==================== block 1
Block 1, ports around the boundary:
Drawn at 8 px/um. Pins as bars across the die edge, other pins in gray.
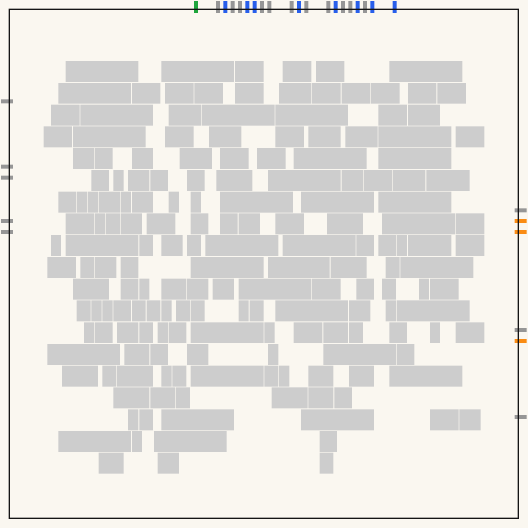
Block 1, I/O nets highlighted:
Drawn at 4 px/um.
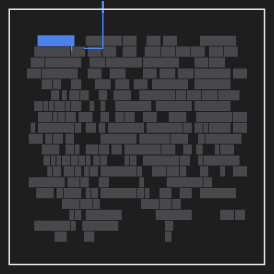
## config.mk

```make
export PLATFORM = sky130hd
export DESIGN_NAME = puf_eval_ctrl
export DESIGN_NICKNAME = d
export VERILOG_FILES = /design/src/rtl/puf_eval_ctrl_pkg.sv /design/src/rtl/puf_sync2.sv /design/src/rtl/puf_eval_ctrl.sv
export SDC_FILE = /design/constraint.sdc
export NUM_CORES = 1
export LEC_CHECK = 0
export CORE_MARGIN = 4
export CORE_UTILIZATION = 50
export CTS_CLUSTER_DIAMETER = 50
export DETAILED_ROUTE_END_ITERATION = 7
export PLACE_DENSITY = 0.78
export SLEW_MARGIN = 10
export SYNTH_ARGS = -nofsm -noshare
export SYNTH_HDL_FRONTEND = slang
export SYNTH_HIERARCHICAL = 1
export SYNTH_SLANG_ARGS = --single-unit
```

## constraint.sdc

```tcl
create_clock -name clk -period 2.2 [get_ports clk]
set_input_delay 0.55 -clock clk [delete_from_list [all_inputs] [get_ports clk]]
set_output_delay 0.55 -clock clk [all_outputs]
set_load 0.005 [all_outputs]
```

## src/rtl/puf_eval_ctrl_pkg.sv

```systemverilog
// Shared definitions for the arbiter-PUF evaluation controller:
// FSM encodings, default timing constants and response-vote helpers.
package puf_defs;

  localparam int DEF_N             = 8;
  localparam int DEF_RST_CYCLES    = 2;
  localparam int DEF_SETTLE_CYCLES = 16;
  localparam int DEF_REPEATS       = 7;

  typedef enum logic [2:0] {
    ST_IDLE   = 3'd0,
    ST_CLEAR  = 3'd1,
    ST_GAP    = 3'd2,
    ST_FIRE   = 3'd3,
    ST_SAMPLE = 3'd4,
    ST_DONE   = 3'd5
  } state_e;

  function automatic logic maj_vote(input int ones, input int reps);
    return (ones > (reps / 2));
  endfunction

  function automatic logic all_agree(input int ones, input int reps);
    return (ones == 0) || (ones == reps);
  endfunction

endpackage

```

## src/rtl/puf_sync2.sv

```systemverilog
// Two-flop synchronizer for the asynchronous arbiter output; clears to 0.
module puf_sync2 (
  input  logic clk,
  input  logic rst_n,
  input  logic d,
  output logic q
);

  logic meta_d, meta_q;
  logic sync_d, sync_q;

  // Next-state of the two synchronizer stages.
  always_comb begin
    meta_d = d;
    sync_d = meta_q;
  end

  // Synchronizer flops, cleared asynchronously.
  always_ff @(posedge clk or negedge rst_n) begin
    if (!rst_n) begin
      meta_q <= 1'b0;
      sync_q <= 1'b0;
    end else begin
      meta_q <= meta_d;
      sync_q <= sync_d;
    end
  end

  assign q = sync_q;

endmodule

```

## src/rtl/puf_eval_ctrl.sv

```systemverilog
// Sequencer for an arbiter PUF core: runs REPEATS clear/fire/sample
// evaluations per challenge and returns the majority vote with a stability flag.
module puf_eval_ctrl
  import puf_defs::*;
#(
  parameter int N             = DEF_N,
  parameter int RST_CYCLES    = DEF_RST_CYCLES,
  parameter int SETTLE_CYCLES = DEF_SETTLE_CYCLES,
  parameter int REPEATS       = DEF_REPEATS,
  parameter int CNT_W         = $clog2(REPEATS + 1)
) (
  input  logic             clk,
  input  logic             reset_n,
  input  logic [N-1:0]     chal_in,
  input  logic             chal_valid,
  output logic             chal_ready,
  output logic             resp_out,
  output logic             resp_stable,
  output logic [CNT_W-1:0] resp_ones,
  output logic             resp_valid,
  input  logic             resp_ready,
  output logic [N-1:0]     puf_challenge,
  output logic             puf_reset,
  output logic             puf_start,
  input  logic             puf_out,
  output logic             busy
);

  localparam int TMR_W = $clog2(SETTLE_CYCLES + RST_CYCLES + 1);

  state_e             state_d, state_q;
  logic [TMR_W-1:0]   tmr_d, tmr_q;
  logic [CNT_W-1:0]   rep_d, rep_q;
  logic [CNT_W-1:0]   ones_d, ones_q;
  logic [N-1:0]       chal_d, chal_q;
  logic               resp_out_d, resp_out_q;
  logic               resp_stable_d, resp_stable_q;
  logic [CNT_W-1:0]   resp_ones_d, resp_ones_q;
  logic               resp_valid_d, resp_valid_q;
  logic               puf_reset_d, puf_reset_q;
  logic               puf_start_d, puf_start_q;
  logic               busy_d, busy_q;
  logic               puf_sync_s;

  puf_sync2 u_sync (
    .clk   (clk),
    .rst_n (reset_n),
    .d     (puf_out),
    .q     (puf_sync_s)
  );

  // Next-state, counters and response latch; pin levels follow the next state
  // so that every output comes straight from a flop.
  always_comb begin
    state_d       = state_q;
    tmr_d         = tmr_q;
    rep_d         = rep_q;
    ones_d        = ones_q;
    chal_d        = chal_q;
    resp_out_d    = resp_out_q;
    resp_stable_d = resp_stable_q;
    resp_ones_d   = resp_ones_q;
    case (state_q)
      ST_IDLE: begin
        tmr_d = {TMR_W{1'b0}};
        if (chal_valid) begin
          chal_d  = chal_in;
          rep_d   = {CNT_W{1'b0}};
          ones_d  = {CNT_W{1'b0}};
          state_d = ST_CLEAR;
        end else begin
          state_d = ST_IDLE;
        end
      end
      ST_CLEAR: begin
        if (tmr_q == TMR_W'(RST_CYCLES - 1)) begin
          tmr_d   = {TMR_W{1'b0}};
          state_d = ST_GAP;
        end else begin
          tmr_d = tmr_q + TMR_W'(1);
        end
      end
      ST_GAP: begin
        tmr_d   = {TMR_W{1'b0}};
        state_d = ST_FIRE;
      end
      ST_FIRE: begin
        if (tmr_q == TMR_W'(SETTLE_CYCLES - 1)) begin
          tmr_d   = {TMR_W{1'b0}};
          state_d = ST_SAMPLE;
        end else begin
          tmr_d = tmr_q + TMR_W'(1);
        end
      end
      ST_SAMPLE: begin
        tmr_d  = {TMR_W{1'b0}};
        ones_d = ones_q + CNT_W'(puf_sync_s);
        rep_d  = rep_q + CNT_W'(1);
        if (rep_d < CNT_W'(REPEATS)) begin
          state_d = ST_CLEAR;
        end else begin
          state_d       = ST_DONE;
          resp_out_d    = maj_vote(int'(ones_d), REPEATS);
          resp_stable_d = all_agree(int'(ones_d), REPEATS);
          resp_ones_d   = ones_d;
        end
      end
      ST_DONE: begin
        if (resp_ready) begin
          state_d = ST_IDLE;
        end else begin
          state_d = ST_DONE;
        end
      end
      default: begin
        state_d = ST_IDLE;
      end
    endcase
    puf_reset_d  = (state_d == ST_CLEAR);
    puf_start_d  = (state_d == ST_FIRE) || (state_d == ST_SAMPLE);
    resp_valid_d = (state_d == ST_DONE);
    busy_d       = (state_d != ST_IDLE);
  end

  // State, counters and registered outputs.
  always_ff @(posedge clk or negedge reset_n) begin
    if (!reset_n) begin
      state_q       <= ST_IDLE;
      tmr_q         <= {TMR_W{1'b0}};
      rep_q         <= {CNT_W{1'b0}};
      ones_q        <= {CNT_W{1'b0}};
      chal_q        <= {N{1'b0}};
      resp_out_q    <= 1'b0;
      resp_stable_q <= 1'b0;
      resp_ones_q   <= {CNT_W{1'b0}};
      resp_valid_q  <= 1'b0;
      puf_reset_q   <= 1'b0;
      puf_start_q   <= 1'b0;
      busy_q        <= 1'b0;
    end else begin
      state_q       <= state_d;
      tmr_q         <= tmr_d;
      rep_q         <= rep_d;
      ones_q        <= ones_d;
      chal_q        <= chal_d;
      resp_out_q    <= resp_out_d;
      resp_stable_q <= resp_stable_d;
      resp_ones_q   <= resp_ones_d;
      resp_valid_q  <= resp_valid_d;
      puf_reset_q   <= puf_reset_d;
      puf_start_q   <= puf_start_d;
      busy_q        <= busy_d;
    end
  end

  assign chal_ready    = (state_q == ST_IDLE);
  assign resp_out      = resp_out_q;
  assign resp_stable   = resp_stable_q;
  assign resp_ones     = resp_ones_q;
  assign resp_valid    = resp_valid_q;
  assign puf_challenge = chal_q;
  assign puf_reset     = puf_reset_q;
  assign puf_start     = puf_start_q;
  assign busy          = busy_q;

endmodule
```

==> results.yml <==
# synthesis and place-and-route metrics
status:
  status: "complete, no violations"
timing:
  drv_slew: 0
  grt_setup_unrepaired: "no"
  fmax_mhz: 488.1
  timing.final.crit_share_pct: 93.12
  whs_ps: 359.7
  setup_slack_ps: 151.4
  slew_headroom_pct: 61.52
placed_design:
  gp_congestion: 0.8767
  portBuffers: 30
  pre_cts_slack_ps: 154.4
setup_path:
  arrival_ps: 2280
  cp-startpoint: "tmr_q[0]"
  crit_path_frequent_cell: "ha_1"
  slowest_stage: "dfrtp_1"
  worstPathMaxFanout: 5
  cp_top_family: "simple AND/OR/NAND/NOR gates"
  timing.critical_path.buf_inv: 1
power_and_ir_drop:
  peakVddDrop_v: 0.0003351
job:
  cap_violations: 0
floorplan:
  die_y_um: 63.46
  die_area_sq_um: 4027
  fp_util_pct: 53.90
synthesis:
  async_reset_ff_share_pct: 100.0
  yosys.area_share.simple_pct: 17.66
  synthMostInstantiatedCell: "dfrtp_1"
  postSynthSeqShare_pct: 53.70
  common_cells: "33 x dfrtp_1, 12 x nand2_1, 9 x nor2_1, 8 x mux2_2, 7 x ha_1"
  adder_share_pct: 5.696
  postSynthAreaPerCell_sq_um: 11.22
  ys_sh_aoi_pct: 10.98
  xor_share_pct: 1.139
  synth_area_sq_um: 1538
drt:
  wl_met1_um: 1299
  wl_met2_um: 1674
  finalWirelength_um: 3121
  drtIter0Drc: 49
clock_network:
  cts_buffer_depth: 2
  clock_latency_ps: 320
finish:
  layout.cells.most_common: "dfrtp_1"
  lay_top_cells: "33 x dfrtp_1, 29 x clkdlybuf4s50_1, 12 x nand2_1, 9 x nor2_1, 8 x mux2_2"
  fill_cells: 221
  stdcell_count: 205
  drive_above_1_share_pct: 14.37
Notes on 'ports around the boundary' of block 1 above:
busy: marked green, pins 1, direction output, edge north. resp_ones: marked orange, pins 3, direction output, edge east. puf_challenge: marked blue, pins 8, direction output, edge north.
All pins by edge: 20 north, 6 east, 5 west.

Notes on 'I/O nets highlighted' of block 1 above:
busy: marked blue, bits 1, direction output, end cells 1, buffers 1, wire 16.1 um.

[per-stage QoR]
stage	util, %	power [uW]
final	68.11	964.7
after global placement	66.54	676.1
after floorplan	-	638.9
after CTS	68.03	975.4
after detailed placement	66.54	678.9
after global routing	68.11	1019
[repair_timing]
action | 4_1_cts | 5_1_grt
resized | 0 | 1
setup endpoints to repair | 0 | 1
setup buffers | 0 | 0
[report_power, final]
group | internal [uW] | switching, uW | total, uW
Clock | 111 | 188 | 299
Combinational | 28.1 | 24.4 | 52.5
Sequential | 611 | 2.32 | 613
[cell type report]
| cell class | instances | area share, % |
|---|---|---|
| sequential | 33 | 42.50 |
| multi-input combinational | 94 | 34.26 |
| timing repair buffer | 37 | 18.29 |
| tap | 31 | 1.996 |
| clock buffer | 5 | 1.932 |
| inverter | 4 | 0.7727 |
| clock inverter | 1 | 0.2576 |
[worst paths after layout]
| check | cells past startpoint | to | slack, ps |
|---|---|---|---|
| setup / recovery | 8 | puf_reset | 150 |
| hold / removal | 0 | u_sync/q | 360 |
| setup reg to reg | 8 | puf_reset | 150 |
| hold reg to reg | 0 | u_sync/q | 360 |
| max in group asynchronous | 2 | puf_challenge[4] | 1290 |
| min in group asynchronous | 2 | rep_q[2] | 600 |

==================== block 2
Block 2, placement view:
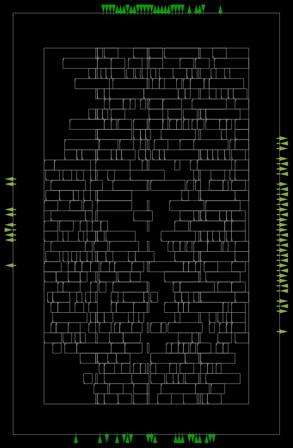
Block 2, drive-strength map:
Drawn at 4 px/um.
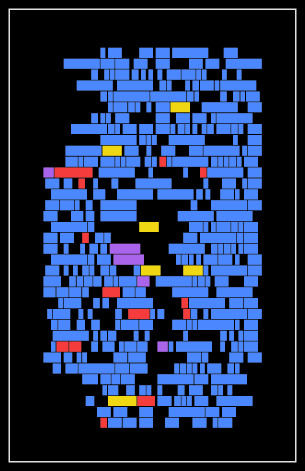
### src/rtl/hwpe_stream_package.sv
// Shared types and constants for the credit-based stream transmitter.
//   flags_credit_tx_t  : status bundle (credits, empty, stall, overflow)
//   credit_tx_state_e  : transmitter output-register state
package hwpe_stream_package;

  localparam int unsigned HWPE_STREAM_CREDIT_MAX = 255;

  typedef struct packed {
    logic [7:0] credits;
    logic       empty;
    logic       stall;
    logic       overflow;
  } flags_credit_tx_t;

  typedef enum logic [1:0] {
    StEmpty   = 2'b00,
    StHold    = 2'b01,
    StStalled = 2'b10
  } credit_tx_state_e;

endpackage

### src/rtl/hwpe_stream_intf_stream.sv
// HWPE-Stream interface: valid/ready handshake with data and byte strobes.
//   source : drives valid, data, strb; receives ready
//   sink   : receives valid, data, strb; drives ready
interface hwpe_stream_intf_stream #(
  parameter int unsigned DATA_WIDTH = 32,
  parameter int unsigned STRB_WIDTH = DATA_WIDTH / 8
);

  logic                  valid;
  logic                  ready;
  logic [DATA_WIDTH-1:0] data;
  logic [STRB_WIDTH-1:0] strb;

  modport source (output valid, output data, output strb, input ready);
  modport sink   (input valid, input data, input strb, output ready);

endinterface

### src/rtl/hwpe_stream_credit_counter.sv
// Saturating 8-bit credit counter, usable on either side of a credit link.
//   clk, rst_n : clock, async active-low reset
//   clear      : synchronous return to CREDITS, clears overflow
//   consume    : one credit used (must never fire with count == 0)
//   give       : one credit returned
//   count      : current credit count
//   nonzero    : count != 0
//   overflow   : sticky, a give arrived with the counter already full
module hwpe_stream_credit_counter
  import hwpe_stream_package::*;
#(
  parameter int unsigned CREDITS = 8  // 1 .. HWPE_STREAM_CREDIT_MAX
) (
  input  logic       clk,
  input  logic       rst_n,
  input  logic       clear,
  input  logic       consume,
  input  logic       give,
  output logic [7:0] count,
  output logic       nonzero,
  output logic       overflow
);

  localparam logic [7:0] CreditsInit = 8'(CREDITS);

  logic [7:0] count_d, count_q;
  logic       ovf_d, ovf_q;

  always_comb begin
    count_d = count_q;
    ovf_d   = ovf_q;
    if (clear) begin
      count_d = CreditsInit;
      ovf_d   = 1'b0;
    end else if (consume && !give) begin
      count_d = count_q - 8'd1;
    end else if (give && !consume) begin
      // A full counter cannot accept another credit: saturate and flag it.
      if (count_q == CreditsInit) begin
        ovf_d = 1'b1;
      end else begin
        count_d = count_q + 8'd1;
      end
    end
  end

  always_ff @(posedge clk or negedge rst_n) begin
    if (!rst_n) begin
      count_q <= CreditsInit;
      ovf_q   <= 1'b0;
    end else begin
      count_q <= count_d;
      ovf_q   <= ovf_d;
    end
  end

  assign count    = count_q;
  assign nonzero  = (count_q != 8'd0);
  assign overflow = ovf_q;

  no_underflow_a : assert property (@(posedge clk) disable iff (!rst_n)
    !(consume && (count_q == 8'd0)));

endmodule

### src/rtl/hwpe_stream_credit_tx.sv
// Credit-based stream transmitter with a single output register.
// Beats are forwarded to a remote FIFO only while credits remain; each pop
// handshake consumes a credit, each credit_return pulse gives one back.
//   clk, rst_n    : clock, async active-low reset
//   clear         : synchronous soft clear (drops the buffered beat)
//   credit_return : remote FIFO freed one entry
//   flags         : credits, empty, stall, overflow
//   push          : upstream stream (sink)
//   pop           : link towards the remote FIFO (source)
module hwpe_stream_credit_tx
  import hwpe_stream_package::*;
#(
  parameter int unsigned DATA_WIDTH = 32,
  parameter int unsigned CREDITS    = 8
) (
  input  logic                        clk,
  input  logic                        rst_n,
  input  logic                        clear,
  input  logic                        credit_return,
  output flags_credit_tx_t            flags,
  hwpe_stream_intf_stream.sink        push,
  hwpe_stream_intf_stream.source      pop
);

  localparam int unsigned STRB_WIDTH = DATA_WIDTH / 8;

  credit_tx_state_e state_d, state_q;

  logic [DATA_WIDTH-1:0] data_q;
  logic [STRB_WIDTH-1:0] strb_q;

  logic [7:0] credit_cnt;
  logic       credit_nz;
  logic       credit_ovf;
  logic       out_valid;
  logic       pop_valid;
  logic       push_ready;
  logic       push_hs;
  logic       pop_hs;
  logic       last_credit;
  logic       nz_next;

  hwpe_stream_credit_counter #(
    .CREDITS (CREDITS)
  ) i_counter (
    .clk      (clk),
    .rst_n    (rst_n),
    .clear    (clear),
    .consume  (pop_hs),
    .give     (credit_return),
    .count    (credit_cnt),
    .nonzero  (credit_nz),
    .overflow (credit_ovf)
  );

  // Illegal encodings read as empty so the link can never present garbage.
  always_comb begin
    out_valid = 1'b0;
    unique case (state_q)
      StHold, StStalled: out_valid = 1'b1;
      default:           out_valid = 1'b0;
    endcase
  end

  assign pop_valid  = out_valid & credit_nz;
  assign push_ready = ~out_valid | (pop_valid & pop.ready);
  assign push_hs    = push.valid & push_ready;
  assign pop_hs     = pop_valid & pop.ready;

  // Whether the counter will be nonzero after this edge (clear handled apart).
  assign last_credit = pop_hs & ~credit_return & (credit_cnt == 8'd1);
  assign nz_next     = credit_return | (credit_nz & ~last_credit);

  always_comb begin
    state_d = state_q;
    unique case (state_q)
      StEmpty: begin
        if (push_hs) state_d = nz_next ? StHold : StStalled;
      end
      StHold: begin
        if (push_hs) begin
          state_d = nz_next ? StHold : StStalled;
        end else if (pop_hs) begin
          state_d = StEmpty;
        end
      end
      StStalled: begin
        if (credit_return) state_d = StHold;
      end
      default: state_d = StEmpty;
    endcase
    if (clear) state_d = StEmpty;
  end

  always_ff @(posedge clk or negedge rst_n) begin
    if (!rst_n) begin
      state_q <= StEmpty;
    end else begin
      state_q <= state_d;
    end
  end

  always_ff @(posedge clk or negedge rst_n) begin
    if (!rst_n) begin
      data_q <= '0;
      strb_q <= '0;
    end else if (clear) begin
      data_q <= '0;
      strb_q <= '0;
    end else if (push_hs) begin
      data_q <= push.data;
      strb_q <= push.strb;
    end
  end

  assign push.ready = push_ready;
  assign pop.valid  = pop_valid;
  assign pop.data   = data_q;
  assign pop.strb   = strb_q;

  assign flags.credits  = credit_cnt;
  assign flags.empty    = (state_q == StEmpty);
  assign flags.stall    = out_valid & ~credit_nz;
  assign flags.overflow = credit_ovf;

endmodule

### src/flat_wrapper.sv
// flat-port wrapper written by rule: the top's interface ports become plain ports
module hwpe_stream_credit_tx_flat import hwpe_stream_package::*;
#(
  parameter int unsigned DATA_WIDTH = 32,
  parameter int unsigned CREDITS    = 8
)
  (clk, rst_n, clear, credit_return, flags, push_valid, push_data, push_strb, push_ready, pop_valid, pop_data, pop_strb, pop_ready);
  hwpe_stream_intf_stream #(.DATA_WIDTH(DATA_WIDTH)) push_i ();
  hwpe_stream_intf_stream #(.DATA_WIDTH(DATA_WIDTH)) pop_i ();
  input  logic clk;
  input  logic rst_n;
  input  logic clear;
  input  logic credit_return;
  output flags_credit_tx_t flags;
  input wire logic [$bits(push_i.valid)-1:0] push_valid;
  input wire logic [$bits(push_i.data)-1:0] push_data;
  input wire logic [$bits(push_i.strb)-1:0] push_strb;
  output wire logic [$bits(push_i.ready)-1:0] push_ready;
  output wire logic [$bits(pop_i.valid)-1:0] pop_valid;
  output wire logic [$bits(pop_i.data)-1:0] pop_data;
  output wire logic [$bits(pop_i.strb)-1:0] pop_strb;
  input wire logic [$bits(pop_i.ready)-1:0] pop_ready;
  assign push_i.valid = push_valid;
  assign push_i.data = push_data;
  assign push_i.strb = push_strb;
  assign push_ready = push_i.ready;
  assign pop_valid = pop_i.valid;
  assign pop_data = pop_i.data;
  assign pop_strb = pop_i.strb;
  assign pop_i.ready = pop_ready;
  hwpe_stream_credit_tx #(.DATA_WIDTH(DATA_WIDTH), .CREDITS(CREDITS)) u_core (.clk(clk), .rst_n(rst_n), .clear(clear), .credit_return(credit_return), .flags(flags), .push(push_i), .pop(pop_i));
endmodule
### config.mk
export PLATFORM = sky130hd
export DESIGN_NAME = hwpe_stream_credit_tx_flat
export DESIGN_NICKNAME = d
export VERILOG_FILES = /design/src/rtl/hwpe_stream_package.sv /design/src/rtl/hwpe_stream_intf_stream.sv /design/src/rtl/hwpe_stream_credit_counter.sv /design/src/rtl/hwpe_stream_credit_tx.sv /design/src/flat_wrapper.sv
export SDC_FILE = /design/constraint.sdc
export NUM_CORES = 1
export LEC_CHECK = 0
export CORE_ASPECT_RATIO = 1.75
export CORE_MARGIN = 8
export CORE_UTILIZATION = 44
export CTS_CLUSTER_SIZE = 10
export DETAILED_ROUTE_END_ITERATION = 8
export GPL_TIMING_DRIVEN = 0
export PLACE_DENSITY = 0.87
export SLEW_MARGIN = 20
export SYNTH_ARGS = -nofsm -noshare
export SYNTH_HDL_FRONTEND = slang
export SYNTH_SLANG_ARGS = --single-unit
### constraint.sdc
create_clock -name clk -period 3 [get_ports clk]
set_clock_uncertainty 0.05 [all_clocks]
set_input_delay 0.45 -clock clk [delete_from_list [all_inputs] [get_ports clk]]
set_output_delay 0.45 -clock clk [all_outputs]
set_load 0.01 [all_outputs]
==> results.yml <==
# synthesis and place-and-route metrics
timing:
  grt_setup_unrepaired: "no"
  tightest_slew_ps: 562.9
  hold_viol_final: 0
power_and_ir_drop:
  p_per_area_nw_per_um2: 534.3
global_route:
  grt_max_degree: 26
setup_path:
  slowest_stage: "clkdlybuf4s50_1"
  arrival_ps: 2330
  cp_top_family: "buffers and inverters"
  r2r-start: "u_core.state_q[0]"
  end_kind: "output port"
synthesis:
  synth_flop_count: 47
  common_cells: "81 x nand2_1, 46 x dfrtp_1, 45 x a21oi_1, 8 x ha_1"
status:
  status: "complete, no violations"
job:
  openroad.warnings: 32
finish:
  fin_area_sq_um: 3428
  nClkBuffers: 6
clock_network:
  cts_buffer_depth: 2
drt:
  ant_nets: 0
  wl_met1_um: 2579
About 'placement view' of block 2:
row count: 35
num tapcells: 55
final core area utilization: 65.79%
Finished Layout Cells: 417

About 'drive-strength map' of block 2:
drive 1 or less: marked blue, cells 338, most used clkdlybuf4s50_1. drive 6 and up: marked yellow, cells 6, most used clkbuf_8. drive 2: marked red, cells 13, most used buf_2. drive 3 to 4: marked purple, cells 5.
Area Growth Syn to Fin: 45.74%
count of non-CTS buffers in the layout: 106
setup ws final: 170.7 ps

## power breakdown
part	switching [uW]	internal [uW]
Sequential	51.2	700
Combinational	363	338
Clock	215	165
Total	628	1200
## registers in the layout, indices dropped and copies added (netlist names)
signal,cells
u_core.pop.data,32
u_core.i_counter.overflow,1
u_core.i_counter.count,8
u_core.state_q,2
u_core.pop.strb,4
## kinds of logic (layout without fill, tap and decap cells)
family | count (synthesis) | in the layout | share of synthesized area (%)
AND-OR/OR-AND | 62 | 62 | 15.48
XOR/XNOR | 4 | 4 | 1.490
adder cells (fa/ha/maj) | 8 | 8 | 4.255
buffers and inverters | 22 | 121 | 4.096
flip-flops | 47 | 47 | 50.05
multiplexers | 2 | 2 | 0.9042
AND/OR/NAND/NOR | 118 | 118 | 23.72
## worst register-to-register path, cell delays in order (launching register included)
cell and delay [ps]:
dfrtp_1 410, inv_1 90, ha_1 380, nor4bb_1 470, a21oi_1 160, nand2_1 310
buf_2 290, nand2_1 70, a21oi_1 160
## stage by stage
step	total power (uW)	hold WS (ps)	instances
5_1_grt	1936	104.5	417
3_3_place_gp	1443	459.6	408
3_5_place_dp	1465	417.8	409
6_report	1832	80.96	417
4_1_cts	1849	88.93	417
2_1_floorplan	1135	104.4	263

==================== block 3
### config.mk
export PLATFORM = sky130hd
export DESIGN_NAME = digit_scan_scheduler
export DESIGN_NICKNAME = d
export VERILOG_FILES = /design/src/rtl/digit_scan_scheduler_pkg.sv /design/src/rtl/digit_scan_scheduler_scan_pwm_gen.sv /design/src/rtl/digit_scan_scheduler.sv
export SDC_FILE = /design/constraint.sdc
export NUM_CORES = 1
export LEC_CHECK = 0
export ABC_AREA = 0
export CORE_UTILIZATION = 45
export DETAILED_ROUTE_END_ITERATION = 8
export PLACE_DENSITY = 0.7
export SYNTH_ARGS = -nofsm -noshare
export SYNTH_HDL_FRONTEND = slang
export SYNTH_SLANG_ARGS = --single-unit
### constraint.sdc
create_clock -name clk -period 2.95 [get_ports clk]
set_input_delay 0.59 -clock clk [delete_from_list [all_inputs] [get_ports clk]]
set_output_delay 0.59 -clock clk [all_outputs]
set_load 0.05 [all_outputs]
### src/rtl/digit_scan_scheduler_pkg.sv
// Shared definitions for the 4-digit 7-segment scan scheduler:
// FSM state encoding, active-low anode patterns and nibble/anode selectors.
package digit_scan_scheduler_pkg;

    typedef enum logic [1:0] {
        ST_IDLE       = 2'd0,
        ST_PRE_BLANK  = 2'd1,
        ST_ACTIVE     = 2'd2,
        ST_POST_BLANK = 2'd3
    } scan_state_e;

    // Anodes are active-low, packed {an3, an2, an1, an0}.
    localparam logic [3:0] ANODES_OFF = 4'b1111;
    localparam logic [3:0] AN3        = 4'b0111;
    localparam logic [3:0] AN2        = 4'b1011;
    localparam logic [3:0] AN1        = 4'b1101;
    localparam logic [3:0] AN0        = 4'b1110;

    // Scan order runs from the leftmost digit down to digit 0.
    localparam logic [1:0] DIGIT_FIRST = 2'd3;
    localparam logic [1:0] DIGIT_LAST  = 2'd0;

    // Full brightness keeps the anode on for the whole active window.
    localparam logic [3:0] BRIGHT_FULL = 4'd15;

    // Character nibble for a digit: [15:12]=digit 3 ... [3:0]=digit 0.
    function automatic logic [3:0] nibble_sel(input logic [15:0] msg,
                                              input logic [1:0]  idx);
        logic [3:0] nib;
        case (idx)
            2'd3:    nib = msg[15:12];
            2'd2:    nib = msg[11:8];
            2'd1:    nib = msg[7:4];
            2'd0:    nib = msg[3:0];
            default: nib = 4'h0;
        endcase
        return nib;
    endfunction

    // Active-low anode pattern that lights exactly one digit.
    function automatic logic [3:0] anode_sel(input logic [1:0] idx);
        logic [3:0] an;
        case (idx)
            2'd3:    an = AN3;
            2'd2:    an = AN2;
            2'd1:    an = AN1;
            2'd0:    an = AN0;
            default: an = ANODES_OFF;
        endcase
        return an;
    endfunction

endpackage

### src/rtl/digit_scan_scheduler_scan_pwm_gen.sv
// Brightness PWM for the active window of a digit slot. The counter clears
// when the slot enters ACTIVE and free-runs (mod 16) while it stays there.
// pwm_on is the on/off decision for the coming cycle, so the parent can
// register it straight into the anode outputs.
module scan_pwm_gen
    import digit_scan_scheduler_pkg::*;
(
    input  logic       clk,
    input  logic       reset,
    input  logic       active_nxt,    // next cycle is an ACTIVE cycle
    input  logic       active_entry,  // next cycle is the first ACTIVE cycle
    input  logic [3:0] brightness,    // latched frame brightness
    output logic       pwm_on
);

    logic [3:0] pwm_cnt_r;
    logic [3:0] pwm_cnt_nxt_s;

    // Next PWM count and the compare against brightness for that count.
    always_comb begin
        pwm_cnt_nxt_s = 4'd0;
        pwm_on        = 1'b0;
        if (active_entry) begin
            pwm_cnt_nxt_s = 4'd0;
        end else if (active_nxt) begin
            pwm_cnt_nxt_s = pwm_cnt_r + 4'd1;
        end else begin
            pwm_cnt_nxt_s = 4'd0;
        end

        if (!active_nxt) begin
            pwm_on = 1'b0;
        end else if (brightness == BRIGHT_FULL) begin
            pwm_on = 1'b1;
        end else begin
            pwm_on = (pwm_cnt_nxt_s < brightness);
        end
    end

    // PWM counter register; holds the count of the current cycle.
    always_ff @(posedge clk or posedge reset) begin
        if (reset) begin
            pwm_cnt_r <= 4'd0;
        end else begin
            pwm_cnt_r <= pwm_cnt_nxt_s;
        end
    end

endmodule

### src/rtl/digit_scan_scheduler.sv
// Scan scheduler for the 4-digit multiplexed 7-segment display.
// Each digit slot is pre-blank / active / post-blank; the frame message and
// brightness are latched only at frame boundaries so a frame never tears.
// An override source wins arbitration at the boundary and is acknowledged.
module digit_scan_scheduler
    import digit_scan_scheduler_pkg::*;
#(
    parameter int DWELL_CYCLES = 16,
    parameter int BLANK_CYCLES = 2
) (
    input  logic        clk,
    input  logic        reset,
    input  logic        en,
    input  logic [15:0] msg_a,
    input  logic        ovr_req,
    input  logic [15:0] ovr_msg,
    output logic        ovr_ack,
    input  logic [3:0]  brightness,
    output logic [3:0]  anodes,
    output logic [3:0]  current_char,
    output logic [1:0]  digit_idx,
    output logic        frame_start
);

    localparam int SLOT_W = (DWELL_CYCLES > 2) ? $clog2(DWELL_CYCLES) : 1;
    localparam logic [SLOT_W-1:0] SLOT_ZERO  = {SLOT_W{1'b0}};
    localparam logic [SLOT_W-1:0] SLOT_ONE   = SLOT_W'(1);
    localparam logic [SLOT_W-1:0] SLOT_LAST  = SLOT_W'(DWELL_CYCLES - 1);
    localparam logic [SLOT_W-1:0] ACT_START  = SLOT_W'(BLANK_CYCLES);
    localparam logic [SLOT_W-1:0] POST_START = SLOT_W'(DWELL_CYCLES - BLANK_CYCLES);

    scan_state_e       state_r,   state_nxt_s;
    logic [SLOT_W-1:0] slot_r,    slot_nxt_s;
    logic [1:0]        digit_r,   digit_nxt_s;
    logic [15:0]       msg_r,     msg_nxt_s;
    logic [3:0]        bright_r,  bright_nxt_s;
    logic [3:0]        char_r,    char_nxt_s;
    logic [3:0]        anodes_r,  anodes_nxt_s;
    logic              ack_r,     ack_nxt_s;
    logic              fs_r,      fs_nxt_s;
    logic              boundary_s;
    logic              active_nxt_s;
    logic              active_entry_s;
    logic              pwm_on_s;

    // Frame boundary: any IDLE cycle, or the final post-blank cycle of digit 0.
    always_comb begin
        boundary_s = 1'b0;
        case (state_r)
            ST_IDLE: begin
                boundary_s = 1'b1;
            end
            ST_POST_BLANK: begin
                if ((slot_r == SLOT_LAST) && (digit_r == DIGIT_LAST)) begin
                    boundary_s = 1'b1;
                end else begin
                    boundary_s = 1'b0;
                end
            end
            default: begin
                boundary_s = 1'b0;
            end
        endcase
    end

    // Next-state logic: slot counter, digit order, boundary arbitration/latch.
    always_comb begin
        state_nxt_s  = state_r;
        slot_nxt_s   = slot_r;
        digit_nxt_s  = digit_r;
        msg_nxt_s    = msg_r;
        bright_nxt_s = bright_r;
        char_nxt_s   = char_r;
        ack_nxt_s    = 1'b0;
        fs_nxt_s     = 1'b0;

        if (boundary_s) begin
            if (en) begin
                // Override has priority; the choice holds for the whole frame.
                if (ovr_req) begin
                    msg_nxt_s = ovr_msg;
                end else begin
                    msg_nxt_s = msg_a;
                end
                state_nxt_s  = ST_PRE_BLANK;
                slot_nxt_s   = SLOT_ZERO;
                digit_nxt_s  = DIGIT_FIRST;
                bright_nxt_s = brightness;
                char_nxt_s   = nibble_sel(msg_nxt_s, DIGIT_FIRST);
                ack_nxt_s    = ovr_req;
                fs_nxt_s     = 1'b1;
            end else begin
                state_nxt_s = ST_IDLE;
                slot_nxt_s  = SLOT_ZERO;
            end
        end else if (slot_r == SLOT_LAST) begin
            // Hand the next slot to the next digit; its char leads its anode.
            state_nxt_s = ST_PRE_BLANK;
            slot_nxt_s  = SLOT_ZERO;
            digit_nxt_s = digit_r - 2'd1;
            char_nxt_s  = nibble_sel(msg_r, digit_r - 2'd1);
        end else begin
            slot_nxt_s = slot_r + SLOT_ONE;
            if (slot_nxt_s < ACT_START) begin
                state_nxt_s = ST_PRE_BLANK;
            end else if (slot_nxt_s < POST_START) begin
                state_nxt_s = ST_ACTIVE;
            end else begin
                state_nxt_s = ST_POST_BLANK;
            end
        end
    end

    // Anode pattern for the coming cycle: one digit lit only while PWM is on.
    always_comb begin
        active_nxt_s   = (state_nxt_s == ST_ACTIVE);
        active_entry_s = active_nxt_s && (state_r != ST_ACTIVE);
        anodes_nxt_s   = ANODES_OFF;
        if (pwm_on_s) begin
            anodes_nxt_s = anode_sel(digit_nxt_s);
        end else begin
            anodes_nxt_s = ANODES_OFF;
        end
    end

    // Brightness is only consulted inside ACTIVE, never on a boundary cycle,
    // so the already-latched value is the one that applies.
    scan_pwm_gen u_pwm (
        .clk          (clk),
        .reset        (reset),
        .active_nxt   (active_nxt_s),
        .active_entry (active_entry_s),
        .brightness   (bright_r),
        .pwm_on       (pwm_on_s)
    );

    // State, frame latch and registered outputs.
    always_ff @(posedge clk or posedge reset) begin
        if (reset) begin
            state_r  <= ST_IDLE;
            slot_r   <= SLOT_ZERO;
            digit_r  <= DIGIT_FIRST;
            msg_r    <= 16'h0000;
            bright_r <= 4'd0;
            char_r   <= 4'h0;
            anodes_r <= ANODES_OFF;
            ack_r    <= 1'b0;
            fs_r     <= 1'b0;
        end else begin
            state_r  <= state_nxt_s;
            slot_r   <= slot_nxt_s;
            digit_r  <= digit_nxt_s;
            msg_r    <= msg_nxt_s;
            bright_r <= bright_nxt_s;
            char_r   <= char_nxt_s;
            anodes_r <= anodes_nxt_s;
            ack_r    <= ack_nxt_s;
            fs_r     <= fs_nxt_s;
        end
    end

    assign anodes       = anodes_r;
    assign current_char = char_r;
    assign digit_idx    = digit_r;
    assign ovr_ack      = ack_r;
    assign frame_start  = fs_r;

endmodule

Block 3, I/O nets highlighted:
Drawn at 4 px/um.
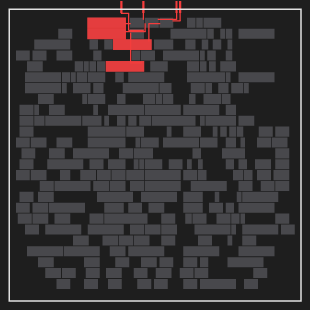
anodes: marked red, bits 4, direction output, end cells 4, buffers 4, wire 49.4 um.
IO buf count: 51
I/O pin cnt: 52

==> results.yml <==
# synthesis and place-and-route metrics
clock_network:
  cts.sinks: 42
  cts_buffer_depth: 2
  cts_tree: "done"
finish:
  antenna_cells: 0
  area_delta_synth_final_pct: 32.94
  layout.cells.most_common: "clkdlybuf4s50_1"
  largest_register_ffs: 16
global_route:
  grt_first_pass_wirelength_um: 7645
  antenna_found_initial: 0
  grt_use_total_pct: 19.37
synthesis:
  synthFlopType: "dfrtp_1"
  top_cells_by_area: "dfrtp_1 40%, mux2_2 16%, ha_1 7.3%, dfstp_2 7.0%, mux2i_1 3.1%"
  synthMuxAreaShare_pct: 18.70
  synth_area_sq_um: 2241
timing:
  drv_slew: 0
  setup_viol: 0
floorplan:
  die_area_sq_um: 5266
  die_width_um: 72.57
setup_path:
  worstPathRequired_ps: 3160
  cp_top_family: "AND-OR/OR-AND gates"
worst_hold_path:
  hold_start: "msg_r[14]"
  holdPathStages: 1
placed_design:
  dp_hpwl_um: 3197
  gp_congestion: 0.7828
status:
  status: "complete, no violations"
drt:
  vias: 1595
power_and_ir_drop:
  powerSeq_uw: 1020
  p_sw_share_pct: 38.23
[area by class of cell]
type                            count  area [sq um]
Clock buffer                        6         82.58
Inverter                           17         63.81
Multi-Input combinational cell    119          1067
Clock inverter                      2         60.06
Timing Repair Buffer               58         563.0
Fill cell                         416          1775
Tap cell                           67         83.83
Sequential cell                    42          1059
[synth_stat cells, drive strengths merged (2+ instances only)]
cell     n
a21oi    4
ha      13
o21ai    6
buf      4
nor2     8
and3     4
nand4    6
mux2    31
dfrtp   36
dfstp    6
nor3     4
o21ba    3
a222oi   4
a31oi    2
mux2i    7
and2     2
clkbuf   5
xnor2    2
nand3    2
nor4     4
inv     17
o22ai    5
[stage by stage]
stage / util, % / worst slack [ps] / hold slack (ps) / instances / area (sq um)
6_report: 62.66 / 332.8 / 513.9 / 311 / 2979
5_1_grt: 62.66 / 76.56 / 532.0 / 311 / 2979
4_1_cts: 62.66 / 254.2 / 515.5 / 311 / 2979
3_5_place_dp: 59.66 / 255.3 / 495.4 / 303 / 2836
3_3_place_gp: 59.66 / 300.9 / 487.6 / 303 / 2836
2_1_floorplan: - / 264.9 / 479.5 / 187 / 2241

==================== block 4
Block 4, placement view:
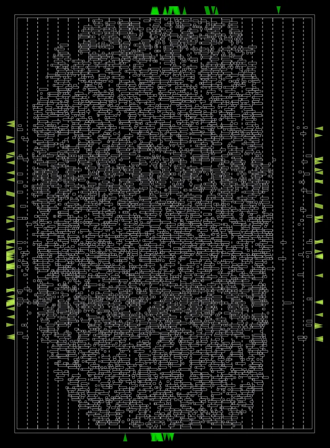
==> config.mk <==
export PLATFORM = sky130hd
export DESIGN_NAME = rv_register_file
export DESIGN_NICKNAME = d
export VERILOG_FILES = /design/src/rtl/rv_register_file.sv
export SDC_FILE = /design/constraint.sdc
export NUM_CORES = 2
export LEC_CHECK = 0
export CELL_PAD_IN_SITES_DETAIL_PLACEMENT = 0
export CELL_PAD_IN_SITES_GLOBAL_PLACEMENT = 2
export CORE_ASPECT_RATIO = 1.4
export CORE_MARGIN = 3
export CORE_UTILIZATION = 25
export CTS_CLUSTER_DIAMETER = 100
export DETAILED_ROUTE_END_ITERATION = 10
export PLACE_DENSITY = 0.51
export SYNTH_ARGS = -nofsm -noshare
export SYNTH_HDL_FRONTEND = slang
export SYNTH_SLANG_ARGS = --single-unit
==> constraint.sdc <==
create_clock -name clk -period 3.36 [get_ports clk]
set_input_delay 0.672 -clock clk [delete_from_list [all_inputs] [get_ports clk]]
set_output_delay 0.672 -clock clk [all_outputs]
set_load 0.03 [all_outputs]
==> src/rtl/rv_register_file.sv <==
// RV32I integer register file: 32 x XLEN registers, two combinational read
// ports with write-through bypass from the write port, x0 hardwired to zero.
module rv_register_file #(
  parameter int unsigned XLEN   = 32,
  parameter int unsigned ADDR_W = 5
) (
  input  logic              clk,
  input  logic              rst,
  input  logic [ADDR_W-1:0] rs1,
  input  logic [ADDR_W-1:0] rs2,
  input  logic [ADDR_W-1:0] rd,
  input  logic              RegWrite,
  input  logic [XLEN-1:0]   in,
  output logic [XLEN-1:0]   out1,
  output logic [XLEN-1:0]   out2
);

  localparam int unsigned NumRegs = 2 ** ADDR_W;

  // Entry 0 is cleared on reset and never written; reads of x0 are forced to
  // zero anyway so it reads 0 even before the first reset.
  logic [XLEN-1:0] mem_q [NumRegs];

  logic wr_en;
  assign wr_en = RegWrite && (rd != '0);

  // Storage update: reset clears every register and wins over a write.
  always_ff @(posedge clk) begin
    if (rst) begin
      for (int i = 0; i < NumRegs; i++) begin
        mem_q[i] <= '0;
      end
    end else if (wr_en) begin
      mem_q[rd] <= in;
    end
  end

  // Read ports: zero for x0, else bypass the in-flight write, else storage.
  always_comb begin
    out1 = mem_q[rs1];
    out2 = mem_q[rs2];
    if (rs1 == '0) begin
      out1 = '0;
    end else if (wr_en && (rd == rs1)) begin
      out1 = in;
    end
    if (rs2 == '0) begin
      out2 = '0;
    end else if (wr_en && (rd == rs2)) begin
      out2 = in;
    end
  end

endmodule

==> results.yml <==
# synthesis and place-and-route metrics
timing:
  drv_slew: 0
  hold_viol_final: 0
  tightest_slew_ps: 905.1
  slew_headroom_pct: 39.66
  setup_viol: 36
  setup_slack_ps: -195.9
setup_path:
  slowest_stage: "mux4_4"
  end_kind: "output port"
  crit_chain: "mux4_4 > mux4_2 > nor2b_4 > a211o_4 > buf_12"
clock_network:
  cts_made_buffers: 110
status:
  violations: "setup timing"
  status: "finished, violations left"
synthesis:
  yosys_area_sq_um: 55720
  edf_count: 1024
power_and_ir_drop:
  clk-power_uw: 13100
  power_uw: 34900
## Picture notes: 'placement view' of block 4
final core area utilization: 33.95%
row count: 204

[worst min-delay path, cell delays in order]
cell    delay (ps)
buf_6           80
or3_4          140
buf_4          160
nor3_1          60
[cells by family (layout without fill, tap and decap cells)]
group / count (synthesis) / in the layout
buf+inv: 423 / 1147
other cells: 1 / 40
xor+xnor: 10 / 10
flops: 1024 / 1024
compound gates: 427 / 427
mux: 736 / 736
simple gates: 1297 / 1297
[routing by layer]
layer  wire length (um)  global-route usage, %
met1             113900                  30.69
met2             140200                  42.12
met3              16140                  3.583
met4               9490                  7.405
met5                 27                      0
[synthesized netlist by cell type, drive strengths merged, types with 28 or more instances]
master     n  area share [%]
or2       35            0.39
edfxtp  1024              55
mux2i    334             6.0
nand2    130            0.88
clkbuf   293             2.0
and2     963              11
mux2      35            0.71
buf      126             1.6
mux4     367              15
a211oi    45            0.61
o22ai     37            0.42
nor3      42            0.38
a32o      32            0.57
a21oi     82            0.76
a22oi     66            0.89
o21ai     28            0.26
o221ai    33            0.52
nor2      59            0.40
a221oi    36            0.58
[worst paths after layout]
check / start / to / depth (start not counted)
setup / recovery: mem_q[27][16] / out2[16] / 5
hold / removal: rd[4] / mem_q[3][0] / 4

==================== block 5
Block 5, gate families picked out:
Drawn at 4 px/um.
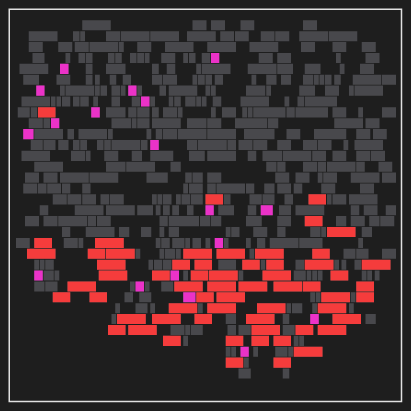
Block 5, I/O nets highlighted:
Drawn at 3 px/um.
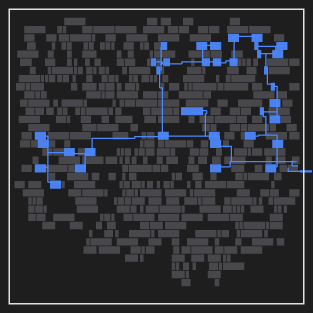
Block 5, placement view:
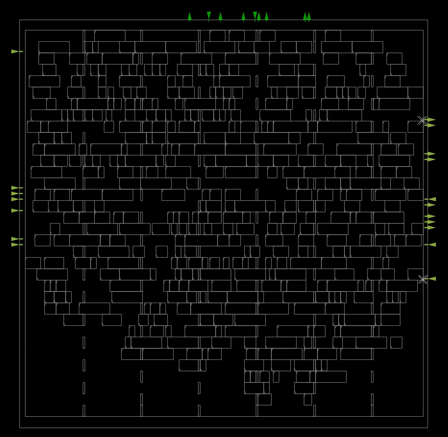
### src/rtl/dphy_lane_aligner.sv
// dphy_lane_aligner
// Per-lane HS word aligner for the D-PHY receive path. It keeps a two-word
// history window and hunts for the HS sync pattern at every bit offset. A
// single-bit error can optionally be tolerated. Once sync is found, the offset
// is frozen until end of packet, and aligned payload words are emitted.
module dphy_lane_aligner #(
  parameter int                WORD_W         = 8,
  parameter int                SYNC_W         = 8,
  parameter logic [SYNC_W-1:0] SYNC_PATTERN   = 8'hB8,
  parameter bit                ALLOW_1BIT_ERR = 1'b1,
  parameter int                TIMEOUT        = 64
) (
  input  logic                      clk_i,
  input  logic                      rst_i,
  input  logic                      enable_i,
  input  logic [WORD_W-1:0]         unaligned_word_i,
  input  logic                      sync_reset_i,
  output logic                      valid_o,
  output logic [WORD_W-1:0]         aligned_word_o,
  output logic                      locked_o,
  output logic [$clog2(WORD_W)-1:0] lock_offset_o,
  output logic                      soft_err_o,
  output logic                      timeout_o
);

  localparam int OFF_W = $clog2(WORD_W);
  localparam logic [15:0] CNT_MAX = 16'(TIMEOUT - 1);

  typedef enum logic [0:0] {
    HUNT   = 1'b0,
    LOCKED = 1'b1
  } state_t;

  state_t              state_q, state_d;
  logic [WORD_W-1:0]   d1_q, d2_q;
  logic [15:0]         huntCnt_q, huntCnt_d;
  logic [OFF_W-1:0]    lockOffset_q, lockOffset_d;
  logic [WORD_W-1:0]   aligned_q, aligned_d;
  logic                valid_q, valid_d;
  logic                softErr_q, softErr_d;
  logic                timeout_q, timeout_d;

  logic [2*WORD_W-1:0] window;
  logic [SYNC_W-1:0]   cand;
  logic                exactHit, softAny, softHit;
  logic [OFF_W-1:0]    exactOff, softOff;

  // The older word sits in the low half so that bit order is LSB-first in time
  assign window = {d1_q, d2_q};

  // Scan every bit offset and keep the lowest exact and lowest 1-bit-error match
  always_comb begin
    exactHit = 1'b0;
    softAny  = 1'b0;
    exactOff = '0;
    softOff  = '0;
    cand     = '0;
    for (int s = 0; s < WORD_W; s++) begin
      cand = SYNC_W'(window >> s);
      if (!exactHit && (cand == SYNC_PATTERN)) begin
        exactHit = 1'b1;
        exactOff = OFF_W'(s);
      end
      if (!softAny && ($countones(cand ^ SYNC_PATTERN) == 1)) begin
        softAny = 1'b1;
        softOff = OFF_W'(s);
      end
    end
    softHit = ALLOW_1BIT_ERR && softAny && !exactHit;
  end

  // Next-state logic: hunt/lock control, hunt timeout and the aligned output word
  always_comb begin
    state_d      = state_q;
    huntCnt_d    = huntCnt_q;
    lockOffset_d = lockOffset_q;
    softErr_d    = 1'b0;
    timeout_d    = 1'b0;
    aligned_d    = aligned_q;
    valid_d      = 1'b0;

    if (enable_i) begin
      aligned_d = WORD_W'(window >> lockOffset_q);
      valid_d   = (state_q == LOCKED) && !sync_reset_i;
    end

    if (sync_reset_i) begin
      state_d   = HUNT;
      huntCnt_d = '0;
    end else if ((state_q == HUNT) && enable_i) begin
      if (exactHit || softHit) begin
        state_d      = LOCKED;
        lockOffset_d = exactHit ? exactOff : softOff;
        softErr_d    = !exactHit;
        huntCnt_d    = '0;
      end else if (huntCnt_q == CNT_MAX) begin
        timeout_d = 1'b1;
        huntCnt_d = '0;
      end else begin
        huntCnt_d = huntCnt_q + 16'd1;
      end
    end
  end

  // Register the history window, the control state and all outputs
  always_ff @(posedge clk_i) begin
    if (!rst_i) begin
      d1_q         <= '0;
      d2_q         <= '0;
      state_q      <= HUNT;
      huntCnt_q    <= '0;
      lockOffset_q <= '0;
      aligned_q    <= '0;
      valid_q      <= 1'b0;
      softErr_q    <= 1'b0;
      timeout_q    <= 1'b0;
    end else begin
      if (enable_i) begin
        d1_q <= unaligned_word_i;
        d2_q <= d1_q;
      end
      state_q      <= state_d;
      huntCnt_q    <= huntCnt_d;
      lockOffset_q <= lockOffset_d;
      aligned_q    <= aligned_d;
      valid_q      <= valid_d;
      softErr_q    <= softErr_d;
      timeout_q    <= timeout_d;
    end
  end

  assign valid_o        = valid_q;
  assign aligned_word_o = aligned_q;
  assign locked_o       = (state_q == LOCKED);
  assign lock_offset_o  = lockOffset_q;
  assign soft_err_o     = softErr_q;
  assign timeout_o      = timeout_q;

endmodule

### config.mk
export PLATFORM = sky130hd
export DESIGN_NAME = dphy_lane_aligner
export DESIGN_NICKNAME = d
export VERILOG_FILES = /design/src/rtl/dphy_lane_aligner.sv
export SDC_FILE = /design/constraint.sdc
export NUM_CORES = 1
export LEC_CHECK = 0
export CORE_UTILIZATION = 45
export DETAILED_ROUTE_END_ITERATION = 12
export PLACE_DENSITY = 0.64
export REMOVE_ABC_BUFFERS = 1
export SYNTH_ARGS = -nofsm -noshare
export SYNTH_HDL_FRONTEND = slang
export SYNTH_SLANG_ARGS = --single-unit
export TNS_END_PERCENT = 10
### constraint.sdc
create_clock -name clk_i -period 4.9 [get_ports clk_i]
set_input_delay 0.735 -clock clk_i [delete_from_list [all_inputs] [get_ports clk_i]]
set_output_delay 0.735 -clock clk_i [all_outputs]
set_load 0.1 [all_outputs]
==> results.yml <==
# synthesis and place-and-route metrics
status:
  status: "finished, violations left"
  violations: "DRC"
finish:
  final_util_pct: 52.47
  comb_cells: 325
drt:
  wl_per_cell_um: 16.32
  remaining_drc_errors: 4
setup_path:
  path_class: "reg -> reg"
  end_kind: "flip-flop"
  worstPathMaxFanout: 18
synthesis:
  yosys.area_share.simple_pct: 22.42
  top_cells_by_area: "dfxtp_1 23%, fa_1 16%, ha_1 8.8%, mux2i_1 7.3%, inv_1 3.8%"
  async_reset_ff_share_pct: 0
power_and_ir_drop:
  powerSeq_uw: 436
  comb_cell_power_uw: 495
global_route:
  grt_overflow: 0
clock_network:
  clock_latency_ps: 290
## Picture notes: 'gate families picked out' of block 5
adder and majority cells: marked red, cells 61, most used fa_1. AND and OR gates: marked magenta, cells 18, most used and2_1.
Finished Layout Cells: 569
most used logic cell in the final layout: dfxtp_1
fraction of area in multi-input gates: 63.36%

## Picture notes: 'I/O nets highlighted' of block 5
enable_i: marked blue, bits 1, direction input, end cells 36, buffers 2, wire 317 um.
IO buf count: 26
I/O pin cnt: 27

## Picture notes: 'placement view' of block 5
Core ar.: 8806 sq um
Flops: 47

worst max-delay path by stage:
stage             from            to  slack [ps]  cells past startpoint
2_1_floorplan  d2_q[6]  huntCnt_q[0]         500                     14
3_3_place_gp   d2_q[7]  huntCnt_q[0]         350                     14
3_5_place_dp   d1_q[0]  huntCnt_q[6]         260                     13
4_1_cts        d1_q[0]  huntCnt_q[7]         230                     11
5_1_grt        d2_q[6]  huntCnt_q[7]         -10                     14
6_report       d2_q[5]  huntCnt_q[6]         320                     12
worst reg2reg max path: stages, from the launching register on:
cell and delay, ps:
dfxtp_1 650, fa_1 530, fa_1 470, fa_1 500
ha_1 160, inv_1 50, fa_1 510, nand2_1 70
o41ai_1 540, nor2_1 130, nand2_2 330, nor3_4 170
a221o_1 350
timing repair:
item                       CTS  global route
buffers inserted             0             0
setup endpoints to repair    0            15
hold buffers                 0             0
gates resized                0             2
layer usage:
layer | track usage, % | wire [um] | up-vias
met5 | 0 | 0 | -
met4 | 3.263 | 55 | 0
met3 | 2.734 | 243 | 7
met2 | 35.52 | 4502 | 47
met1 | 28.69 | 4483 | 1641
li1 | - | - | 1614

==================== block 6
Block 6, ports around the boundary:
Drawn at 6 px/um. Pins as bars across the die edge, other pins in gray.
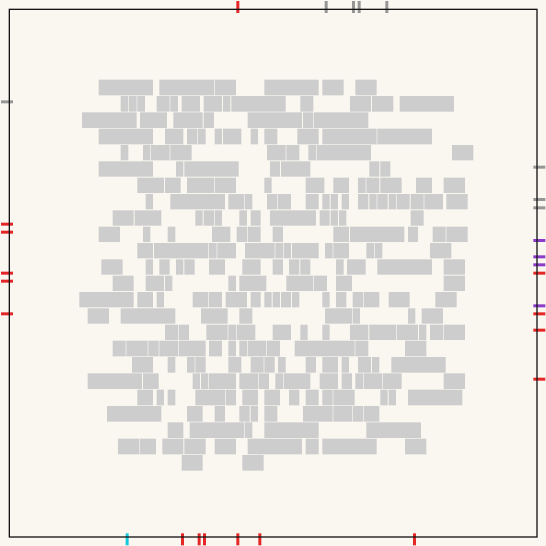
Block 6, I/O nets highlighted:
Drawn at 3 px/um.
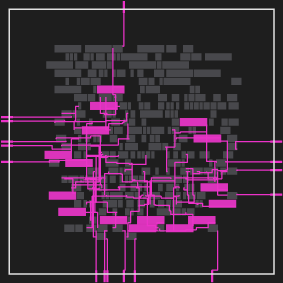
Block 6, placement view:
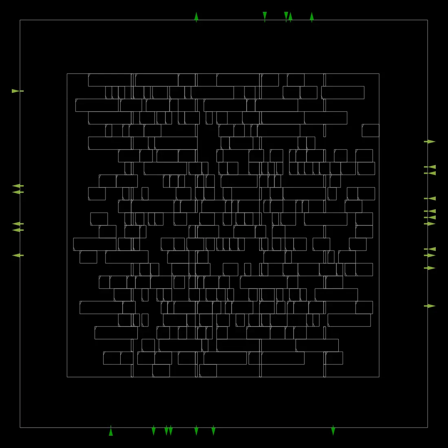
$ cat src/rtl/magnetron_timer.sv
// magnetron_timer -- cook-time countdown and magnetron enable.
//
// The 4-digit BCD mm:ss cook time is entered from the keypad. The magnetron
// runs while the time counts down once per cook second. When the time
// expires, tdone is returned to the Set/Reset control logic.
//
// Optional feature (compile-time macro ADD30_EN): quick-start. Set in IDLE or
// DONE loads 00:30 and starts cooking. Set in COOK adds 30 s, saturating at
// 99:59. Without the macro, Set in IDLE/DONE/COOK is ignored.
//
// Parameters:
//   TICK_DIV     clock cycles per cook second (>= 2)
// Ports:
//   clk          system clock
//   rstN         asynchronous active-low reset
//   Set          start/resume request (level)
//   Reset        stop request (level, priority over Set)
//   keyValid     one-cycle strobe, keyDigit holds a pressed digit
//   keyDigit     BCD digit 0-9 (10-15 ignored)
//   limpaN       synchronous clear, active-low
//   magnetronOn  magnetron enable, high only while cooking
//   tdone        time expired, high while in DONE
//   timeBcd      {min10, min1, sec10, sec1}
//   secTick      one-cycle pulse on each decrement
module magnetron_timer #(
  parameter int TICK_DIV = 100
) (
  input  logic        clk,
  input  logic        rstN,
  input  logic        Set,
  input  logic        Reset,
  input  logic        keyValid,
  input  logic [3:0]  keyDigit,
  input  logic        limpaN,
  output logic        magnetronOn,
  output logic        tdone,
  output logic [15:0] timeBcd,
  output logic        secTick
);

  localparam int PW = $clog2(TICK_DIV);
  localparam logic [PW-1:0] PMAX = PW'(TICK_DIV - 1);

  typedef enum logic [2:0] {
    IDLE  = 3'd0,
    READY = 3'd1,
    COOK  = 3'd2,
    PAUSE = 3'd3,
    DONE  = 3'd4
  } state_t;

  state_t        state, nxt;
  logic [PW-1:0] presc, presc_n;
  logic [15:0]   time_n;
  logic [15:0]   tdec;
  logic          tick;

  // One-second BCD decrement. sec10 values 6-9 are counted down as entered.
  function automatic logic [15:0] bcd_dec(input logic [15:0] t);
    logic [15:0] r;
    r = t;
    if (t[3:0] != 4'd0) begin
      r[3:0] = t[3:0] - 4'd1;
    end else if (t[7:4] != 4'd0) begin
      r[3:0] = 4'd9;
      r[7:4] = t[7:4] - 4'd1;
    end else if (t[15:8] != 8'd0) begin
      r[7:0] = 8'h59;
      if (t[11:8] != 4'd0) begin
        r[11:8] = t[11:8] - 4'd1;
      end else begin
        r[11:8]  = 4'd9;
        r[15:12] = t[15:12] - 4'd1;
      end
    end
    return r;
  endfunction

`ifdef ADD30_EN
  // Add 30 s to a BCD mm:ss value, saturating at 99:59.
  function automatic logic [15:0] bcd_add30(input logic [15:0] t);
    logic [4:0]  s10;
    logic        carry;
    logic [15:0] r;
    s10   = {1'b0, t[7:4]} + 5'd3;
    carry = 1'b0;
    if (s10 > 5'd5) begin
      s10   = s10 - 5'd6;
      carry = 1'b1;
    end
    r = {t[15:8], s10[3:0], t[3:0]};
    if (carry) begin
      if (t[11:8] != 4'd9) begin
        r[11:8] = t[11:8] + 4'd1;
      end else if (t[15:12] != 4'd9) begin
        r[11:8]  = 4'd0;
        r[15:12] = t[15:12] + 4'd1;
      end else begin
        r = 16'h9959;
      end
    end
    return r;
  endfunction
`endif

  always_ff @(posedge clk or negedge rstN) begin
    if (!rstN) begin
      state       <= IDLE;
      timeBcd     <= 16'h0000;
      presc       <= '0;
      magnetronOn <= 1'b0;
      tdone       <= 1'b0;
      secTick     <= 1'b0;
    end else begin
      state       <= nxt;
      timeBcd     <= time_n;
      presc       <= presc_n;
      magnetronOn <= (nxt == COOK);
      tdone       <= (nxt == DONE);
      secTick     <= tick && limpaN;
    end
  end

  always_comb begin
    nxt    = state;
    time_n = timeBcd;
    tdec   = bcd_dec(timeBcd);
    tick   = (state == COOK) && (presc == PMAX);

    if (!limpaN) begin
      time_n = 16'h0000;
      nxt    = IDLE;
    end else begin
      if (tick) begin
        time_n = tdec;
        nxt    = (tdec == 16'h0000) ? DONE : COOK;
      end
      if (Reset) begin
        // A coincident tick has already been applied; expiry still wins.
        if (state == COOK && nxt == COOK) nxt = PAUSE;
      end else if (Set) begin
        case (state)
          READY, PAUSE: nxt = COOK;
`ifdef ADD30_EN
          IDLE, DONE: begin
            time_n = 16'h0030;
            nxt    = COOK;
          end
          COOK: begin
            time_n = bcd_add30(time_n);
            nxt    = COOK;
          end
`endif
          default: ;
        endcase
      end else if (keyValid && keyDigit <= 4'd9 &&
                   (state == IDLE || state == READY || state == DONE)) begin
        time_n = {timeBcd[11:0], keyDigit};
        nxt    = (time_n != 16'h0000) ? READY : IDLE;
      end
    end

    // A resumed or restarted cook always begins a full second.
    presc_n = (state == COOK && nxt == COOK && !tick) ? presc + PW'(1) : '0;
  end

endmodule

$ cat config.mk
export PLATFORM = sky130hd
export DESIGN_NAME = magnetron_timer
export DESIGN_NICKNAME = d
export VERILOG_FILES = /design/src/rtl/magnetron_timer.sv
export SDC_FILE = /design/constraint.sdc
export NUM_CORES = 1
export LEC_CHECK = 0
export CORE_MARGIN = 10
export CORE_UTILIZATION = 45
export CTS_CLUSTER_SIZE = 8
export DETAILED_ROUTE_END_ITERATION = 8
export PLACE_DENSITY = 0.68
export SYNTH_ARGS = -nofsm -noshare
export SYNTH_HDL_FRONTEND = slang
export SYNTH_SLANG_ARGS = --single-unit
$ cat constraint.sdc
create_clock -name clk -period 5.1 [get_ports clk]
set_input_delay 1.02 -clock clk [delete_from_list [all_inputs] [get_ports clk]]
set_output_delay 1.02 -clock clk [all_outputs]
set_load 0.01 [all_outputs]
==> results.yml <==
# synthesis and place-and-route metrics
drt:
  ant_nets: 0
setup_path:
  cp_top_family: "simple AND/OR/NAND/NOR gates"
worst_hold_path:
  hp-class: "reg -> reg"
synthesis:
  async_reset_ff_share_pct: 100.0
  postSynthSeqShare_pct: 35.17
  ys_cells: 239
placed_design:
  place_inst: 308
clock_network:
  cts_resized: 0
power_and_ir_drop:
  p_per_area_nw_per_um2: 231.7
  p_seq_share_pct: 43.6
job:
  openroad.warnings: 28
  cap_violations: 0
global_route:
  grt_overflow: 0
timing:
  tightest_slew_ps: 1098
  setup_slack_ps: 2030
  slew_headroom_pct: 26.26
status:
  status: "complete, no violations"
## Picture notes: 'ports around the boundary' of block 6
timeBcd: marked red, pins 16, direction output, edge 6 south, 5 west, 4 east, 1 north. keyDigit: marked purple, pins 4, direction input, edge east. rstN: marked cyan, pins 1, direction input, edge south.
All pins by edge: 11 east, 7 south, 6 west, 5 north.
Die H: 87.71 um
DIE WIDTH: 87.71 um
IO buf count: 28

## Picture notes: 'I/O nets highlighted' of block 6
timeBcd: marked magenta, bits 16, direction output, end cells 16, buffers 16, wire 1150 um.
I/O pin cnt: 29

## Picture notes: 'placement view' of block 6
Core ar.: 4384 sq um
Layout fillers: 405
num tapcells: 52
Seq area share: 29.79%

routing by layer:
metal,global-route usage (%),up-vias,part of all wire [%]
met5,0,-,0
met4,5.797,0,1.7
met3,4.828,8,7.2
met2,21.23,35,44
met1,18.41,894,47
li1,-,927,-
state kept, by name, summed over array words and instances (netlist names):
name,flops
magnetronOn,1
presc,7
state,3
timeBcd,16
tdone,1
secTick,1
path summary, 6_finish.rpt:
check	start	to	slack, ps	depth (start not counted)
worst max-delay path	keyDigit[1]	magnetronOn	2030	8
worst min-delay path	presc[0]	presc[0]	460	1
worst max register to register	presc[0]	magnetronOn	2070	8
worst min register to register	presc[0]	presc[0]	460	1
max in group asynchronous	rstN	state[2]	3720	2
min in group asynchronous	rstN	timeBcd[8]	1110	2
final cells by class:
cell class	instances	area, sq um
Tap cell	52	65.06
Sequential cell	29	725.7
Multi-Input combinational cell	185	1226
Timing Repair Buffer	29	287.8
Clock buffer	6	72.57
Clock inverter	2	10.01
Fill cell	405	1948
Inverter	13	48.80
cells by family after synthesis:
kind of cell	count (synthesis)	share of synthesized area (%)
simple gates	114	31.23
compound gates	54	19.65
fa+ha+maj	6	3.638
buf+inv	25	5.397
flops	29	35.17
xor+xnor	7	2.972
mux	4	1.941

==================== block 7
Block 7, wiring heat map:
Drawn at 6 px/um. The die is cut into 12 by 12 equal tiles; black is low, pale yellow is high, scaled to the fullest tile. Values are wire area over tile area, all layers added.
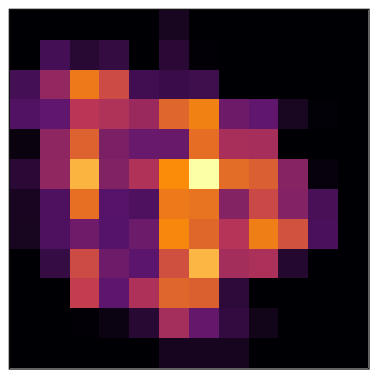
Block 7, gate families picked out:
Drawn at 8 px/um.
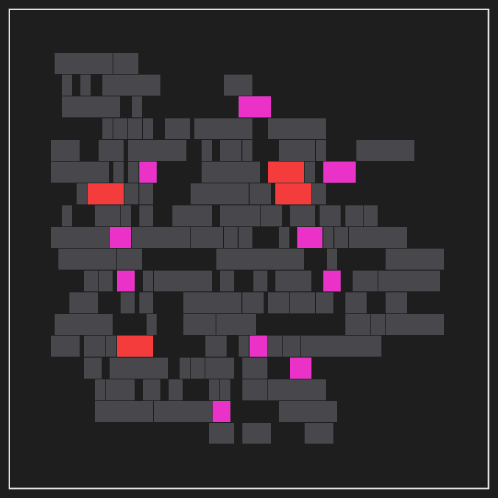
Block 7, drive-strength map:
Drawn at 8 px/um.
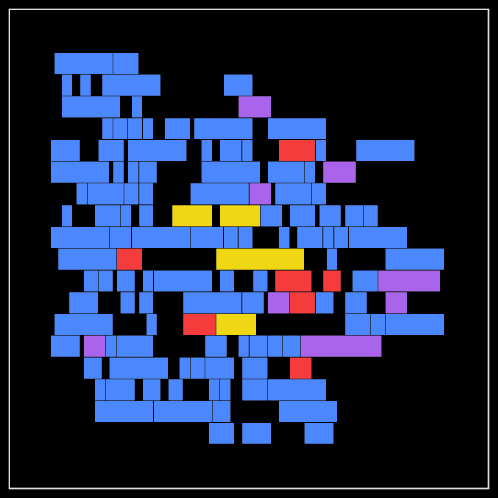
`src/rtl/crosswalk_request_pkg.sv`:
```
// Shared definitions for the crosswalk request front end: FSM state encodings
// and the default timing constants also used by the pedestrian signal block.
package crosswalk_request_pkg;

  // Encodings are visible on the wire to pedestrianSignal debug, keep them fixed.
  typedef enum logic [1:0] {
    PedIdle    = 2'd0,
    PedRequest = 2'd1,
    PedLockout = 2'd2
  } ped_state_e;

  localparam int unsigned DefDebounceCycles = 16;
  localparam int unsigned DefLockoutCycles  = 64;
  localparam int unsigned DefCntW           = 8;

endpackage

```
`src/rtl/button_debouncer.sv`:
```
// Two-flop synchroniser plus counter debouncer for the raw crosswalk button.
// The clean level only follows the synchronised level after it has been
// different for DEBOUNCE_CYCLES consecutive cycles. The rise output flags the
// cycle just before the clean level goes high; releases produce no event.
module button_debouncer
  import crosswalk_request_pkg::*;
#(
  parameter int unsigned DEBOUNCE_CYCLES = DefDebounceCycles,
  parameter int unsigned CNT_W           = DefCntW
) (
  input  logic clk,
  input  logic reset,
  input  logic raw,
  output logic clean,
  output logic rise
);

  localparam logic [CNT_W-1:0] DbLast = CNT_W'(DEBOUNCE_CYCLES - 1);

  logic             s1_q;
  logic             s2_q;
  logic             clean_q;
  logic             clean_d;
  logic [CNT_W-1:0] db_cnt_q;
  logic [CNT_W-1:0] db_cnt_d;
  logic             at_last;

  // Debounce next state: count while the synchronised level disagrees,
  // restart on any agreement so a single bounce resets the window.
  always_comb begin
    at_last  = (db_cnt_q == DbLast);
    clean_d  = clean_q;
    db_cnt_d = '0;
    if (s2_q != clean_q) begin
      if (at_last) begin
        clean_d = s2_q;
      end else begin
        db_cnt_d = db_cnt_q + CNT_W'(1);
      end
    end
  end

  // Synchroniser and debounce state.
  always_ff @(posedge clk) begin
    if (reset) begin
      s1_q     <= 1'b0;
      s2_q     <= 1'b0;
      clean_q  <= 1'b0;
      db_cnt_q <= '0;
    end else begin
      s1_q     <= raw;
      s2_q     <= s1_q;
      clean_q  <= clean_d;
      db_cnt_q <= db_cnt_d;
    end
  end

  assign clean = clean_q;
  assign rise  = s2_q & ~clean_q & at_last;

endmodule

```
`src/rtl/crosswalk_request.sv`:
```
// Crosswalk request front end. Turns each debounced button press into a level
// walk_req held until walk_ack, then runs a lockout window during which one
// press can be remembered and issued the moment lockout ends.
module crosswalk_request
  import crosswalk_request_pkg::*;
#(
  parameter int unsigned DEBOUNCE_CYCLES = DefDebounceCycles,
  parameter int unsigned LOCKOUT_CYCLES  = DefLockoutCycles,
  parameter int unsigned CNT_W           = DefCntW
) (
  input  logic clk,
  input  logic reset,
  input  logic button_in,
  input  logic walk_ack,
  output logic walk_req,
  output logic lockout,
  output logic queued,
  output logic button_clean
);

  localparam logic [CNT_W-1:0] LkLast = CNT_W'(LOCKOUT_CYCLES - 1);

  logic             press;
  ped_state_e       state_q;
  ped_state_e       state_d;
  logic [CNT_W-1:0] lk_cnt_q;
  logic [CNT_W-1:0] lk_cnt_d;
  logic             queued_q;
  logic             queued_d;
  logic             walk_req_q;
  logic             lockout_q;

  button_debouncer #(
    .DEBOUNCE_CYCLES (DEBOUNCE_CYCLES),
    .CNT_W           (CNT_W)
  ) u_debouncer (
    .clk   (clk),
    .reset (reset),
    .raw   (button_in),
    .clean (button_clean),
    .rise  (press)
  );

  // Next-state logic for the request / lockout sequencer.
  always_comb begin
    state_d  = state_q;
    lk_cnt_d = lk_cnt_q;
    queued_d = queued_q;
    unique case (state_q)
      PedIdle: begin
        // walk_ack has nothing to acknowledge here.
        if (press) begin
          state_d = PedRequest;
        end
      end
      PedRequest: begin
        // A press while already requesting merges into the pending request.
        if (walk_ack) begin
          state_d  = PedLockout;
          lk_cnt_d = LkLast;
        end
      end
      PedLockout: begin
        if (lk_cnt_q == '0) begin
          // A press landing on the final cycle is as good as a queued one.
          state_d  = (queued_q | press) ? PedRequest : PedIdle;
          queued_d = 1'b0;
        end else begin
          lk_cnt_d = lk_cnt_q - CNT_W'(1);
          if (press) begin
            queued_d = 1'b1;
          end
        end
      end
      default: begin
        state_d  = PedIdle;
        queued_d = 1'b0;
      end
    endcase
  end

  // Sequencer state with outputs registered from the next state.
  always_ff @(posedge clk) begin
    if (reset) begin
      state_q    <= PedIdle;
      lk_cnt_q   <= '0;
      queued_q   <= 1'b0;
      walk_req_q <= 1'b0;
      lockout_q  <= 1'b0;
    end else begin
      state_q    <= state_d;
      lk_cnt_q   <= lk_cnt_d;
      queued_q   <= queued_d;
      walk_req_q <= (state_d == PedRequest);
      lockout_q  <= (state_d == PedLockout);
    end
  end

  assign walk_req = walk_req_q;
  assign lockout  = lockout_q;
  assign queued   = queued_q;

endmodule
```
`config.mk`:
```
export PLATFORM = sky130hd
export DESIGN_NAME = crosswalk_request
export DESIGN_NICKNAME = d
export VERILOG_FILES = /design/src/rtl/crosswalk_request_pkg.sv /design/src/rtl/button_debouncer.sv /design/src/rtl/crosswalk_request.sv
export SDC_FILE = /design/constraint.sdc
export NUM_CORES = 1
export LEC_CHECK = 0
export CAP_MARGIN = 10
export CORE_MARGIN = 5
export CORE_UTILIZATION = 45
export CTS_BUF_LIST = sky130_fd_sc_hd__clkbuf_8
export CTS_CLUSTER_DIAMETER = 60
export DETAILED_ROUTE_END_ITERATION = 12
export MAX_ROUTING_LAYER = met4
export PLACE_DENSITY = 0.71
export REMOVE_ABC_BUFFERS = 1
export SYNTH_ARGS = -nofsm -noshare
export SYNTH_HDL_FRONTEND = slang
export SYNTH_SLANG_ARGS = --single-unit
```
`constraint.sdc`:
```
create_clock -name clk -period 2.24 [get_ports clk]
set_clock_uncertainty 0.2 [all_clocks]
set_input_delay 0.448 -clock clk [delete_from_list [all_inputs] [get_ports clk]]
set_output_delay 0.448 -clock clk [all_outputs]
set_load 0.02 [all_outputs]
```
==> results.yml <==
# synthesis and place-and-route metrics
synthesis:
  yosys_warnings: 0
  synthMuxAreaShare_pct: 2.925
  yosys.area.top_type_share_pct: 43.19
  adder_share_pct: 4.499
  top_cells_by_area: "dfxtp_1 43%, ha_1 4.5%, nor2_1 4.4%, nor3_1 3.1%, xnor2_1 3.1%"
drt:
  viasPerCell: 5.335
  vias: 843
  wl_per_cell_um: 13.44
power_and_ir_drop:
  peakVddDrop_v: 0.0003836
  p_comb_share_pct: 2.4
  p_seq_share_pct: 51.8
  p_int_uw: 677.0
  power-top-group: "sequential cells"
setup_path:
  reg2reg_slack_ps: 240
  worstPathMaxFanout: 5
  end_kind: "flip-flop"
  reg2reg_to: "lk_cnt_q[6]"
  setup.worst_path.start_class: "flip-flop"
timing:
  setup_viol: 0
  fin_crit_ps: 2000
  slew_headroom_pct: 73.19
  grt_setup_unrepaired: "no"
worst_hold_path:
  holdPathStages: 1
  hold_end: "u_debouncer.s2_q"
global_route:
  antenna_found_initial: 0
  grt_use_total_pct: 14.21
  grt_overflow: 0
status:
  status: "complete, no violations"
finish:
  largest_class: "combinational gates"
floorplan:
  n_tap_cell: 30
placed_design:
  portBuffers: 7
  place_inst: 154
  gp_congestion: 0.8392
job:
  cap_violations: 0
clock_network:
  post-cts-setup-buffers: 0
## Picture notes: 'wiring heat map' of block 7
The fullest tile reaches 0.41. The emptiest ninth of the die: north-east. 17% of the tiles are over half the peak. The densest ninth of the die: center. 40% of the tiles are nearly empty.

## Picture notes: 'gate families picked out' of block 7
AND and OR gates: marked magenta, cells 10, most used or3_1. adder and majority cells: marked red, cells 4, most used ha_1.
Finished Layout Cells: 158
most used logic cell in the final layout: dfxtp_1
fraction of area in multi-input gates: 44.60%

## Picture notes: 'drive-strength map' of block 7
drive 1 or less: marked blue, cells 109, most used dfxtp_1. drive 2: marked red, cells 7. drive 6 and up: marked yellow, cells 4, most used clkbuf_8. drive 3 to 4: marked purple, cells 8, most used buf_4.
Finished Cell Area: 1299 sq um
setup ws final: 240.4 ps
count of non-CTS buffers in the layout: 11

## per-stage QoR
| step | utilization, % | hold WS (ps) | area (sq um) |
|---|---|---|---|
| after floorplan | - | 213.8 | 1090 |
| after global placement | 50.93 | 220.7 | 1227 |
| after detailed placement | 50.93 | 227.9 | 1227 |
| after CTS | 53.89 | 256.6 | 1299 |
| after global routing | 53.89 | 265.8 | 1299 |
| final | 53.89 | 252.3 | 1299 |
## cells in the final DEF (no fill, tap or decap), types with 2 or more instances in the layout
master,instances
a21oi_1,5
ha_1,4
buf_4,4
nor3b_1,2
nand3_1,3
nor2b_1,2
xnor2_1,4
nand2_1,4
or3_1,2
inv_1,8
nor3_1,7
o21ai_0,4
nor2_1,13
xor2_1,2
dfxtp_1,24
clkdlybuf4s50_1,7
clkbuf_8,3
o41ai_1,2
a211oi_1,2
## worst max-delay path, cell delays in order, from the launching register on
cell      delay, ps
dfxtp_1         350
inv_1            80
ha_1            140
nor3b_2         360
a21oi_2         160
o211ai_1        250
mux2_2          360
## routing by layer
layer  vias up  GRT usage, %  part of all wire [%]
li1        439             -                     -
met1       391         16.31                    45
met2         9         23.92                    51
met3         4         3.240                   2.0
met4         0         5.380                   1.9
met5         -             -                     0

==================== block 8
$ cat config.mk
export PLATFORM = sky130hd
export DESIGN_NAME = gen_read_logic
export DESIGN_NICKNAME = d
export VERILOG_FILES = /design/src/rtl/pktctrl_pkg.sv /design/src/rtl/gen_read_fifo.sv /design/src/rtl/jlsemi_util_sync_pos_with_rst_low.sv /design/src/rtl/gen_read_logic.sv
export SDC_FILE = /design/constraint.sdc
export NUM_CORES = 1
export LEC_CHECK = 0
export CAP_MARGIN = 20
export CORE_MARGIN = 2
export CORE_UTILIZATION = 30
export DETAILED_ROUTE_END_ITERATION = 10
export DONT_BUFFER_PORTS = 1
export GPL_TIMING_DRIVEN = 0
export PLACE_DENSITY_LB_ADDON = 0.3
export SETUP_SLACK_MARGIN = 0.5
export SYNTH_ARGS = -nofsm -noshare
export SYNTH_HDL_FRONTEND = slang
export SYNTH_HIERARCHICAL = 1
export SYNTH_SLANG_ARGS = --single-unit
$ cat constraint.sdc
create_clock -name clk -period 4.1 [get_ports clk]
set_clock_uncertainty 0.15 [all_clocks]
set_input_delay 0.41 -clock clk [delete_from_list [all_inputs] [get_ports clk]]
set_output_delay 0.41 -clock clk [all_outputs]
set_load 0.01 [all_outputs]
$ cat src/rtl/pktctrl_pkg.sv
// Shared definitions for the packet-controller capture path.
// Provides the read-side FSM state encoding, the capture RAM address width
// and a small helper that decodes the busy flag from a state.
package pktctrl_pkg;

  localparam int unsigned CAP_AW = 15;

  typedef enum logic [2:0] {
    RD_IDLE,
    RD_WAIT_WR,
    RD_READ,
    RD_DRAIN,
    RD_DONE
  } rd_state_e;

  function automatic logic state_is_busy(input rd_state_e s);
    return (s != RD_IDLE) && (s != RD_DONE);
  endfunction

endpackage

$ cat src/rtl/gen_read_fifo.sv
// Synchronous show-ahead FIFO used as the read-side output buffer.
// Ports: clk, rstn (async active-low), flush (clears contents, wins over
//        push/pop), push/din (write), pop (read; dout shows head entry),
//        count (occupancy), empty, full.
module gen_read_fifo #(
  parameter  int unsigned DW         = 16,
  parameter  int unsigned FIFO_DEPTH = 4,
  localparam int unsigned CW         = $clog2(FIFO_DEPTH + 1)
) (
  input  logic          clk,
  input  logic          rstn,
  input  logic          flush,
  input  logic          push,
  input  logic [DW-1:0] din,
  input  logic          pop,
  output logic [DW-1:0] dout,
  output logic [CW-1:0] count,
  output logic          empty,
  output logic          full
);

  localparam int unsigned PW = (FIFO_DEPTH > 1) ? $clog2(FIFO_DEPTH) : 1;
  localparam logic [PW-1:0] LAST_PTR = PW'(FIFO_DEPTH - 1);

  logic [DW-1:0] mem_q [FIFO_DEPTH];
  logic [DW-1:0] mem_d [FIFO_DEPTH];
  logic [PW-1:0] wr_ptr_q, wr_ptr_d;
  logic [PW-1:0] rd_ptr_q, rd_ptr_d;
  logic [CW-1:0] count_q, count_d;
  logic          do_push, do_pop;

  function automatic logic [PW-1:0] ptr_next(input logic [PW-1:0] p);
    return (p == LAST_PTR) ? '0 : p + PW'(1);
  endfunction

  assign empty   = (count_q == '0);
  assign full    = (count_q == CW'(FIFO_DEPTH));
  assign do_push = push & ~full;
  assign do_pop  = pop & ~empty;

  always_comb begin
    mem_d    = mem_q;
    wr_ptr_d = wr_ptr_q;
    rd_ptr_d = rd_ptr_q;
    count_d  = count_q;
    if (flush) begin
      wr_ptr_d = '0;
      rd_ptr_d = '0;
      count_d  = '0;
    end else begin
      if (do_push) begin
        mem_d[wr_ptr_q] = din;
        wr_ptr_d        = ptr_next(wr_ptr_q);
      end
      if (do_pop) begin
        rd_ptr_d = ptr_next(rd_ptr_q);
      end
      case ({do_push, do_pop})
        2'b10:   count_d = count_q + CW'(1);
        2'b01:   count_d = count_q - CW'(1);
        default: count_d = count_q;
      endcase
    end
  end

  always_ff @(posedge clk or negedge rstn) begin
    if (!rstn) begin
      mem_q    <= '{default: '0};
      wr_ptr_q <= '0;
      rd_ptr_q <= '0;
      count_q  <= '0;
    end else begin
      mem_q    <= mem_d;
      wr_ptr_q <= wr_ptr_d;
      rd_ptr_q <= rd_ptr_d;
      count_q  <= count_d;
    end
  end

  assign dout  = mem_q[rd_ptr_q];
  assign count = count_q;

endmodule

$ cat src/rtl/jlsemi_util_sync_pos_with_rst_low.sv
// Two-flop level synchronizer for a single asynchronous bit.
// Ports: clk (destination clock), rst_n (async active-low reset),
//        d (asynchronous input), q (synchronized output, resets to 0).
module jlsemi_util_sync_pos_with_rst_low (
  input  logic clk,
  input  logic rst_n,
  input  logic d,
  output logic q
);

  logic [1:0] sync_q;
  logic [1:0] sync_d;

  always_comb begin
    sync_d = {sync_q[0], d};
  end

  always_ff @(posedge clk or negedge rst_n) begin
    if (!rst_n) begin
      sync_q <= '0;
    end else begin
      sync_q <= sync_d;
    end
  end

  assign q = sync_q[1];

endmodule

$ cat src/rtl/gen_read_logic.sv
// Read-side address generator and stream-out engine for the capture buffer.
// Once the write side reports completion it reads every RAM entry in order
// and streams the words out on a valid/ready interface, buffering RAM read
// latency and back-pressure in a small show-ahead FIFO.
// Ports: clk, rstn (async active-low); rf_capture_start / rf_read_start /
//        wr_done (asynchronous levels, synchronized here); ren/raddr/rdata
//        (RAM read port); dout_vld/dout/dout_rdy (output stream);
//        rd_busy (active run), rd_done (sticky completion flag).
module gen_read_logic
  import pktctrl_pkg::*;
#(
  parameter int unsigned AW         = CAP_AW,
  parameter int unsigned DW         = 16,
  parameter int unsigned RD_LAT     = 1,
  parameter int unsigned FIFO_DEPTH = 4
) (
  input  logic          clk,
  input  logic          rstn,
  input  logic          rf_capture_start,
  input  logic          rf_read_start,
  input  logic          wr_done,
  output logic          ren,
  output logic [AW-1:0] raddr,
  input  logic [DW-1:0] rdata,
  output logic          dout_vld,
  output logic [DW-1:0] dout,
  input  logic          dout_rdy,
  output logic          rd_busy,
  output logic          rd_done
);

  localparam int unsigned CW = $clog2(FIFO_DEPTH + 1);
  localparam int unsigned OW = CW + 1;

  logic              cap_sync, rd_start_sync, wr_done_sync;
  logic              rd_start_prev_q, rd_start_prev_d;
  logic              start_p_q, start_p_d;
  rd_state_e         state_q, state_d;
  logic [AW-1:0]     raddr_q, raddr_d;
  logic [1:0]        inflight_q, inflight_d;
  logic [RD_LAT-1:0] lat_q, lat_d;
  logic              rd_busy_q, rd_busy_d;
  logic              rd_done_q, rd_done_d;

  logic [CW-1:0]     fifo_count;
  logic              fifo_empty, fifo_full;
  logic              fifo_push, fifo_pop;
  logic              ren_c, ret_strobe, drain_done;
  logic [OW-1:0]     occupancy;

  jlsemi_util_sync_pos_with_rst_low u_sync_cap (
    .clk  (clk),
    .rst_n(rstn),
    .d    (rf_capture_start),
    .q    (cap_sync)
  );

  jlsemi_util_sync_pos_with_rst_low u_sync_start (
    .clk  (clk),
    .rst_n(rstn),
    .d    (rf_read_start),
    .q    (rd_start_sync)
  );

  jlsemi_util_sync_pos_with_rst_low u_sync_wr (
    .clk  (clk),
    .rst_n(rstn),
    .d    (wr_done),
    .q    (wr_done_sync)
  );

  gen_read_fifo #(
    .DW        (DW),
    .FIFO_DEPTH(FIFO_DEPTH)
  ) u_fifo (
    .clk  (clk),
    .rstn (rstn),
    .flush(cap_sync),
    .push (fifo_push),
    .din  (rdata),
    .pop  (fifo_pop),
    .dout (dout),
    .count(fifo_count),
    .empty(fifo_empty),
    .full (fifo_full)
  );

  // Outstanding reads are counted against FIFO space so returning data
  // always has a slot to land in.
  assign occupancy  = OW'(fifo_count) + OW'(inflight_q);
  assign ren_c      = (state_q == RD_READ) && !cap_sync && !fifo_full &&
                      (occupancy < OW'(FIFO_DEPTH));
  assign ret_strobe = lat_q[RD_LAT-1];
  assign fifo_push  = ret_strobe & ~cap_sync;
  assign fifo_pop   = ~fifo_empty & dout_rdy;

  // Looks ahead at the pop of the final word so rd_done rises on the same
  // edge that completes the last handshake.
  assign drain_done = (inflight_q == 2'd0) &&
                      (fifo_empty || ((fifo_count == CW'(1)) && fifo_pop));

  always_comb begin
    state_d         = state_q;
    raddr_d         = raddr_q;
    inflight_d      = inflight_q;
    rd_done_d       = rd_done_q;
    rd_start_prev_d = rd_start_sync;
    start_p_d       = rd_start_sync & ~rd_start_prev_q;

    lat_d    = lat_q;
    lat_d[0] = ren_c;
    for (int unsigned i = 1; i < RD_LAT; i++) begin
      lat_d[i] = lat_q[i-1];
    end

    if (ren_c) begin
      raddr_d = raddr_q + AW'(1);
    end

    case ({ren_c, ret_strobe})
      2'b10:   inflight_d = inflight_q + 2'd1;
      2'b01:   inflight_d = inflight_q - 2'd1;
      default: inflight_d = inflight_q;
    endcase

    case (state_q)
      RD_IDLE, RD_DONE: begin
        if (start_p_q) begin
          state_d   = RD_WAIT_WR;
          rd_done_d = 1'b0;
        end
      end
      RD_WAIT_WR: begin
        if (wr_done_sync) begin
          state_d = RD_READ;
        end
      end
      RD_READ: begin
        if (ren_c && (raddr_q == '1)) begin
          state_d = RD_DRAIN;
        end
      end
      RD_DRAIN: begin
        if (drain_done) begin
          state_d   = RD_DONE;
          rd_done_d = 1'b1;
        end
      end
      default: state_d = RD_IDLE;
    endcase

    // Capture restart overrides everything, including a coincident start.
    if (cap_sync) begin
      state_d    = RD_IDLE;
      raddr_d    = '0;
      inflight_d = '0;
      lat_d      = '0;
      rd_done_d  = 1'b0;
    end

    rd_busy_d = state_is_busy(state_d);
  end

  always_ff @(posedge clk or negedge rstn) begin
    if (!rstn) begin
      state_q         <= RD_IDLE;
      raddr_q         <= '0;
      inflight_q      <= '0;
      lat_q           <= '0;
      rd_start_prev_q <= 1'b0;
      start_p_q       <= 1'b0;
      rd_busy_q       <= 1'b0;
      rd_done_q       <= 1'b0;
    end else begin
      state_q         <= state_d;
      raddr_q         <= raddr_d;
      inflight_q      <= inflight_d;
      lat_q           <= lat_d;
      rd_start_prev_q <= rd_start_prev_d;
      start_p_q       <= start_p_d;
      rd_busy_q       <= rd_busy_d;
      rd_done_q       <= rd_done_d;
    end
  end

  assign ren      = ren_c;
  assign raddr    = raddr_q;
  assign dout_vld = ~fifo_empty;
  assign rd_busy  = rd_busy_q;
  assign rd_done  = rd_done_q;

endmodule
Block 8, drive-strength map:
Drawn at 4 px/um.
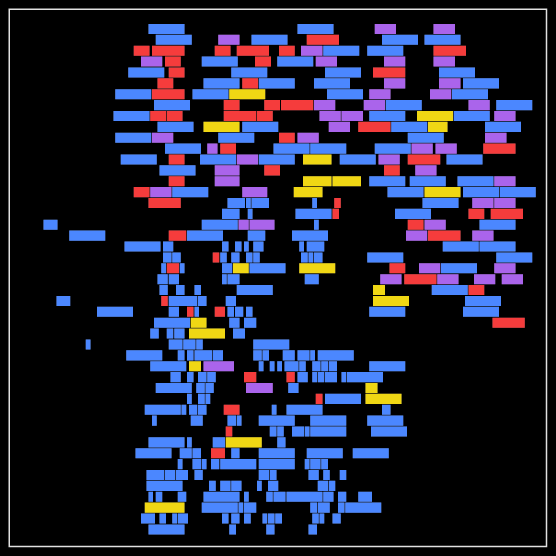
drive 6 and up: marked yellow, cells 20, most used clkbuf_16. drive 3 to 4: marked purple, cells 48, most used mux2_4. drive 1 or less: marked blue, cells 261, most used dfrtp_1. drive 2: marked red, cells 54, most used mux2_2.

==> results.yml <==
# synthesis and place-and-route metrics
setup_path:
  cp-endpoint: "u_fifo/count[2]"
  worstPathRequired_ps: 4220
  slowest_delay_ps: 560
  worst-path-stages: 9
  cp_top_family: "simple AND/OR/NAND/NOR gates"
  reg2reg_to: "u_fifo/count[2]"
  arrival_ps: 3440
  crit_chain: "clkbuf_1 > nor2b_1 > clkbuf_2 > o21a_1 > nor2_1 > fa_1 > nand2b_1 > or4_2 > a31oi_1"
  cp-startpoint: "u_sync_cap/sync_q[1]"
  timing.critical_path.buf_inv: 2
  r2r-start: "u_sync_cap/sync_q[1]"
synthesis:
  async_reset_ff_share_pct: 100.0
  yosys.area.top_type_share_pct: 50.40
  postSynthCellCount: 363
  yosys_warnings: 6
timing:
  fmax_mhz: 301.2
  setup_slack_ps: 779.9
  grt_setup_unrepaired: "no"
  timing.final.crit_share_pct: 80.98
  slew_headroom_pct: 51.91
global_route:
  grt_max_degree: 103
finish:
  final_util_pct: 34.41
  seq_area_sq_um: 2552
  signal_buffers: 23
  stdcell_count: 603
  finalNetCount: 409
  area_delta_synth_final_pct: 12.28
  drive_above_1_share_pct: 31.85
  comb_share_pct: 40.75
  largest_class: "registers"
power_and_ir_drop:
  clockPowerShare_pct: 38.8
  p_int_uw: 1603
  p_sw_uw: 502.6
status:
  status: "complete, no violations"
drt:
  drtIter0Drc: 190
  vias: 2991
placed_design:
  postPlaceCellArea_sq_um: 5340
  place_inst: 583
  dp_hpwl_um: 6798
floorplan:
  rows: 47
  die_area_sq_um: 17940
clock_network:
  cts_tree: "done"
  cts_htree_levels: 3
  cts_buffer_depth: 2
## cell families after synthesis
| logic type | after synthesis | share of synthesized area, % |
|---|---|---|
| xor+xnor | 6 | 1.038 |
| compound gates | 45 | 5.238 |
| simple gates | 91 | 12.43 |
| fa+ha+maj | 8 | 2.124 |
| buf+inv | 28 | 3.854 |
| flops | 102 | 50.40 |
| mux | 83 | 24.93 |
## sequential cells by signal, summed over array words and instances (netlist names)
name / cells
u_sync_cap/sync_q: 2
u_fifo/wr_ptr_q: 2
raddr: 15
rd_done: 1
rd_busy: 1
inflight_q: 2
state_q: 3
u_fifo/count: 3
u_sync_wr/sync_q: 2
lat_q: 1
rd_start_prev_q: 1
u_fifo/mem_q: 64
start_p_q: 1
u_sync_start/sync_q: 2
u_fifo/rd_ptr_q: 2
## what timing repair did
action	in CTS	in global routing
buffers inserted	0	0
resized	0	2
hold buffers	5	0
hold endpoints to repair	105	0
endpoints found under the setup margin	0	1
## per-layer routing
layer | global-route usage [%] | part of all wire, % | vias to the layer above
met5 | 0 | 0 | -
met4 | 5.851 | 1.9 | 0
met3 | 3.061 | 4.1 | 13
met2 | 19.34 | 48 | 37
met1 | 15.73 | 46 | 1559
li1 | - | - | 1382

==================== block 9
Block 9, ports around the boundary:
Drawn at 6 px/um. Pins as bars across the die edge, other pins in gray.
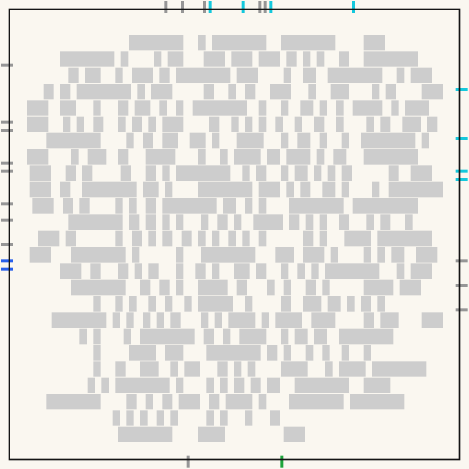
Block 9, gate families picked out:
Drawn at 6 px/um.
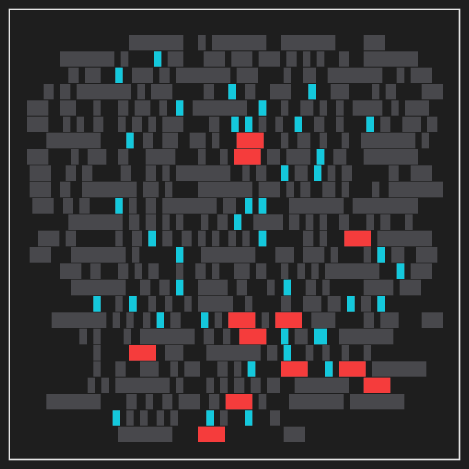
===== src/rtl/psk_symbol_scheduler.sv =====
// psk_symbol_scheduler
//   Transmit-side frame sequencer for the PSK modulator. Emits one symbol every DIV
//   clocks: PRE_LEN preamble symbols (00,11,00,...), then the payload bytes LSB first
//   (QPSK: 2 bits/symbol, BPSK: 1 bit duplicated onto both symbol bits), then
//   GUARD_LEN zero symbols. The BPSK/QPSK mode is latched at start for the whole frame.
// Ports
//   clk        system clock, rising edge
//   rst        asynchronous active-high reset
//   start      frame request, sampled only while idle
//   is_bpsk    mode request (1=BPSK, 0=QPSK), sampled with start
//   frame_len  payload length in bytes, sampled with start
//   s_data     payload byte
//   s_valid    s_data valid
//   s_ready    byte accepted when s_valid & s_ready
//   sym_valid  one-cycle strobe per emitted symbol
//   sym_bits   symbol bits, held between strobes
//   bypass     latched frame mode (1=BPSK)
//   busy       high whenever the sequencer is not idle
//   underrun   sticky: frame aborted because no byte was available in time
module psk_symbol_scheduler #(
    parameter int unsigned DIV       = 8,
    parameter int unsigned PRE_LEN   = 16,
    parameter int unsigned GUARD_LEN = 4,
    parameter int unsigned LEN_WIDTH = 8
) (
    input  logic                 clk,
    input  logic                 rst,
    input  logic                 start,
    input  logic                 is_bpsk,
    input  logic [LEN_WIDTH-1:0] frame_len,
    input  logic [7:0]           s_data,
    input  logic                 s_valid,
    output logic                 s_ready,
    output logic                 sym_valid,
    output logic [1:0]           sym_bits,
    output logic                 bypass,
    output logic                 busy,
    output logic                 underrun
);

    localparam int unsigned MaxPg  = (PRE_LEN > GUARD_LEN) ? PRE_LEN : GUARD_LEN;
    localparam int unsigned MaxLen = (MaxPg > 8) ? MaxPg : 8;
    localparam int unsigned SymW   = $clog2(MaxLen) + 1;
    localparam int unsigned DivW   = $clog2(DIV);

    typedef enum logic [1:0] {StIdle, StPre, StPay, StGuard} state_e;

    state_e               state;
    logic [DivW-1:0]      div_cnt;
    logic [SymW-1:0]      sym_cnt;
    logic [2:0]           bit_cnt;
    logic [LEN_WIDTH-1:0] len_cnt;
    logic [7:0]           shreg;
    logic                 need_byte;

    logic strobe;
    logic last_sym;
    logic handshake;

    assign strobe    = (state != StIdle) && (div_cnt == DivW'(DIV - 1));
    assign last_sym  = bypass ? (bit_cnt == 3'd7) : (bit_cnt == 3'd3);
    assign s_ready   = (state == StPay) && need_byte;
    assign handshake = s_valid && s_ready;
    assign busy      = (state != StIdle);

    always_ff @(posedge clk or posedge rst) begin
        if (rst) begin
            state     <= StIdle;
            div_cnt   <= '0;
            sym_cnt   <= '0;
            bit_cnt   <= '0;
            len_cnt   <= '0;
            shreg     <= '0;
            need_byte <= 1'b0;
            sym_valid <= 1'b0;
            sym_bits  <= 2'b00;
            bypass    <= 1'b0;
            underrun  <= 1'b0;
        end else begin
            sym_valid <= 1'b0;

            if (state == StIdle) begin
                div_cnt <= '0;
            end else begin
                div_cnt <= strobe ? '0 : div_cnt + 1'b1;
            end

            // need_byte is only ever set while len_cnt != 0, so len_cnt cannot wrap.
            if (handshake) begin
                shreg     <= s_data;
                need_byte <= 1'b0;
                len_cnt   <= len_cnt - 1'b1;
            end

            case (state)
                StIdle: begin
                    sym_bits <= 2'b00;
                    if (start) begin
                        bypass   <= is_bpsk;
                        len_cnt  <= frame_len;
                        underrun <= 1'b0;
                        sym_cnt  <= '0;
                        bit_cnt  <= '0;
                        state    <= StPre;
                    end
                end
                StPre: begin
                    if (strobe) begin
                        sym_valid <= 1'b1;
                        sym_bits  <= sym_cnt[0] ? 2'b11 : 2'b00;
                        if (sym_cnt == SymW'(PRE_LEN - 1)) begin
                            sym_cnt <= '0;
                            if (len_cnt == '0) begin
                                state <= StGuard;
                            end else begin
                                state     <= StPay;
                                need_byte <= 1'b1;
                                bit_cnt   <= '0;
                            end
                        end else begin
                            sym_cnt <= sym_cnt + 1'b1;
                        end
                    end
                end
                StPay: begin
                    if (strobe) begin
                        if (need_byte) begin
                            // No byte arrived in a whole symbol period: abort to guard.
                            underrun  <= 1'b1;
                            need_byte <= 1'b0;
                            sym_cnt   <= '0;
                            state     <= StGuard;
                        end else begin
                            sym_valid <= 1'b1;
                            if (bypass) begin
                                sym_bits <= {shreg[0], shreg[0]};
                                shreg    <= {1'b0, shreg[7:1]};
                            end else begin
                                sym_bits <= shreg[1:0];
                                shreg    <= {2'b00, shreg[7:2]};
                            end
                            if (last_sym) begin
                                bit_cnt <= '0;
                                // len_cnt already counts this byte, so zero means it was the last one.
                                if (len_cnt == '0) begin
                                    sym_cnt <= '0;
                                    state   <= StGuard;
                                end else begin
                                    need_byte <= 1'b1;
                                end
                            end else begin
                                bit_cnt <= bit_cnt + 1'b1;
                            end
                        end
                    end
                end
                StGuard: begin
                    if (strobe) begin
                        sym_valid <= 1'b1;
                        sym_bits  <= 2'b00;
                        if (sym_cnt == SymW'(GUARD_LEN - 1)) begin
                            sym_cnt <= '0;
                            state   <= StIdle;
                        end else begin
                            sym_cnt <= sym_cnt + 1'b1;
                        end
                    end
                end
                default: state <= StIdle;
            endcase
        end
    end

endmodule


===== config.mk =====
export PLATFORM = sky130hd
export DESIGN_NAME = psk_symbol_scheduler
export DESIGN_NICKNAME = d
export VERILOG_FILES = /design/src/rtl/psk_symbol_scheduler.sv
export SDC_FILE = /design/constraint.sdc
export NUM_CORES = 1
export LEC_CHECK = 0
export ABC_AREA = 1
export CAP_MARGIN = 30
export CELL_PAD_IN_SITES_DETAIL_PLACEMENT = 1
export CELL_PAD_IN_SITES_GLOBAL_PLACEMENT = 1
export CORE_MARGIN = 2
export CORE_UTILIZATION = 43
export DETAILED_ROUTE_END_ITERATION = 8
export PLACE_DENSITY = 0.94
export SYNTH_ARGS = -nofsm -noshare
export SYNTH_HDL_FRONTEND = slang
export SYNTH_SLANG_ARGS = --single-unit
export TNS_END_PERCENT = 100

===== constraint.sdc =====
create_clock -name clk -period 2.9 [get_ports clk]
set_input_delay 0.435 -clock clk [delete_from_list [all_inputs] [get_ports clk]]
set_output_delay 0.435 -clock clk [all_outputs]
set_load 0.03 [all_outputs]

==> results.yml <==
# synthesis and place-and-route metrics
timing:
  fin_crit_ps: 2617
  setup_slack_ps: 282.9
  slew_headroom_pct: 67.94
synthesis:
  synthMuxAreaShare_pct: 0
  yosys.area.top_type_share_pct: 40.63
  xor_share_pct: 2.031
  synth_area_sq_um: 2156
  postSynthCellCount: 283
placed_design:
  pre_cts_slack_ps: 613.5
finish:
  buffer_area_share_pct: 11.03
  seq_area_sq_um: 875.8
  clk_share_pct: 4.352
  drive_above_1_share_pct: 7.987
  comb_cells: 202
  seq_share_pct: 33.85
  area_delta_synth_final_pct: 20.02
global_route:
  grt_overflow: 0
  grt.met2_usage_pct: 39.13
  grt_busiest_layer: "met2"
floorplan:
  n_tap_cell: 67
  fp_util_pct: 45.05
  pin_count: 28
status:
  status: "complete, no violations"
drt:
  dr.max_layer_used: "met4"
  remaining_drc_errors: 0
setup_path:
  reg2reg_slack_ps: 510
  setup.worst_path.start_class: "flip-flop"
  worstPathMaxFanout: 11
clock_network:
  post-cts-setup-buffers: 0
  cts_root_buf: "clkbuf_8"
  cts_made_buffers: 5
worst_hold_path:
  hold_start: "div_cnt[0]"
Notes on 'ports around the boundary' of block 9 above:
sym_bits: marked blue, pins 2, direction output, edge west. frame_len: marked cyan, pins 8, direction input, edge 4 north, 4 east. busy: marked green, pins 1, direction output, edge south.
IO buf count: 27
Die H: 74.81 um
DIE WIDTH: 74.81 um

Notes on 'gate families picked out' of block 9 above:
adder and majority cells: marked red, cells 12, most used ha_1. inverters: marked cyan, cells 39, most used inv_1.

-- placed cells by master, fill, tap and decap left out --
cell type        instances
or2_2                    1
inv_4                    1
inv_2                    1
nor2_2                   3
nor3_2                   1
xnor2_1                  1
nor3_1                   3
clkinv_2                 1
nand3_1                 16
nand2_1                 70
a21oi_4                  1
nand3_2                  1
nand2_4                  1
inv_1                   36
o32ai_1                  1
clkbuf_8                 5
nand4_1                  5
bufinv_16                1
o21ai_2                  1
nand2_2                  2
a21oi_1                 20
clkinv_1                 1
ha_1                    12
a31oi_1                  1
clkdlybuf4s50_1         27
o21ai_1                  2
clkinv_4                 1
nor2_1                  25
nand3b_1                 1
o211ai_1                 1
a22oi_1                  5
buf_4                    2
dfrtp_1                 35
xor2_1                   4
o21ai_0                 22
nor2_4                   2
-- power by group --
| group | internal (uW) | leakage (uW) | total [uW] | switching, uW |
|---|---|---|---|---|
| registers | 655 | 0.000449 | 825 | 170 |
| logic | 351 | 0.000765 | 1020 | 668 |
| clock network | 256 | 0.0000581 | 451 | 195 |
| total | 1260 | 0.00127 | 2300 | 1030 |

==================== block 10
==> config.mk <==
export PLATFORM = sky130hd
export DESIGN_NAME = id_ex_stage_flat
export DESIGN_NICKNAME = d
export VERILOG_FILES = /design/src/rtl/riscv_pkg.sv /design/src/rtl/id_ex_stage_if.sv /design/src/rtl/fwd_operand_hold.sv /design/src/rtl/id_ex_stage.sv /design/src/flat_wrapper.sv
export SDC_FILE = /design/constraint.sdc
export NUM_CORES = 1
export LEC_CHECK = 0
export CAP_MARGIN = 15
export CORE_AREA = 2 2 184 186
export DETAILED_ROUTE_END_ITERATION = 16
export DIE_AREA = 0 0 186 188
export PLACE_DENSITY = 0.69
export SETUP_SLACK_MARGIN = 0.4
export SLEW_MARGIN = 20
export SYNTH_ARGS = -nofsm -noshare
export SYNTH_HDL_FRONTEND = slang
export SYNTH_HIERARCHICAL = 1
export SYNTH_SLANG_ARGS = --single-unit
export TNS_END_PERCENT = 1
==> constraint.sdc <==
create_clock -name clk -period 3.74 [get_ports clk]
set_clock_uncertainty 0.2 [all_clocks]
set_input_delay 0.935 -clock clk [delete_from_list [all_inputs] [get_ports clk]]
set_output_delay 0.935 -clock clk [all_outputs]
set_load 0.02 [all_outputs]
==> src/rtl/riscv_pkg.sv <==
// Shared types and widths for the RV32I pipeline: forward selects and the
// execute-stage control bundle carried from decode into EX.
package riscv_pkg;

  localparam int XLEN = 32;
  localparam int REGW = 5;

  // Forwarding-unit operand source; 2'b11 is reserved and behaves like FWD_RF.
  typedef enum logic [1:0] {
    FWD_RF = 2'b00,
    FWD_W  = 2'b01,
    FWD_M  = 2'b10
  } fwd_sel_t;

  // Decode control bits that travel together into EX as one register.
  typedef struct packed {
    logic       RegWrite;
    logic [1:0] ResultSrc;
    logic       MemWrite;
    logic       Jump;
    logic       Branch;
    logic [2:0] ALUControl;
    logic       ALUSrc;
  } ex_ctrl_t;

endpackage

==> src/rtl/id_ex_stage_if.sv <==
// Bundle of every signal between the ID/EX stage and its neighbours:
// decode inputs, pipeline control, forward sources and the EX outputs.
interface id_ex_stage_if;
  import riscv_pkg::*;

  logic            StallE, FlushE;
  logic [XLEN-1:0] RD1D, RD2D, ImmExtD, PCD, PCPlus4D;
  logic [REGW-1:0] Rs1D, Rs2D, RdD;
  logic            RegWriteD, MemWriteD, JumpD, BranchD, ALUSrcD;
  logic [1:0]      ResultSrcD;
  logic [2:0]      ALUControlD;
  logic [1:0]      ForwardAE, ForwardBE;
  logic [XLEN-1:0] ALUResultM, ResultW;

  logic [REGW-1:0] Rs1E, Rs2E, RdE;
  logic            RegWriteE, MemWriteE, JumpE, BranchE, ALUSrcE;
  logic [1:0]      ResultSrcE;
  logic [2:0]      ALUControlE;
  logic [XLEN-1:0] PCE, PCPlus4E, ImmExtE;
  logic [XLEN-1:0] SrcAE, SrcBE, WriteDataE;
  logic            ValidE;

  // Surrounding pipeline: drives decode/forward inputs, observes EX outputs.
  modport master (
    output StallE, FlushE, RD1D, RD2D, ImmExtD, PCD, PCPlus4D,
           Rs1D, Rs2D, RdD, RegWriteD, MemWriteD, JumpD, BranchD, ALUSrcD,
           ResultSrcD, ALUControlD, ForwardAE, ForwardBE, ALUResultM, ResultW,
    input  Rs1E, Rs2E, RdE, RegWriteE, MemWriteE, JumpE, BranchE, ALUSrcE,
           ResultSrcE, ALUControlE, PCE, PCPlus4E, ImmExtE,
           SrcAE, SrcBE, WriteDataE, ValidE
  );

  // The ID/EX stage itself.
  modport slave (
    input  StallE, FlushE, RD1D, RD2D, ImmExtD, PCD, PCPlus4D,
           Rs1D, Rs2D, RdD, RegWriteD, MemWriteD, JumpD, BranchD, ALUSrcD,
           ResultSrcD, ALUControlD, ForwardAE, ForwardBE, ALUResultM, ResultW,
    output Rs1E, Rs2E, RdE, RegWriteE, MemWriteE, JumpE, BranchE, ALUSrcE,
           ResultSrcE, ALUControlE, PCE, PCPlus4E, ImmExtE,
           SrcAE, SrcBE, WriteDataE, ValidE
  );
endinterface

==> src/rtl/fwd_operand_hold.sv <==
// One EX operand: 3:1 forward mux plus a capture register that freezes the
// forwarded value while EX is stalled, because the M/W producers keep
// draining and their values would otherwise vanish mid-operation.
module fwd_operand_hold
  import riscv_pkg::*;
(
  input  logic            clk,
  input  logic            reset,
  input  logic            stall,
  input  logic            flush,
  input  logic [1:0]      fwd_sel,
  input  logic [XLEN-1:0] rf_val,
  input  logic [XLEN-1:0] alu_result_m,
  input  logic [XLEN-1:0] result_w,
  output logic [XLEN-1:0] operand
);

  logic [XLEN-1:0] live;
  logic [XLEN-1:0] hold_val;
  logic            hold_valid;

  // Live forward selection; the reserved code falls through to the register file.
  always_comb begin
    // NOTE: default assigned first so no path leaves 'live' unassigned (no latch).
    live = rf_val;
    case (fwd_sel)
      FWD_W:   live = result_w;
      FWD_M:   live = alu_result_m;
      default: ;
    endcase
  end

  // Hold-valid flag: set on the first stall cycle, dropped when EX moves on.
  always_ff @(posedge clk) begin
    // NOTE: non-blocking assignments keep every flop sampling pre-edge values.
    if (reset || flush)  hold_valid <= 1'b0;
    else if (stall)      hold_valid <= 1'b1;
    else                 hold_valid <= 1'b0;
  end

  // Captured operand, written only on the first stall cycle.
  always_ff @(posedge clk) begin
    // NOTE: no reset needed on the data itself; it is never used unless
    // hold_valid is set, and hold_valid is reset.
    if (stall && !hold_valid) hold_val <= live;
  end

  assign operand = hold_valid ? hold_val : live;

endmodule

==> src/rtl/id_ex_stage.sv <==
// ID/EX pipeline register and EX operand selection for the 5-stage RV32I core.
module id_ex_stage
  import riscv_pkg::*;
(
  input  logic          clk,
  input  logic          reset,
  id_ex_stage_if.slave  bus
);

  ex_ctrl_t        ctrl_d, ctrl_e;
  logic [XLEN-1:0] rd1_e, rd2_e, imm_e, pc_e, pc4_e;
  logic [REGW-1:0] rs1_e, rs2_e, rd_e;
  logic            valid_e;
  logic [XLEN-1:0] op_a, op_b;

  assign ctrl_d = '{RegWrite:   bus.RegWriteD,
                    ResultSrc:  bus.ResultSrcD,
                    MemWrite:   bus.MemWriteD,
                    Jump:       bus.JumpD,
                    Branch:     bus.BranchD,
                    ALUControl: bus.ALUControlD,
                    ALUSrc:     bus.ALUSrcD};

  // Pipeline register: reset and flush make a bubble, stall holds, else load.
  always_ff @(posedge clk) begin
    if (reset || bus.FlushE) begin
      ctrl_e  <= '0;
      rd1_e   <= '0;
      rd2_e   <= '0;
      imm_e   <= '0;
      pc_e    <= '0;
      pc4_e   <= '0;
      rs1_e   <= '0;
      rs2_e   <= '0;
      rd_e    <= '0;
      valid_e <= 1'b0;
    end else if (!bus.StallE) begin
      ctrl_e  <= ctrl_d;
      rd1_e   <= bus.RD1D;
      rd2_e   <= bus.RD2D;
      imm_e   <= bus.ImmExtD;
      pc_e    <= bus.PCD;
      pc4_e   <= bus.PCPlus4D;
      rs1_e   <= bus.Rs1D;
      rs2_e   <= bus.Rs2D;
      rd_e    <= bus.RdD;
      valid_e <= 1'b1;
    end
  end

  fwd_operand_hold u_hold_a (
    .clk          (clk),
    .reset        (reset),
    .stall        (bus.StallE),
    .flush        (bus.FlushE),
    .fwd_sel      (bus.ForwardAE),
    .rf_val       (rd1_e),
    .alu_result_m (bus.ALUResultM),
    .result_w     (bus.ResultW),
    .operand      (op_a)
  );

  fwd_operand_hold u_hold_b (
    .clk          (clk),
    .reset        (reset),
    .stall        (bus.StallE),
    .flush        (bus.FlushE),
    .fwd_sel      (bus.ForwardBE),
    .rf_val       (rd2_e),
    .alu_result_m (bus.ALUResultM),
    .result_w     (bus.ResultW),
    .operand      (op_b)
  );

  assign bus.SrcAE       = op_a;
  assign bus.WriteDataE  = op_b;
  assign bus.SrcBE       = ctrl_e.ALUSrc ? imm_e : op_b;

  assign bus.RegWriteE   = ctrl_e.RegWrite;
  assign bus.ResultSrcE  = ctrl_e.ResultSrc;
  assign bus.MemWriteE   = ctrl_e.MemWrite;
  assign bus.JumpE       = ctrl_e.Jump;
  assign bus.BranchE     = ctrl_e.Branch;
  assign bus.ALUControlE = ctrl_e.ALUControl;
  assign bus.ALUSrcE     = ctrl_e.ALUSrc;
  assign bus.Rs1E        = rs1_e;
  assign bus.Rs2E        = rs2_e;
  assign bus.RdE         = rd_e;
  assign bus.PCE         = pc_e;
  assign bus.PCPlus4E    = pc4_e;
  assign bus.ImmExtE     = imm_e;
  assign bus.ValidE      = valid_e;

endmodule
==> src/flat_wrapper.sv <==
// flat-port wrapper written by rule: the top's interface ports become plain ports
module id_ex_stage_flat import riscv_pkg::*;
  (clk, reset, bus_StallE, bus_FlushE, bus_RD1D, bus_RD2D, bus_ImmExtD, bus_PCD, bus_PCPlus4D, bus_Rs1D, bus_Rs2D, bus_RdD, bus_RegWriteD, bus_MemWriteD, bus_JumpD, bus_BranchD, bus_ALUSrcD, bus_ResultSrcD, bus_ALUControlD, bus_ForwardAE, bus_ForwardBE, bus_ALUResultM, bus_ResultW, bus_Rs1E, bus_Rs2E, bus_RdE, bus_RegWriteE, bus_MemWriteE, bus_JumpE, bus_BranchE, bus_ALUSrcE, bus_ResultSrcE, bus_ALUControlE, bus_PCE, bus_PCPlus4E, bus_ImmExtE, bus_SrcAE, bus_SrcBE, bus_WriteDataE, bus_ValidE);
  id_ex_stage_if bus_i ();
  input  logic clk;
  input  logic reset;
  input wire logic [$bits(bus_i.StallE)-1:0] bus_StallE;
  input wire logic [$bits(bus_i.FlushE)-1:0] bus_FlushE;
  input wire logic [$bits(bus_i.RD1D)-1:0] bus_RD1D;
  input wire logic [$bits(bus_i.RD2D)-1:0] bus_RD2D;
  input wire logic [$bits(bus_i.ImmExtD)-1:0] bus_ImmExtD;
  input wire logic [$bits(bus_i.PCD)-1:0] bus_PCD;
  input wire logic [$bits(bus_i.PCPlus4D)-1:0] bus_PCPlus4D;
  input wire logic [$bits(bus_i.Rs1D)-1:0] bus_Rs1D;
  input wire logic [$bits(bus_i.Rs2D)-1:0] bus_Rs2D;
  input wire logic [$bits(bus_i.RdD)-1:0] bus_RdD;
  input wire logic [$bits(bus_i.RegWriteD)-1:0] bus_RegWriteD;
  input wire logic [$bits(bus_i.MemWriteD)-1:0] bus_MemWriteD;
  input wire logic [$bits(bus_i.JumpD)-1:0] bus_JumpD;
  input wire logic [$bits(bus_i.BranchD)-1:0] bus_BranchD;
  input wire logic [$bits(bus_i.ALUSrcD)-1:0] bus_ALUSrcD;
  input wire logic [$bits(bus_i.ResultSrcD)-1:0] bus_ResultSrcD;
  input wire logic [$bits(bus_i.ALUControlD)-1:0] bus_ALUControlD;
  input wire logic [$bits(bus_i.ForwardAE)-1:0] bus_ForwardAE;
  input wire logic [$bits(bus_i.ForwardBE)-1:0] bus_ForwardBE;
  input wire logic [$bits(bus_i.ALUResultM)-1:0] bus_ALUResultM;
  input wire logic [$bits(bus_i.ResultW)-1:0] bus_ResultW;
  output wire logic [$bits(bus_i.Rs1E)-1:0] bus_Rs1E;
  output wire logic [$bits(bus_i.Rs2E)-1:0] bus_Rs2E;
  output wire logic [$bits(bus_i.RdE)-1:0] bus_RdE;
  output wire logic [$bits(bus_i.RegWriteE)-1:0] bus_RegWriteE;
  output wire logic [$bits(bus_i.MemWriteE)-1:0] bus_MemWriteE;
  output wire logic [$bits(bus_i.JumpE)-1:0] bus_JumpE;
  output wire logic [$bits(bus_i.BranchE)-1:0] bus_BranchE;
  output wire logic [$bits(bus_i.ALUSrcE)-1:0] bus_ALUSrcE;
  output wire logic [$bits(bus_i.ResultSrcE)-1:0] bus_ResultSrcE;
  output wire logic [$bits(bus_i.ALUControlE)-1:0] bus_ALUControlE;
  output wire logic [$bits(bus_i.PCE)-1:0] bus_PCE;
  output wire logic [$bits(bus_i.PCPlus4E)-1:0] bus_PCPlus4E;
  output wire logic [$bits(bus_i.ImmExtE)-1:0] bus_ImmExtE;
  output wire logic [$bits(bus_i.SrcAE)-1:0] bus_SrcAE;
  output wire logic [$bits(bus_i.SrcBE)-1:0] bus_SrcBE;
  output wire logic [$bits(bus_i.WriteDataE)-1:0] bus_WriteDataE;
  output wire logic [$bits(bus_i.ValidE)-1:0] bus_ValidE;
  assign bus_i.StallE = bus_StallE;
  assign bus_i.FlushE = bus_FlushE;
  assign bus_i.RD1D = bus_RD1D;
  assign bus_i.RD2D = bus_RD2D;
  assign bus_i.ImmExtD = bus_ImmExtD;
  assign bus_i.PCD = bus_PCD;
  assign bus_i.PCPlus4D = bus_PCPlus4D;
  assign bus_i.Rs1D = bus_Rs1D;
  assign bus_i.Rs2D = bus_Rs2D;
  assign bus_i.RdD = bus_RdD;
  assign bus_i.RegWriteD = bus_RegWriteD;
  assign bus_i.MemWriteD = bus_MemWriteD;
  assign bus_i.JumpD = bus_JumpD;
  assign bus_i.BranchD = bus_BranchD;
  assign bus_i.ALUSrcD = bus_ALUSrcD;
  assign bus_i.ResultSrcD = bus_ResultSrcD;
  assign bus_i.ALUControlD = bus_ALUControlD;
  assign bus_i.ForwardAE = bus_ForwardAE;
  assign bus_i.ForwardBE = bus_ForwardBE;
  assign bus_i.ALUResultM = bus_ALUResultM;
  assign bus_i.ResultW = bus_ResultW;
  assign bus_Rs1E = bus_i.Rs1E;
  assign bus_Rs2E = bus_i.Rs2E;
  assign bus_RdE = bus_i.RdE;
  assign bus_RegWriteE = bus_i.RegWriteE;
  assign bus_MemWriteE = bus_i.MemWriteE;
  assign bus_JumpE = bus_i.JumpE;
  assign bus_BranchE = bus_i.BranchE;
  assign bus_ALUSrcE = bus_i.ALUSrcE;
  assign bus_ResultSrcE = bus_i.ResultSrcE;
  assign bus_ALUControlE = bus_i.ALUControlE;
  assign bus_PCE = bus_i.PCE;
  assign bus_PCPlus4E = bus_i.PCPlus4E;
  assign bus_ImmExtE = bus_i.ImmExtE;
  assign bus_SrcAE = bus_i.SrcAE;
  assign bus_SrcBE = bus_i.SrcBE;
  assign bus_WriteDataE = bus_i.WriteDataE;
  assign bus_ValidE = bus_i.ValidE;
  id_ex_stage u_core (.clk(clk), .reset(reset), .bus(bus_i));
endmodule
Block 10, ports around the boundary:
Drawn at 2 px/um. Pins as bars across the die edge, other pins in gray.
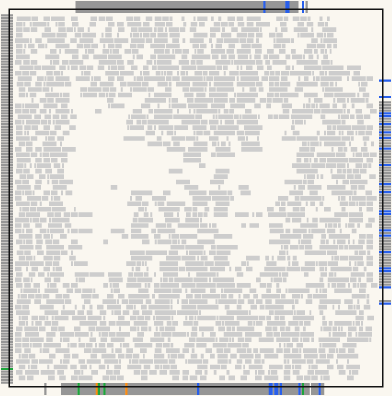
bus_Rs2E: marked green, pins 5, direction output, edge 4 south, 1 west. bus_RD1D: marked blue, pins 32, direction input, edge 20 east, 8 south, 4 north. bus_ResultSrcE: marked orange, pins 2, direction output, edge south.
All pins by edge: 143 south, 136 west, 123 north, 73 east.
DIE WIDTH: 186 um
Die H: 188 um
IO buf count: 474

Block 10, placement view:
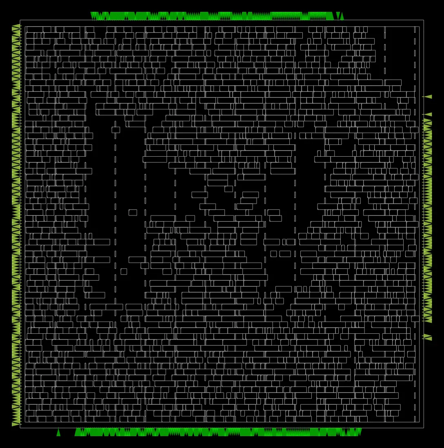
Layout fillers: 2668
Seq area share: 28.05%

==> results.yml <==
# synthesis and place-and-route metrics
job:
  cap_violations: 0
synthesis:
  yosysUniqueCellTypes: 21
  synthMostInstantiatedCell: "nor2_1"
  adder_share_pct: 0.4155
  ys_sh_aoi_pct: 14.38
  synthMuxAreaShare_pct: 18.37
setup_path:
  cp-startpoint: "bus_ForwardBE[1]"
  slowest_delay_ps: 260
  cp-endpoint: "bus_WriteDataE[28]"
  path_class: "in -> out"
  r2r_cells: 3
drt:
  ant_nets: 0
  remaining_drc_errors: 0
placed_design:
  gp_congestion: 0.8179
finish:
  finalNetCount: 1924
  nClkBuffers: 50
  signal_buffers: 642
  buffer_area_share_pct: 30.60
  lay_top_cells: "373 x clkdlybuf4s50_1, 249 x nor2_1, 185 x mux2i_1, 185 x dfxtp_1, 133 x buf_4"
  fin_area_sq_um: 20290
  seq_area_sq_um: 5692
clock_network:
  cts.sinks: 252
  clkTransAtPathRegs_ps: 60
global_route:
  antenna_found_initial: 6
worst_hold_path:
  hold_end: "u_core/bus.ValidE"
  holdPathStages: 2
power_and_ir_drop:
  peakVddDrop_v: 0.0003311
floorplan:
  pin_count: 475
timing:
  fmax_mhz: 273.6
  slew_headroom_pct: 43.58
  setup_viol: 0
  drv_slew: 0
status:
  status: "complete, no violations"
Block 10, gate families picked out:
Drawn at 2 px/um.
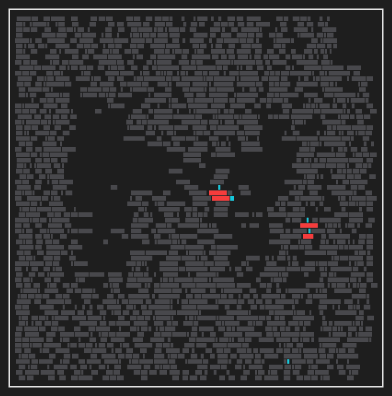
adder and majority cells: marked red, cells 4, most used ha_4. inverters: marked cyan, cells 5, most used inv_1, where east.
Finished Layout Cells: 2137
most used logic cell in the final layout: clkdlybuf4s50_1
fraction of area in multi-input gates: 33.60%

## flip-flops by register name (all words and copies together), names as in the netlist
name                        flops
u_core/bus.Rs2E                 5
u_core/bus.ResultSrcE           2
u_core/bus.ALUSrcE              1
u_core/bus.ValidE               1
u_core/bus.RdE                  5
u_core/bus.PCPlus4E            32
u_core/bus.PCE                 32
u_core/rd1_e                   32
u_core/u_hold_b/hold_valid      1
u_core/rd2_e                   32
u_core/bus.JumpE                1
u_core/bus.ALUControlE          3
u_core/bus.ImmExtE             32
u_core/u_hold_a/hold_val       32
u_core/bus.RegWriteE            1
u_core/bus.BranchE              1
u_core/u_hold_b/hold_val       32
u_core/bus.MemWriteE            1
u_core/u_hold_a/hold_valid      1
u_core/bus.Rs1E                 5
## what timing repair did
item | CTS | global route
pin swaps | 39 | 7
setup buffers | 21 | 2
endpoints found under the hold margin | 0 | 0
cloned | 5 | 1
resized | 389 | 22
endpoints found under the setup margin | 96 | 96
## power by group
group	internal [uW]	total [uW]	switching (uW)
Clock	1730	2890	1160
Sequential	2950	3030	73.1
Combinational	1160	2230	1070
Total	5850	8150	2300


==> gallery <==
I/O nets highlighted.
panel A
Drawn at 1 px/um.
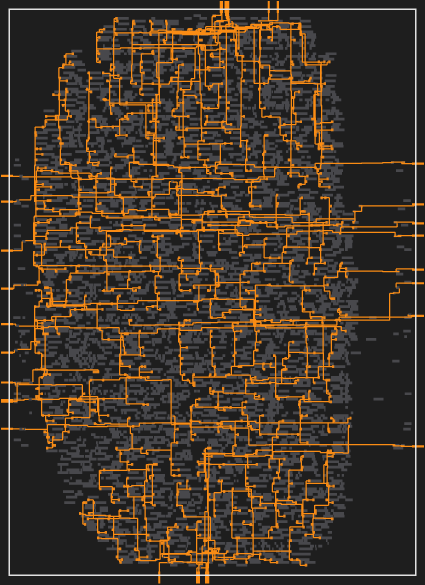
panel B
Drawn at 2 px/um.
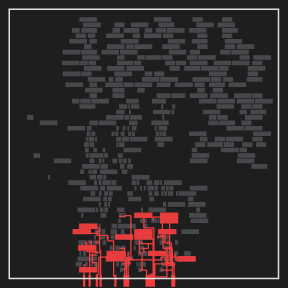
panel C
Drawn at 2 px/um.
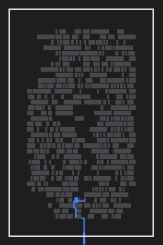
panel D
Drawn at 4 px/um.
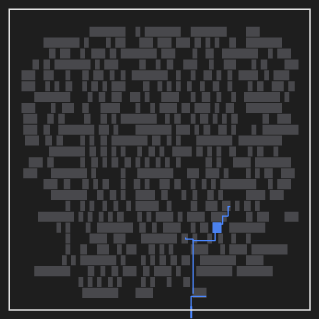
panel E
Drawn at 4 px/um.
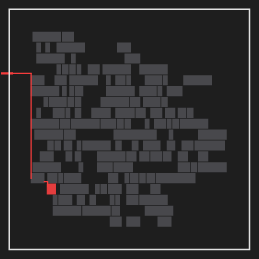
panel F
Drawn at 1.5 px/um.
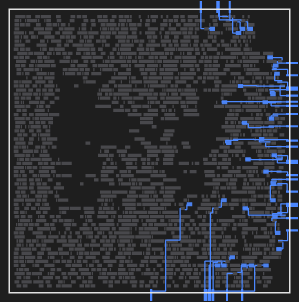
- block 4 = panel A
- block 9 = panel D
- block 10 = panel F
- block 7 = panel E
- block 2 = panel C
- block 8 = panel B
- smallest die: panel E
- fewest cells: panel E

Key to panel C:
push_ready: marked blue, bits 1, direction output, end cells 1, buffers 1, wire 24.6 um.


==> gallery <==
Drive-strength map.
Plate I
Drawn at 6 px/um.
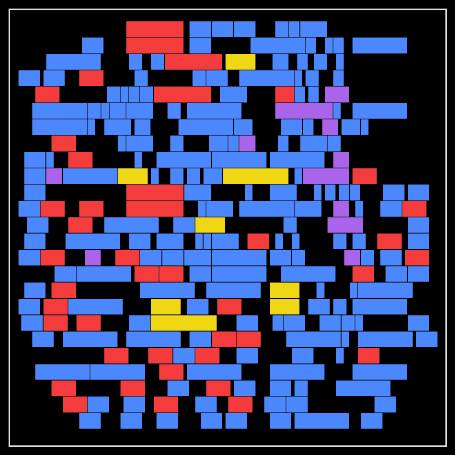
Plate II
Drawn at 4 px/um.
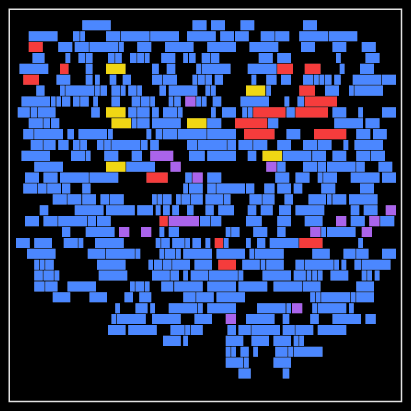
Plate III
Drawn at 2 px/um.
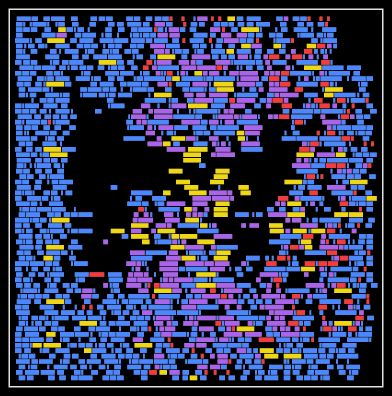
Plate IV
Drawn at 8 px/um.
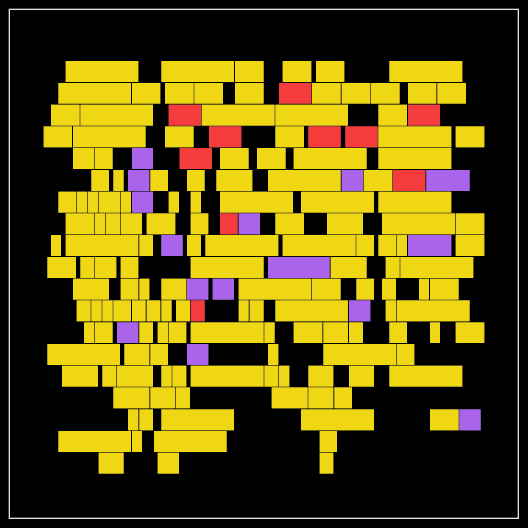
Plate V
Drawn at 6 px/um.
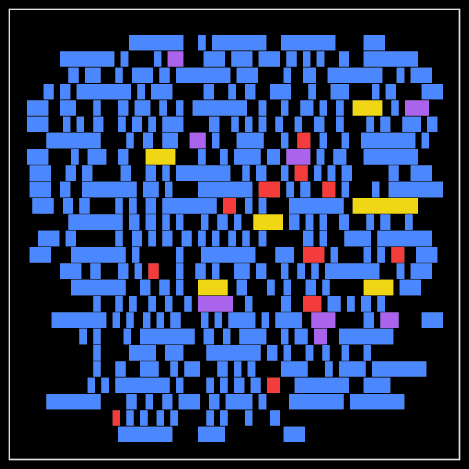
Plate VI
Drawn at 6 px/um.
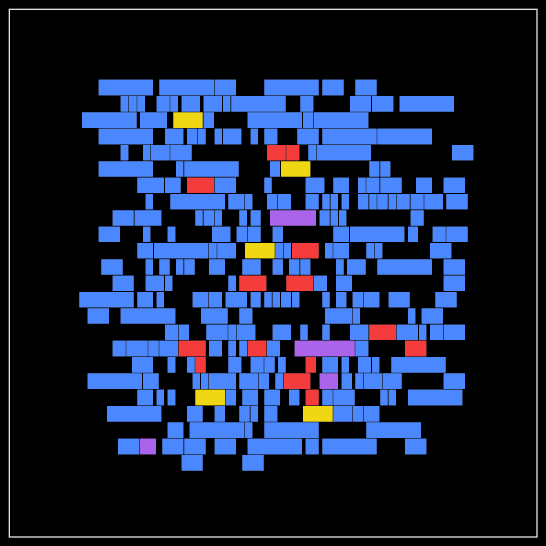
Block 10 is Plate III.
Block 3 is Plate I.
Block 5 is Plate II.
Block 1 is Plate IV.
Block 9 is Plate V.
Block 6 is Plate VI.
Of these, most cells: Plate III

Key to Plate I:
drive 3 to 4: marked purple, cells 11, most used buf_4. drive 6 and up: marked yellow, cells 8, most used clkbuf_8. drive 1 or less: marked blue, cells 183, most used clkdlybuf4s50_1. drive 2: marked red, cells 42, most used mux2_2.

No activity file was given, so power comes from the tool's default toggle rates.
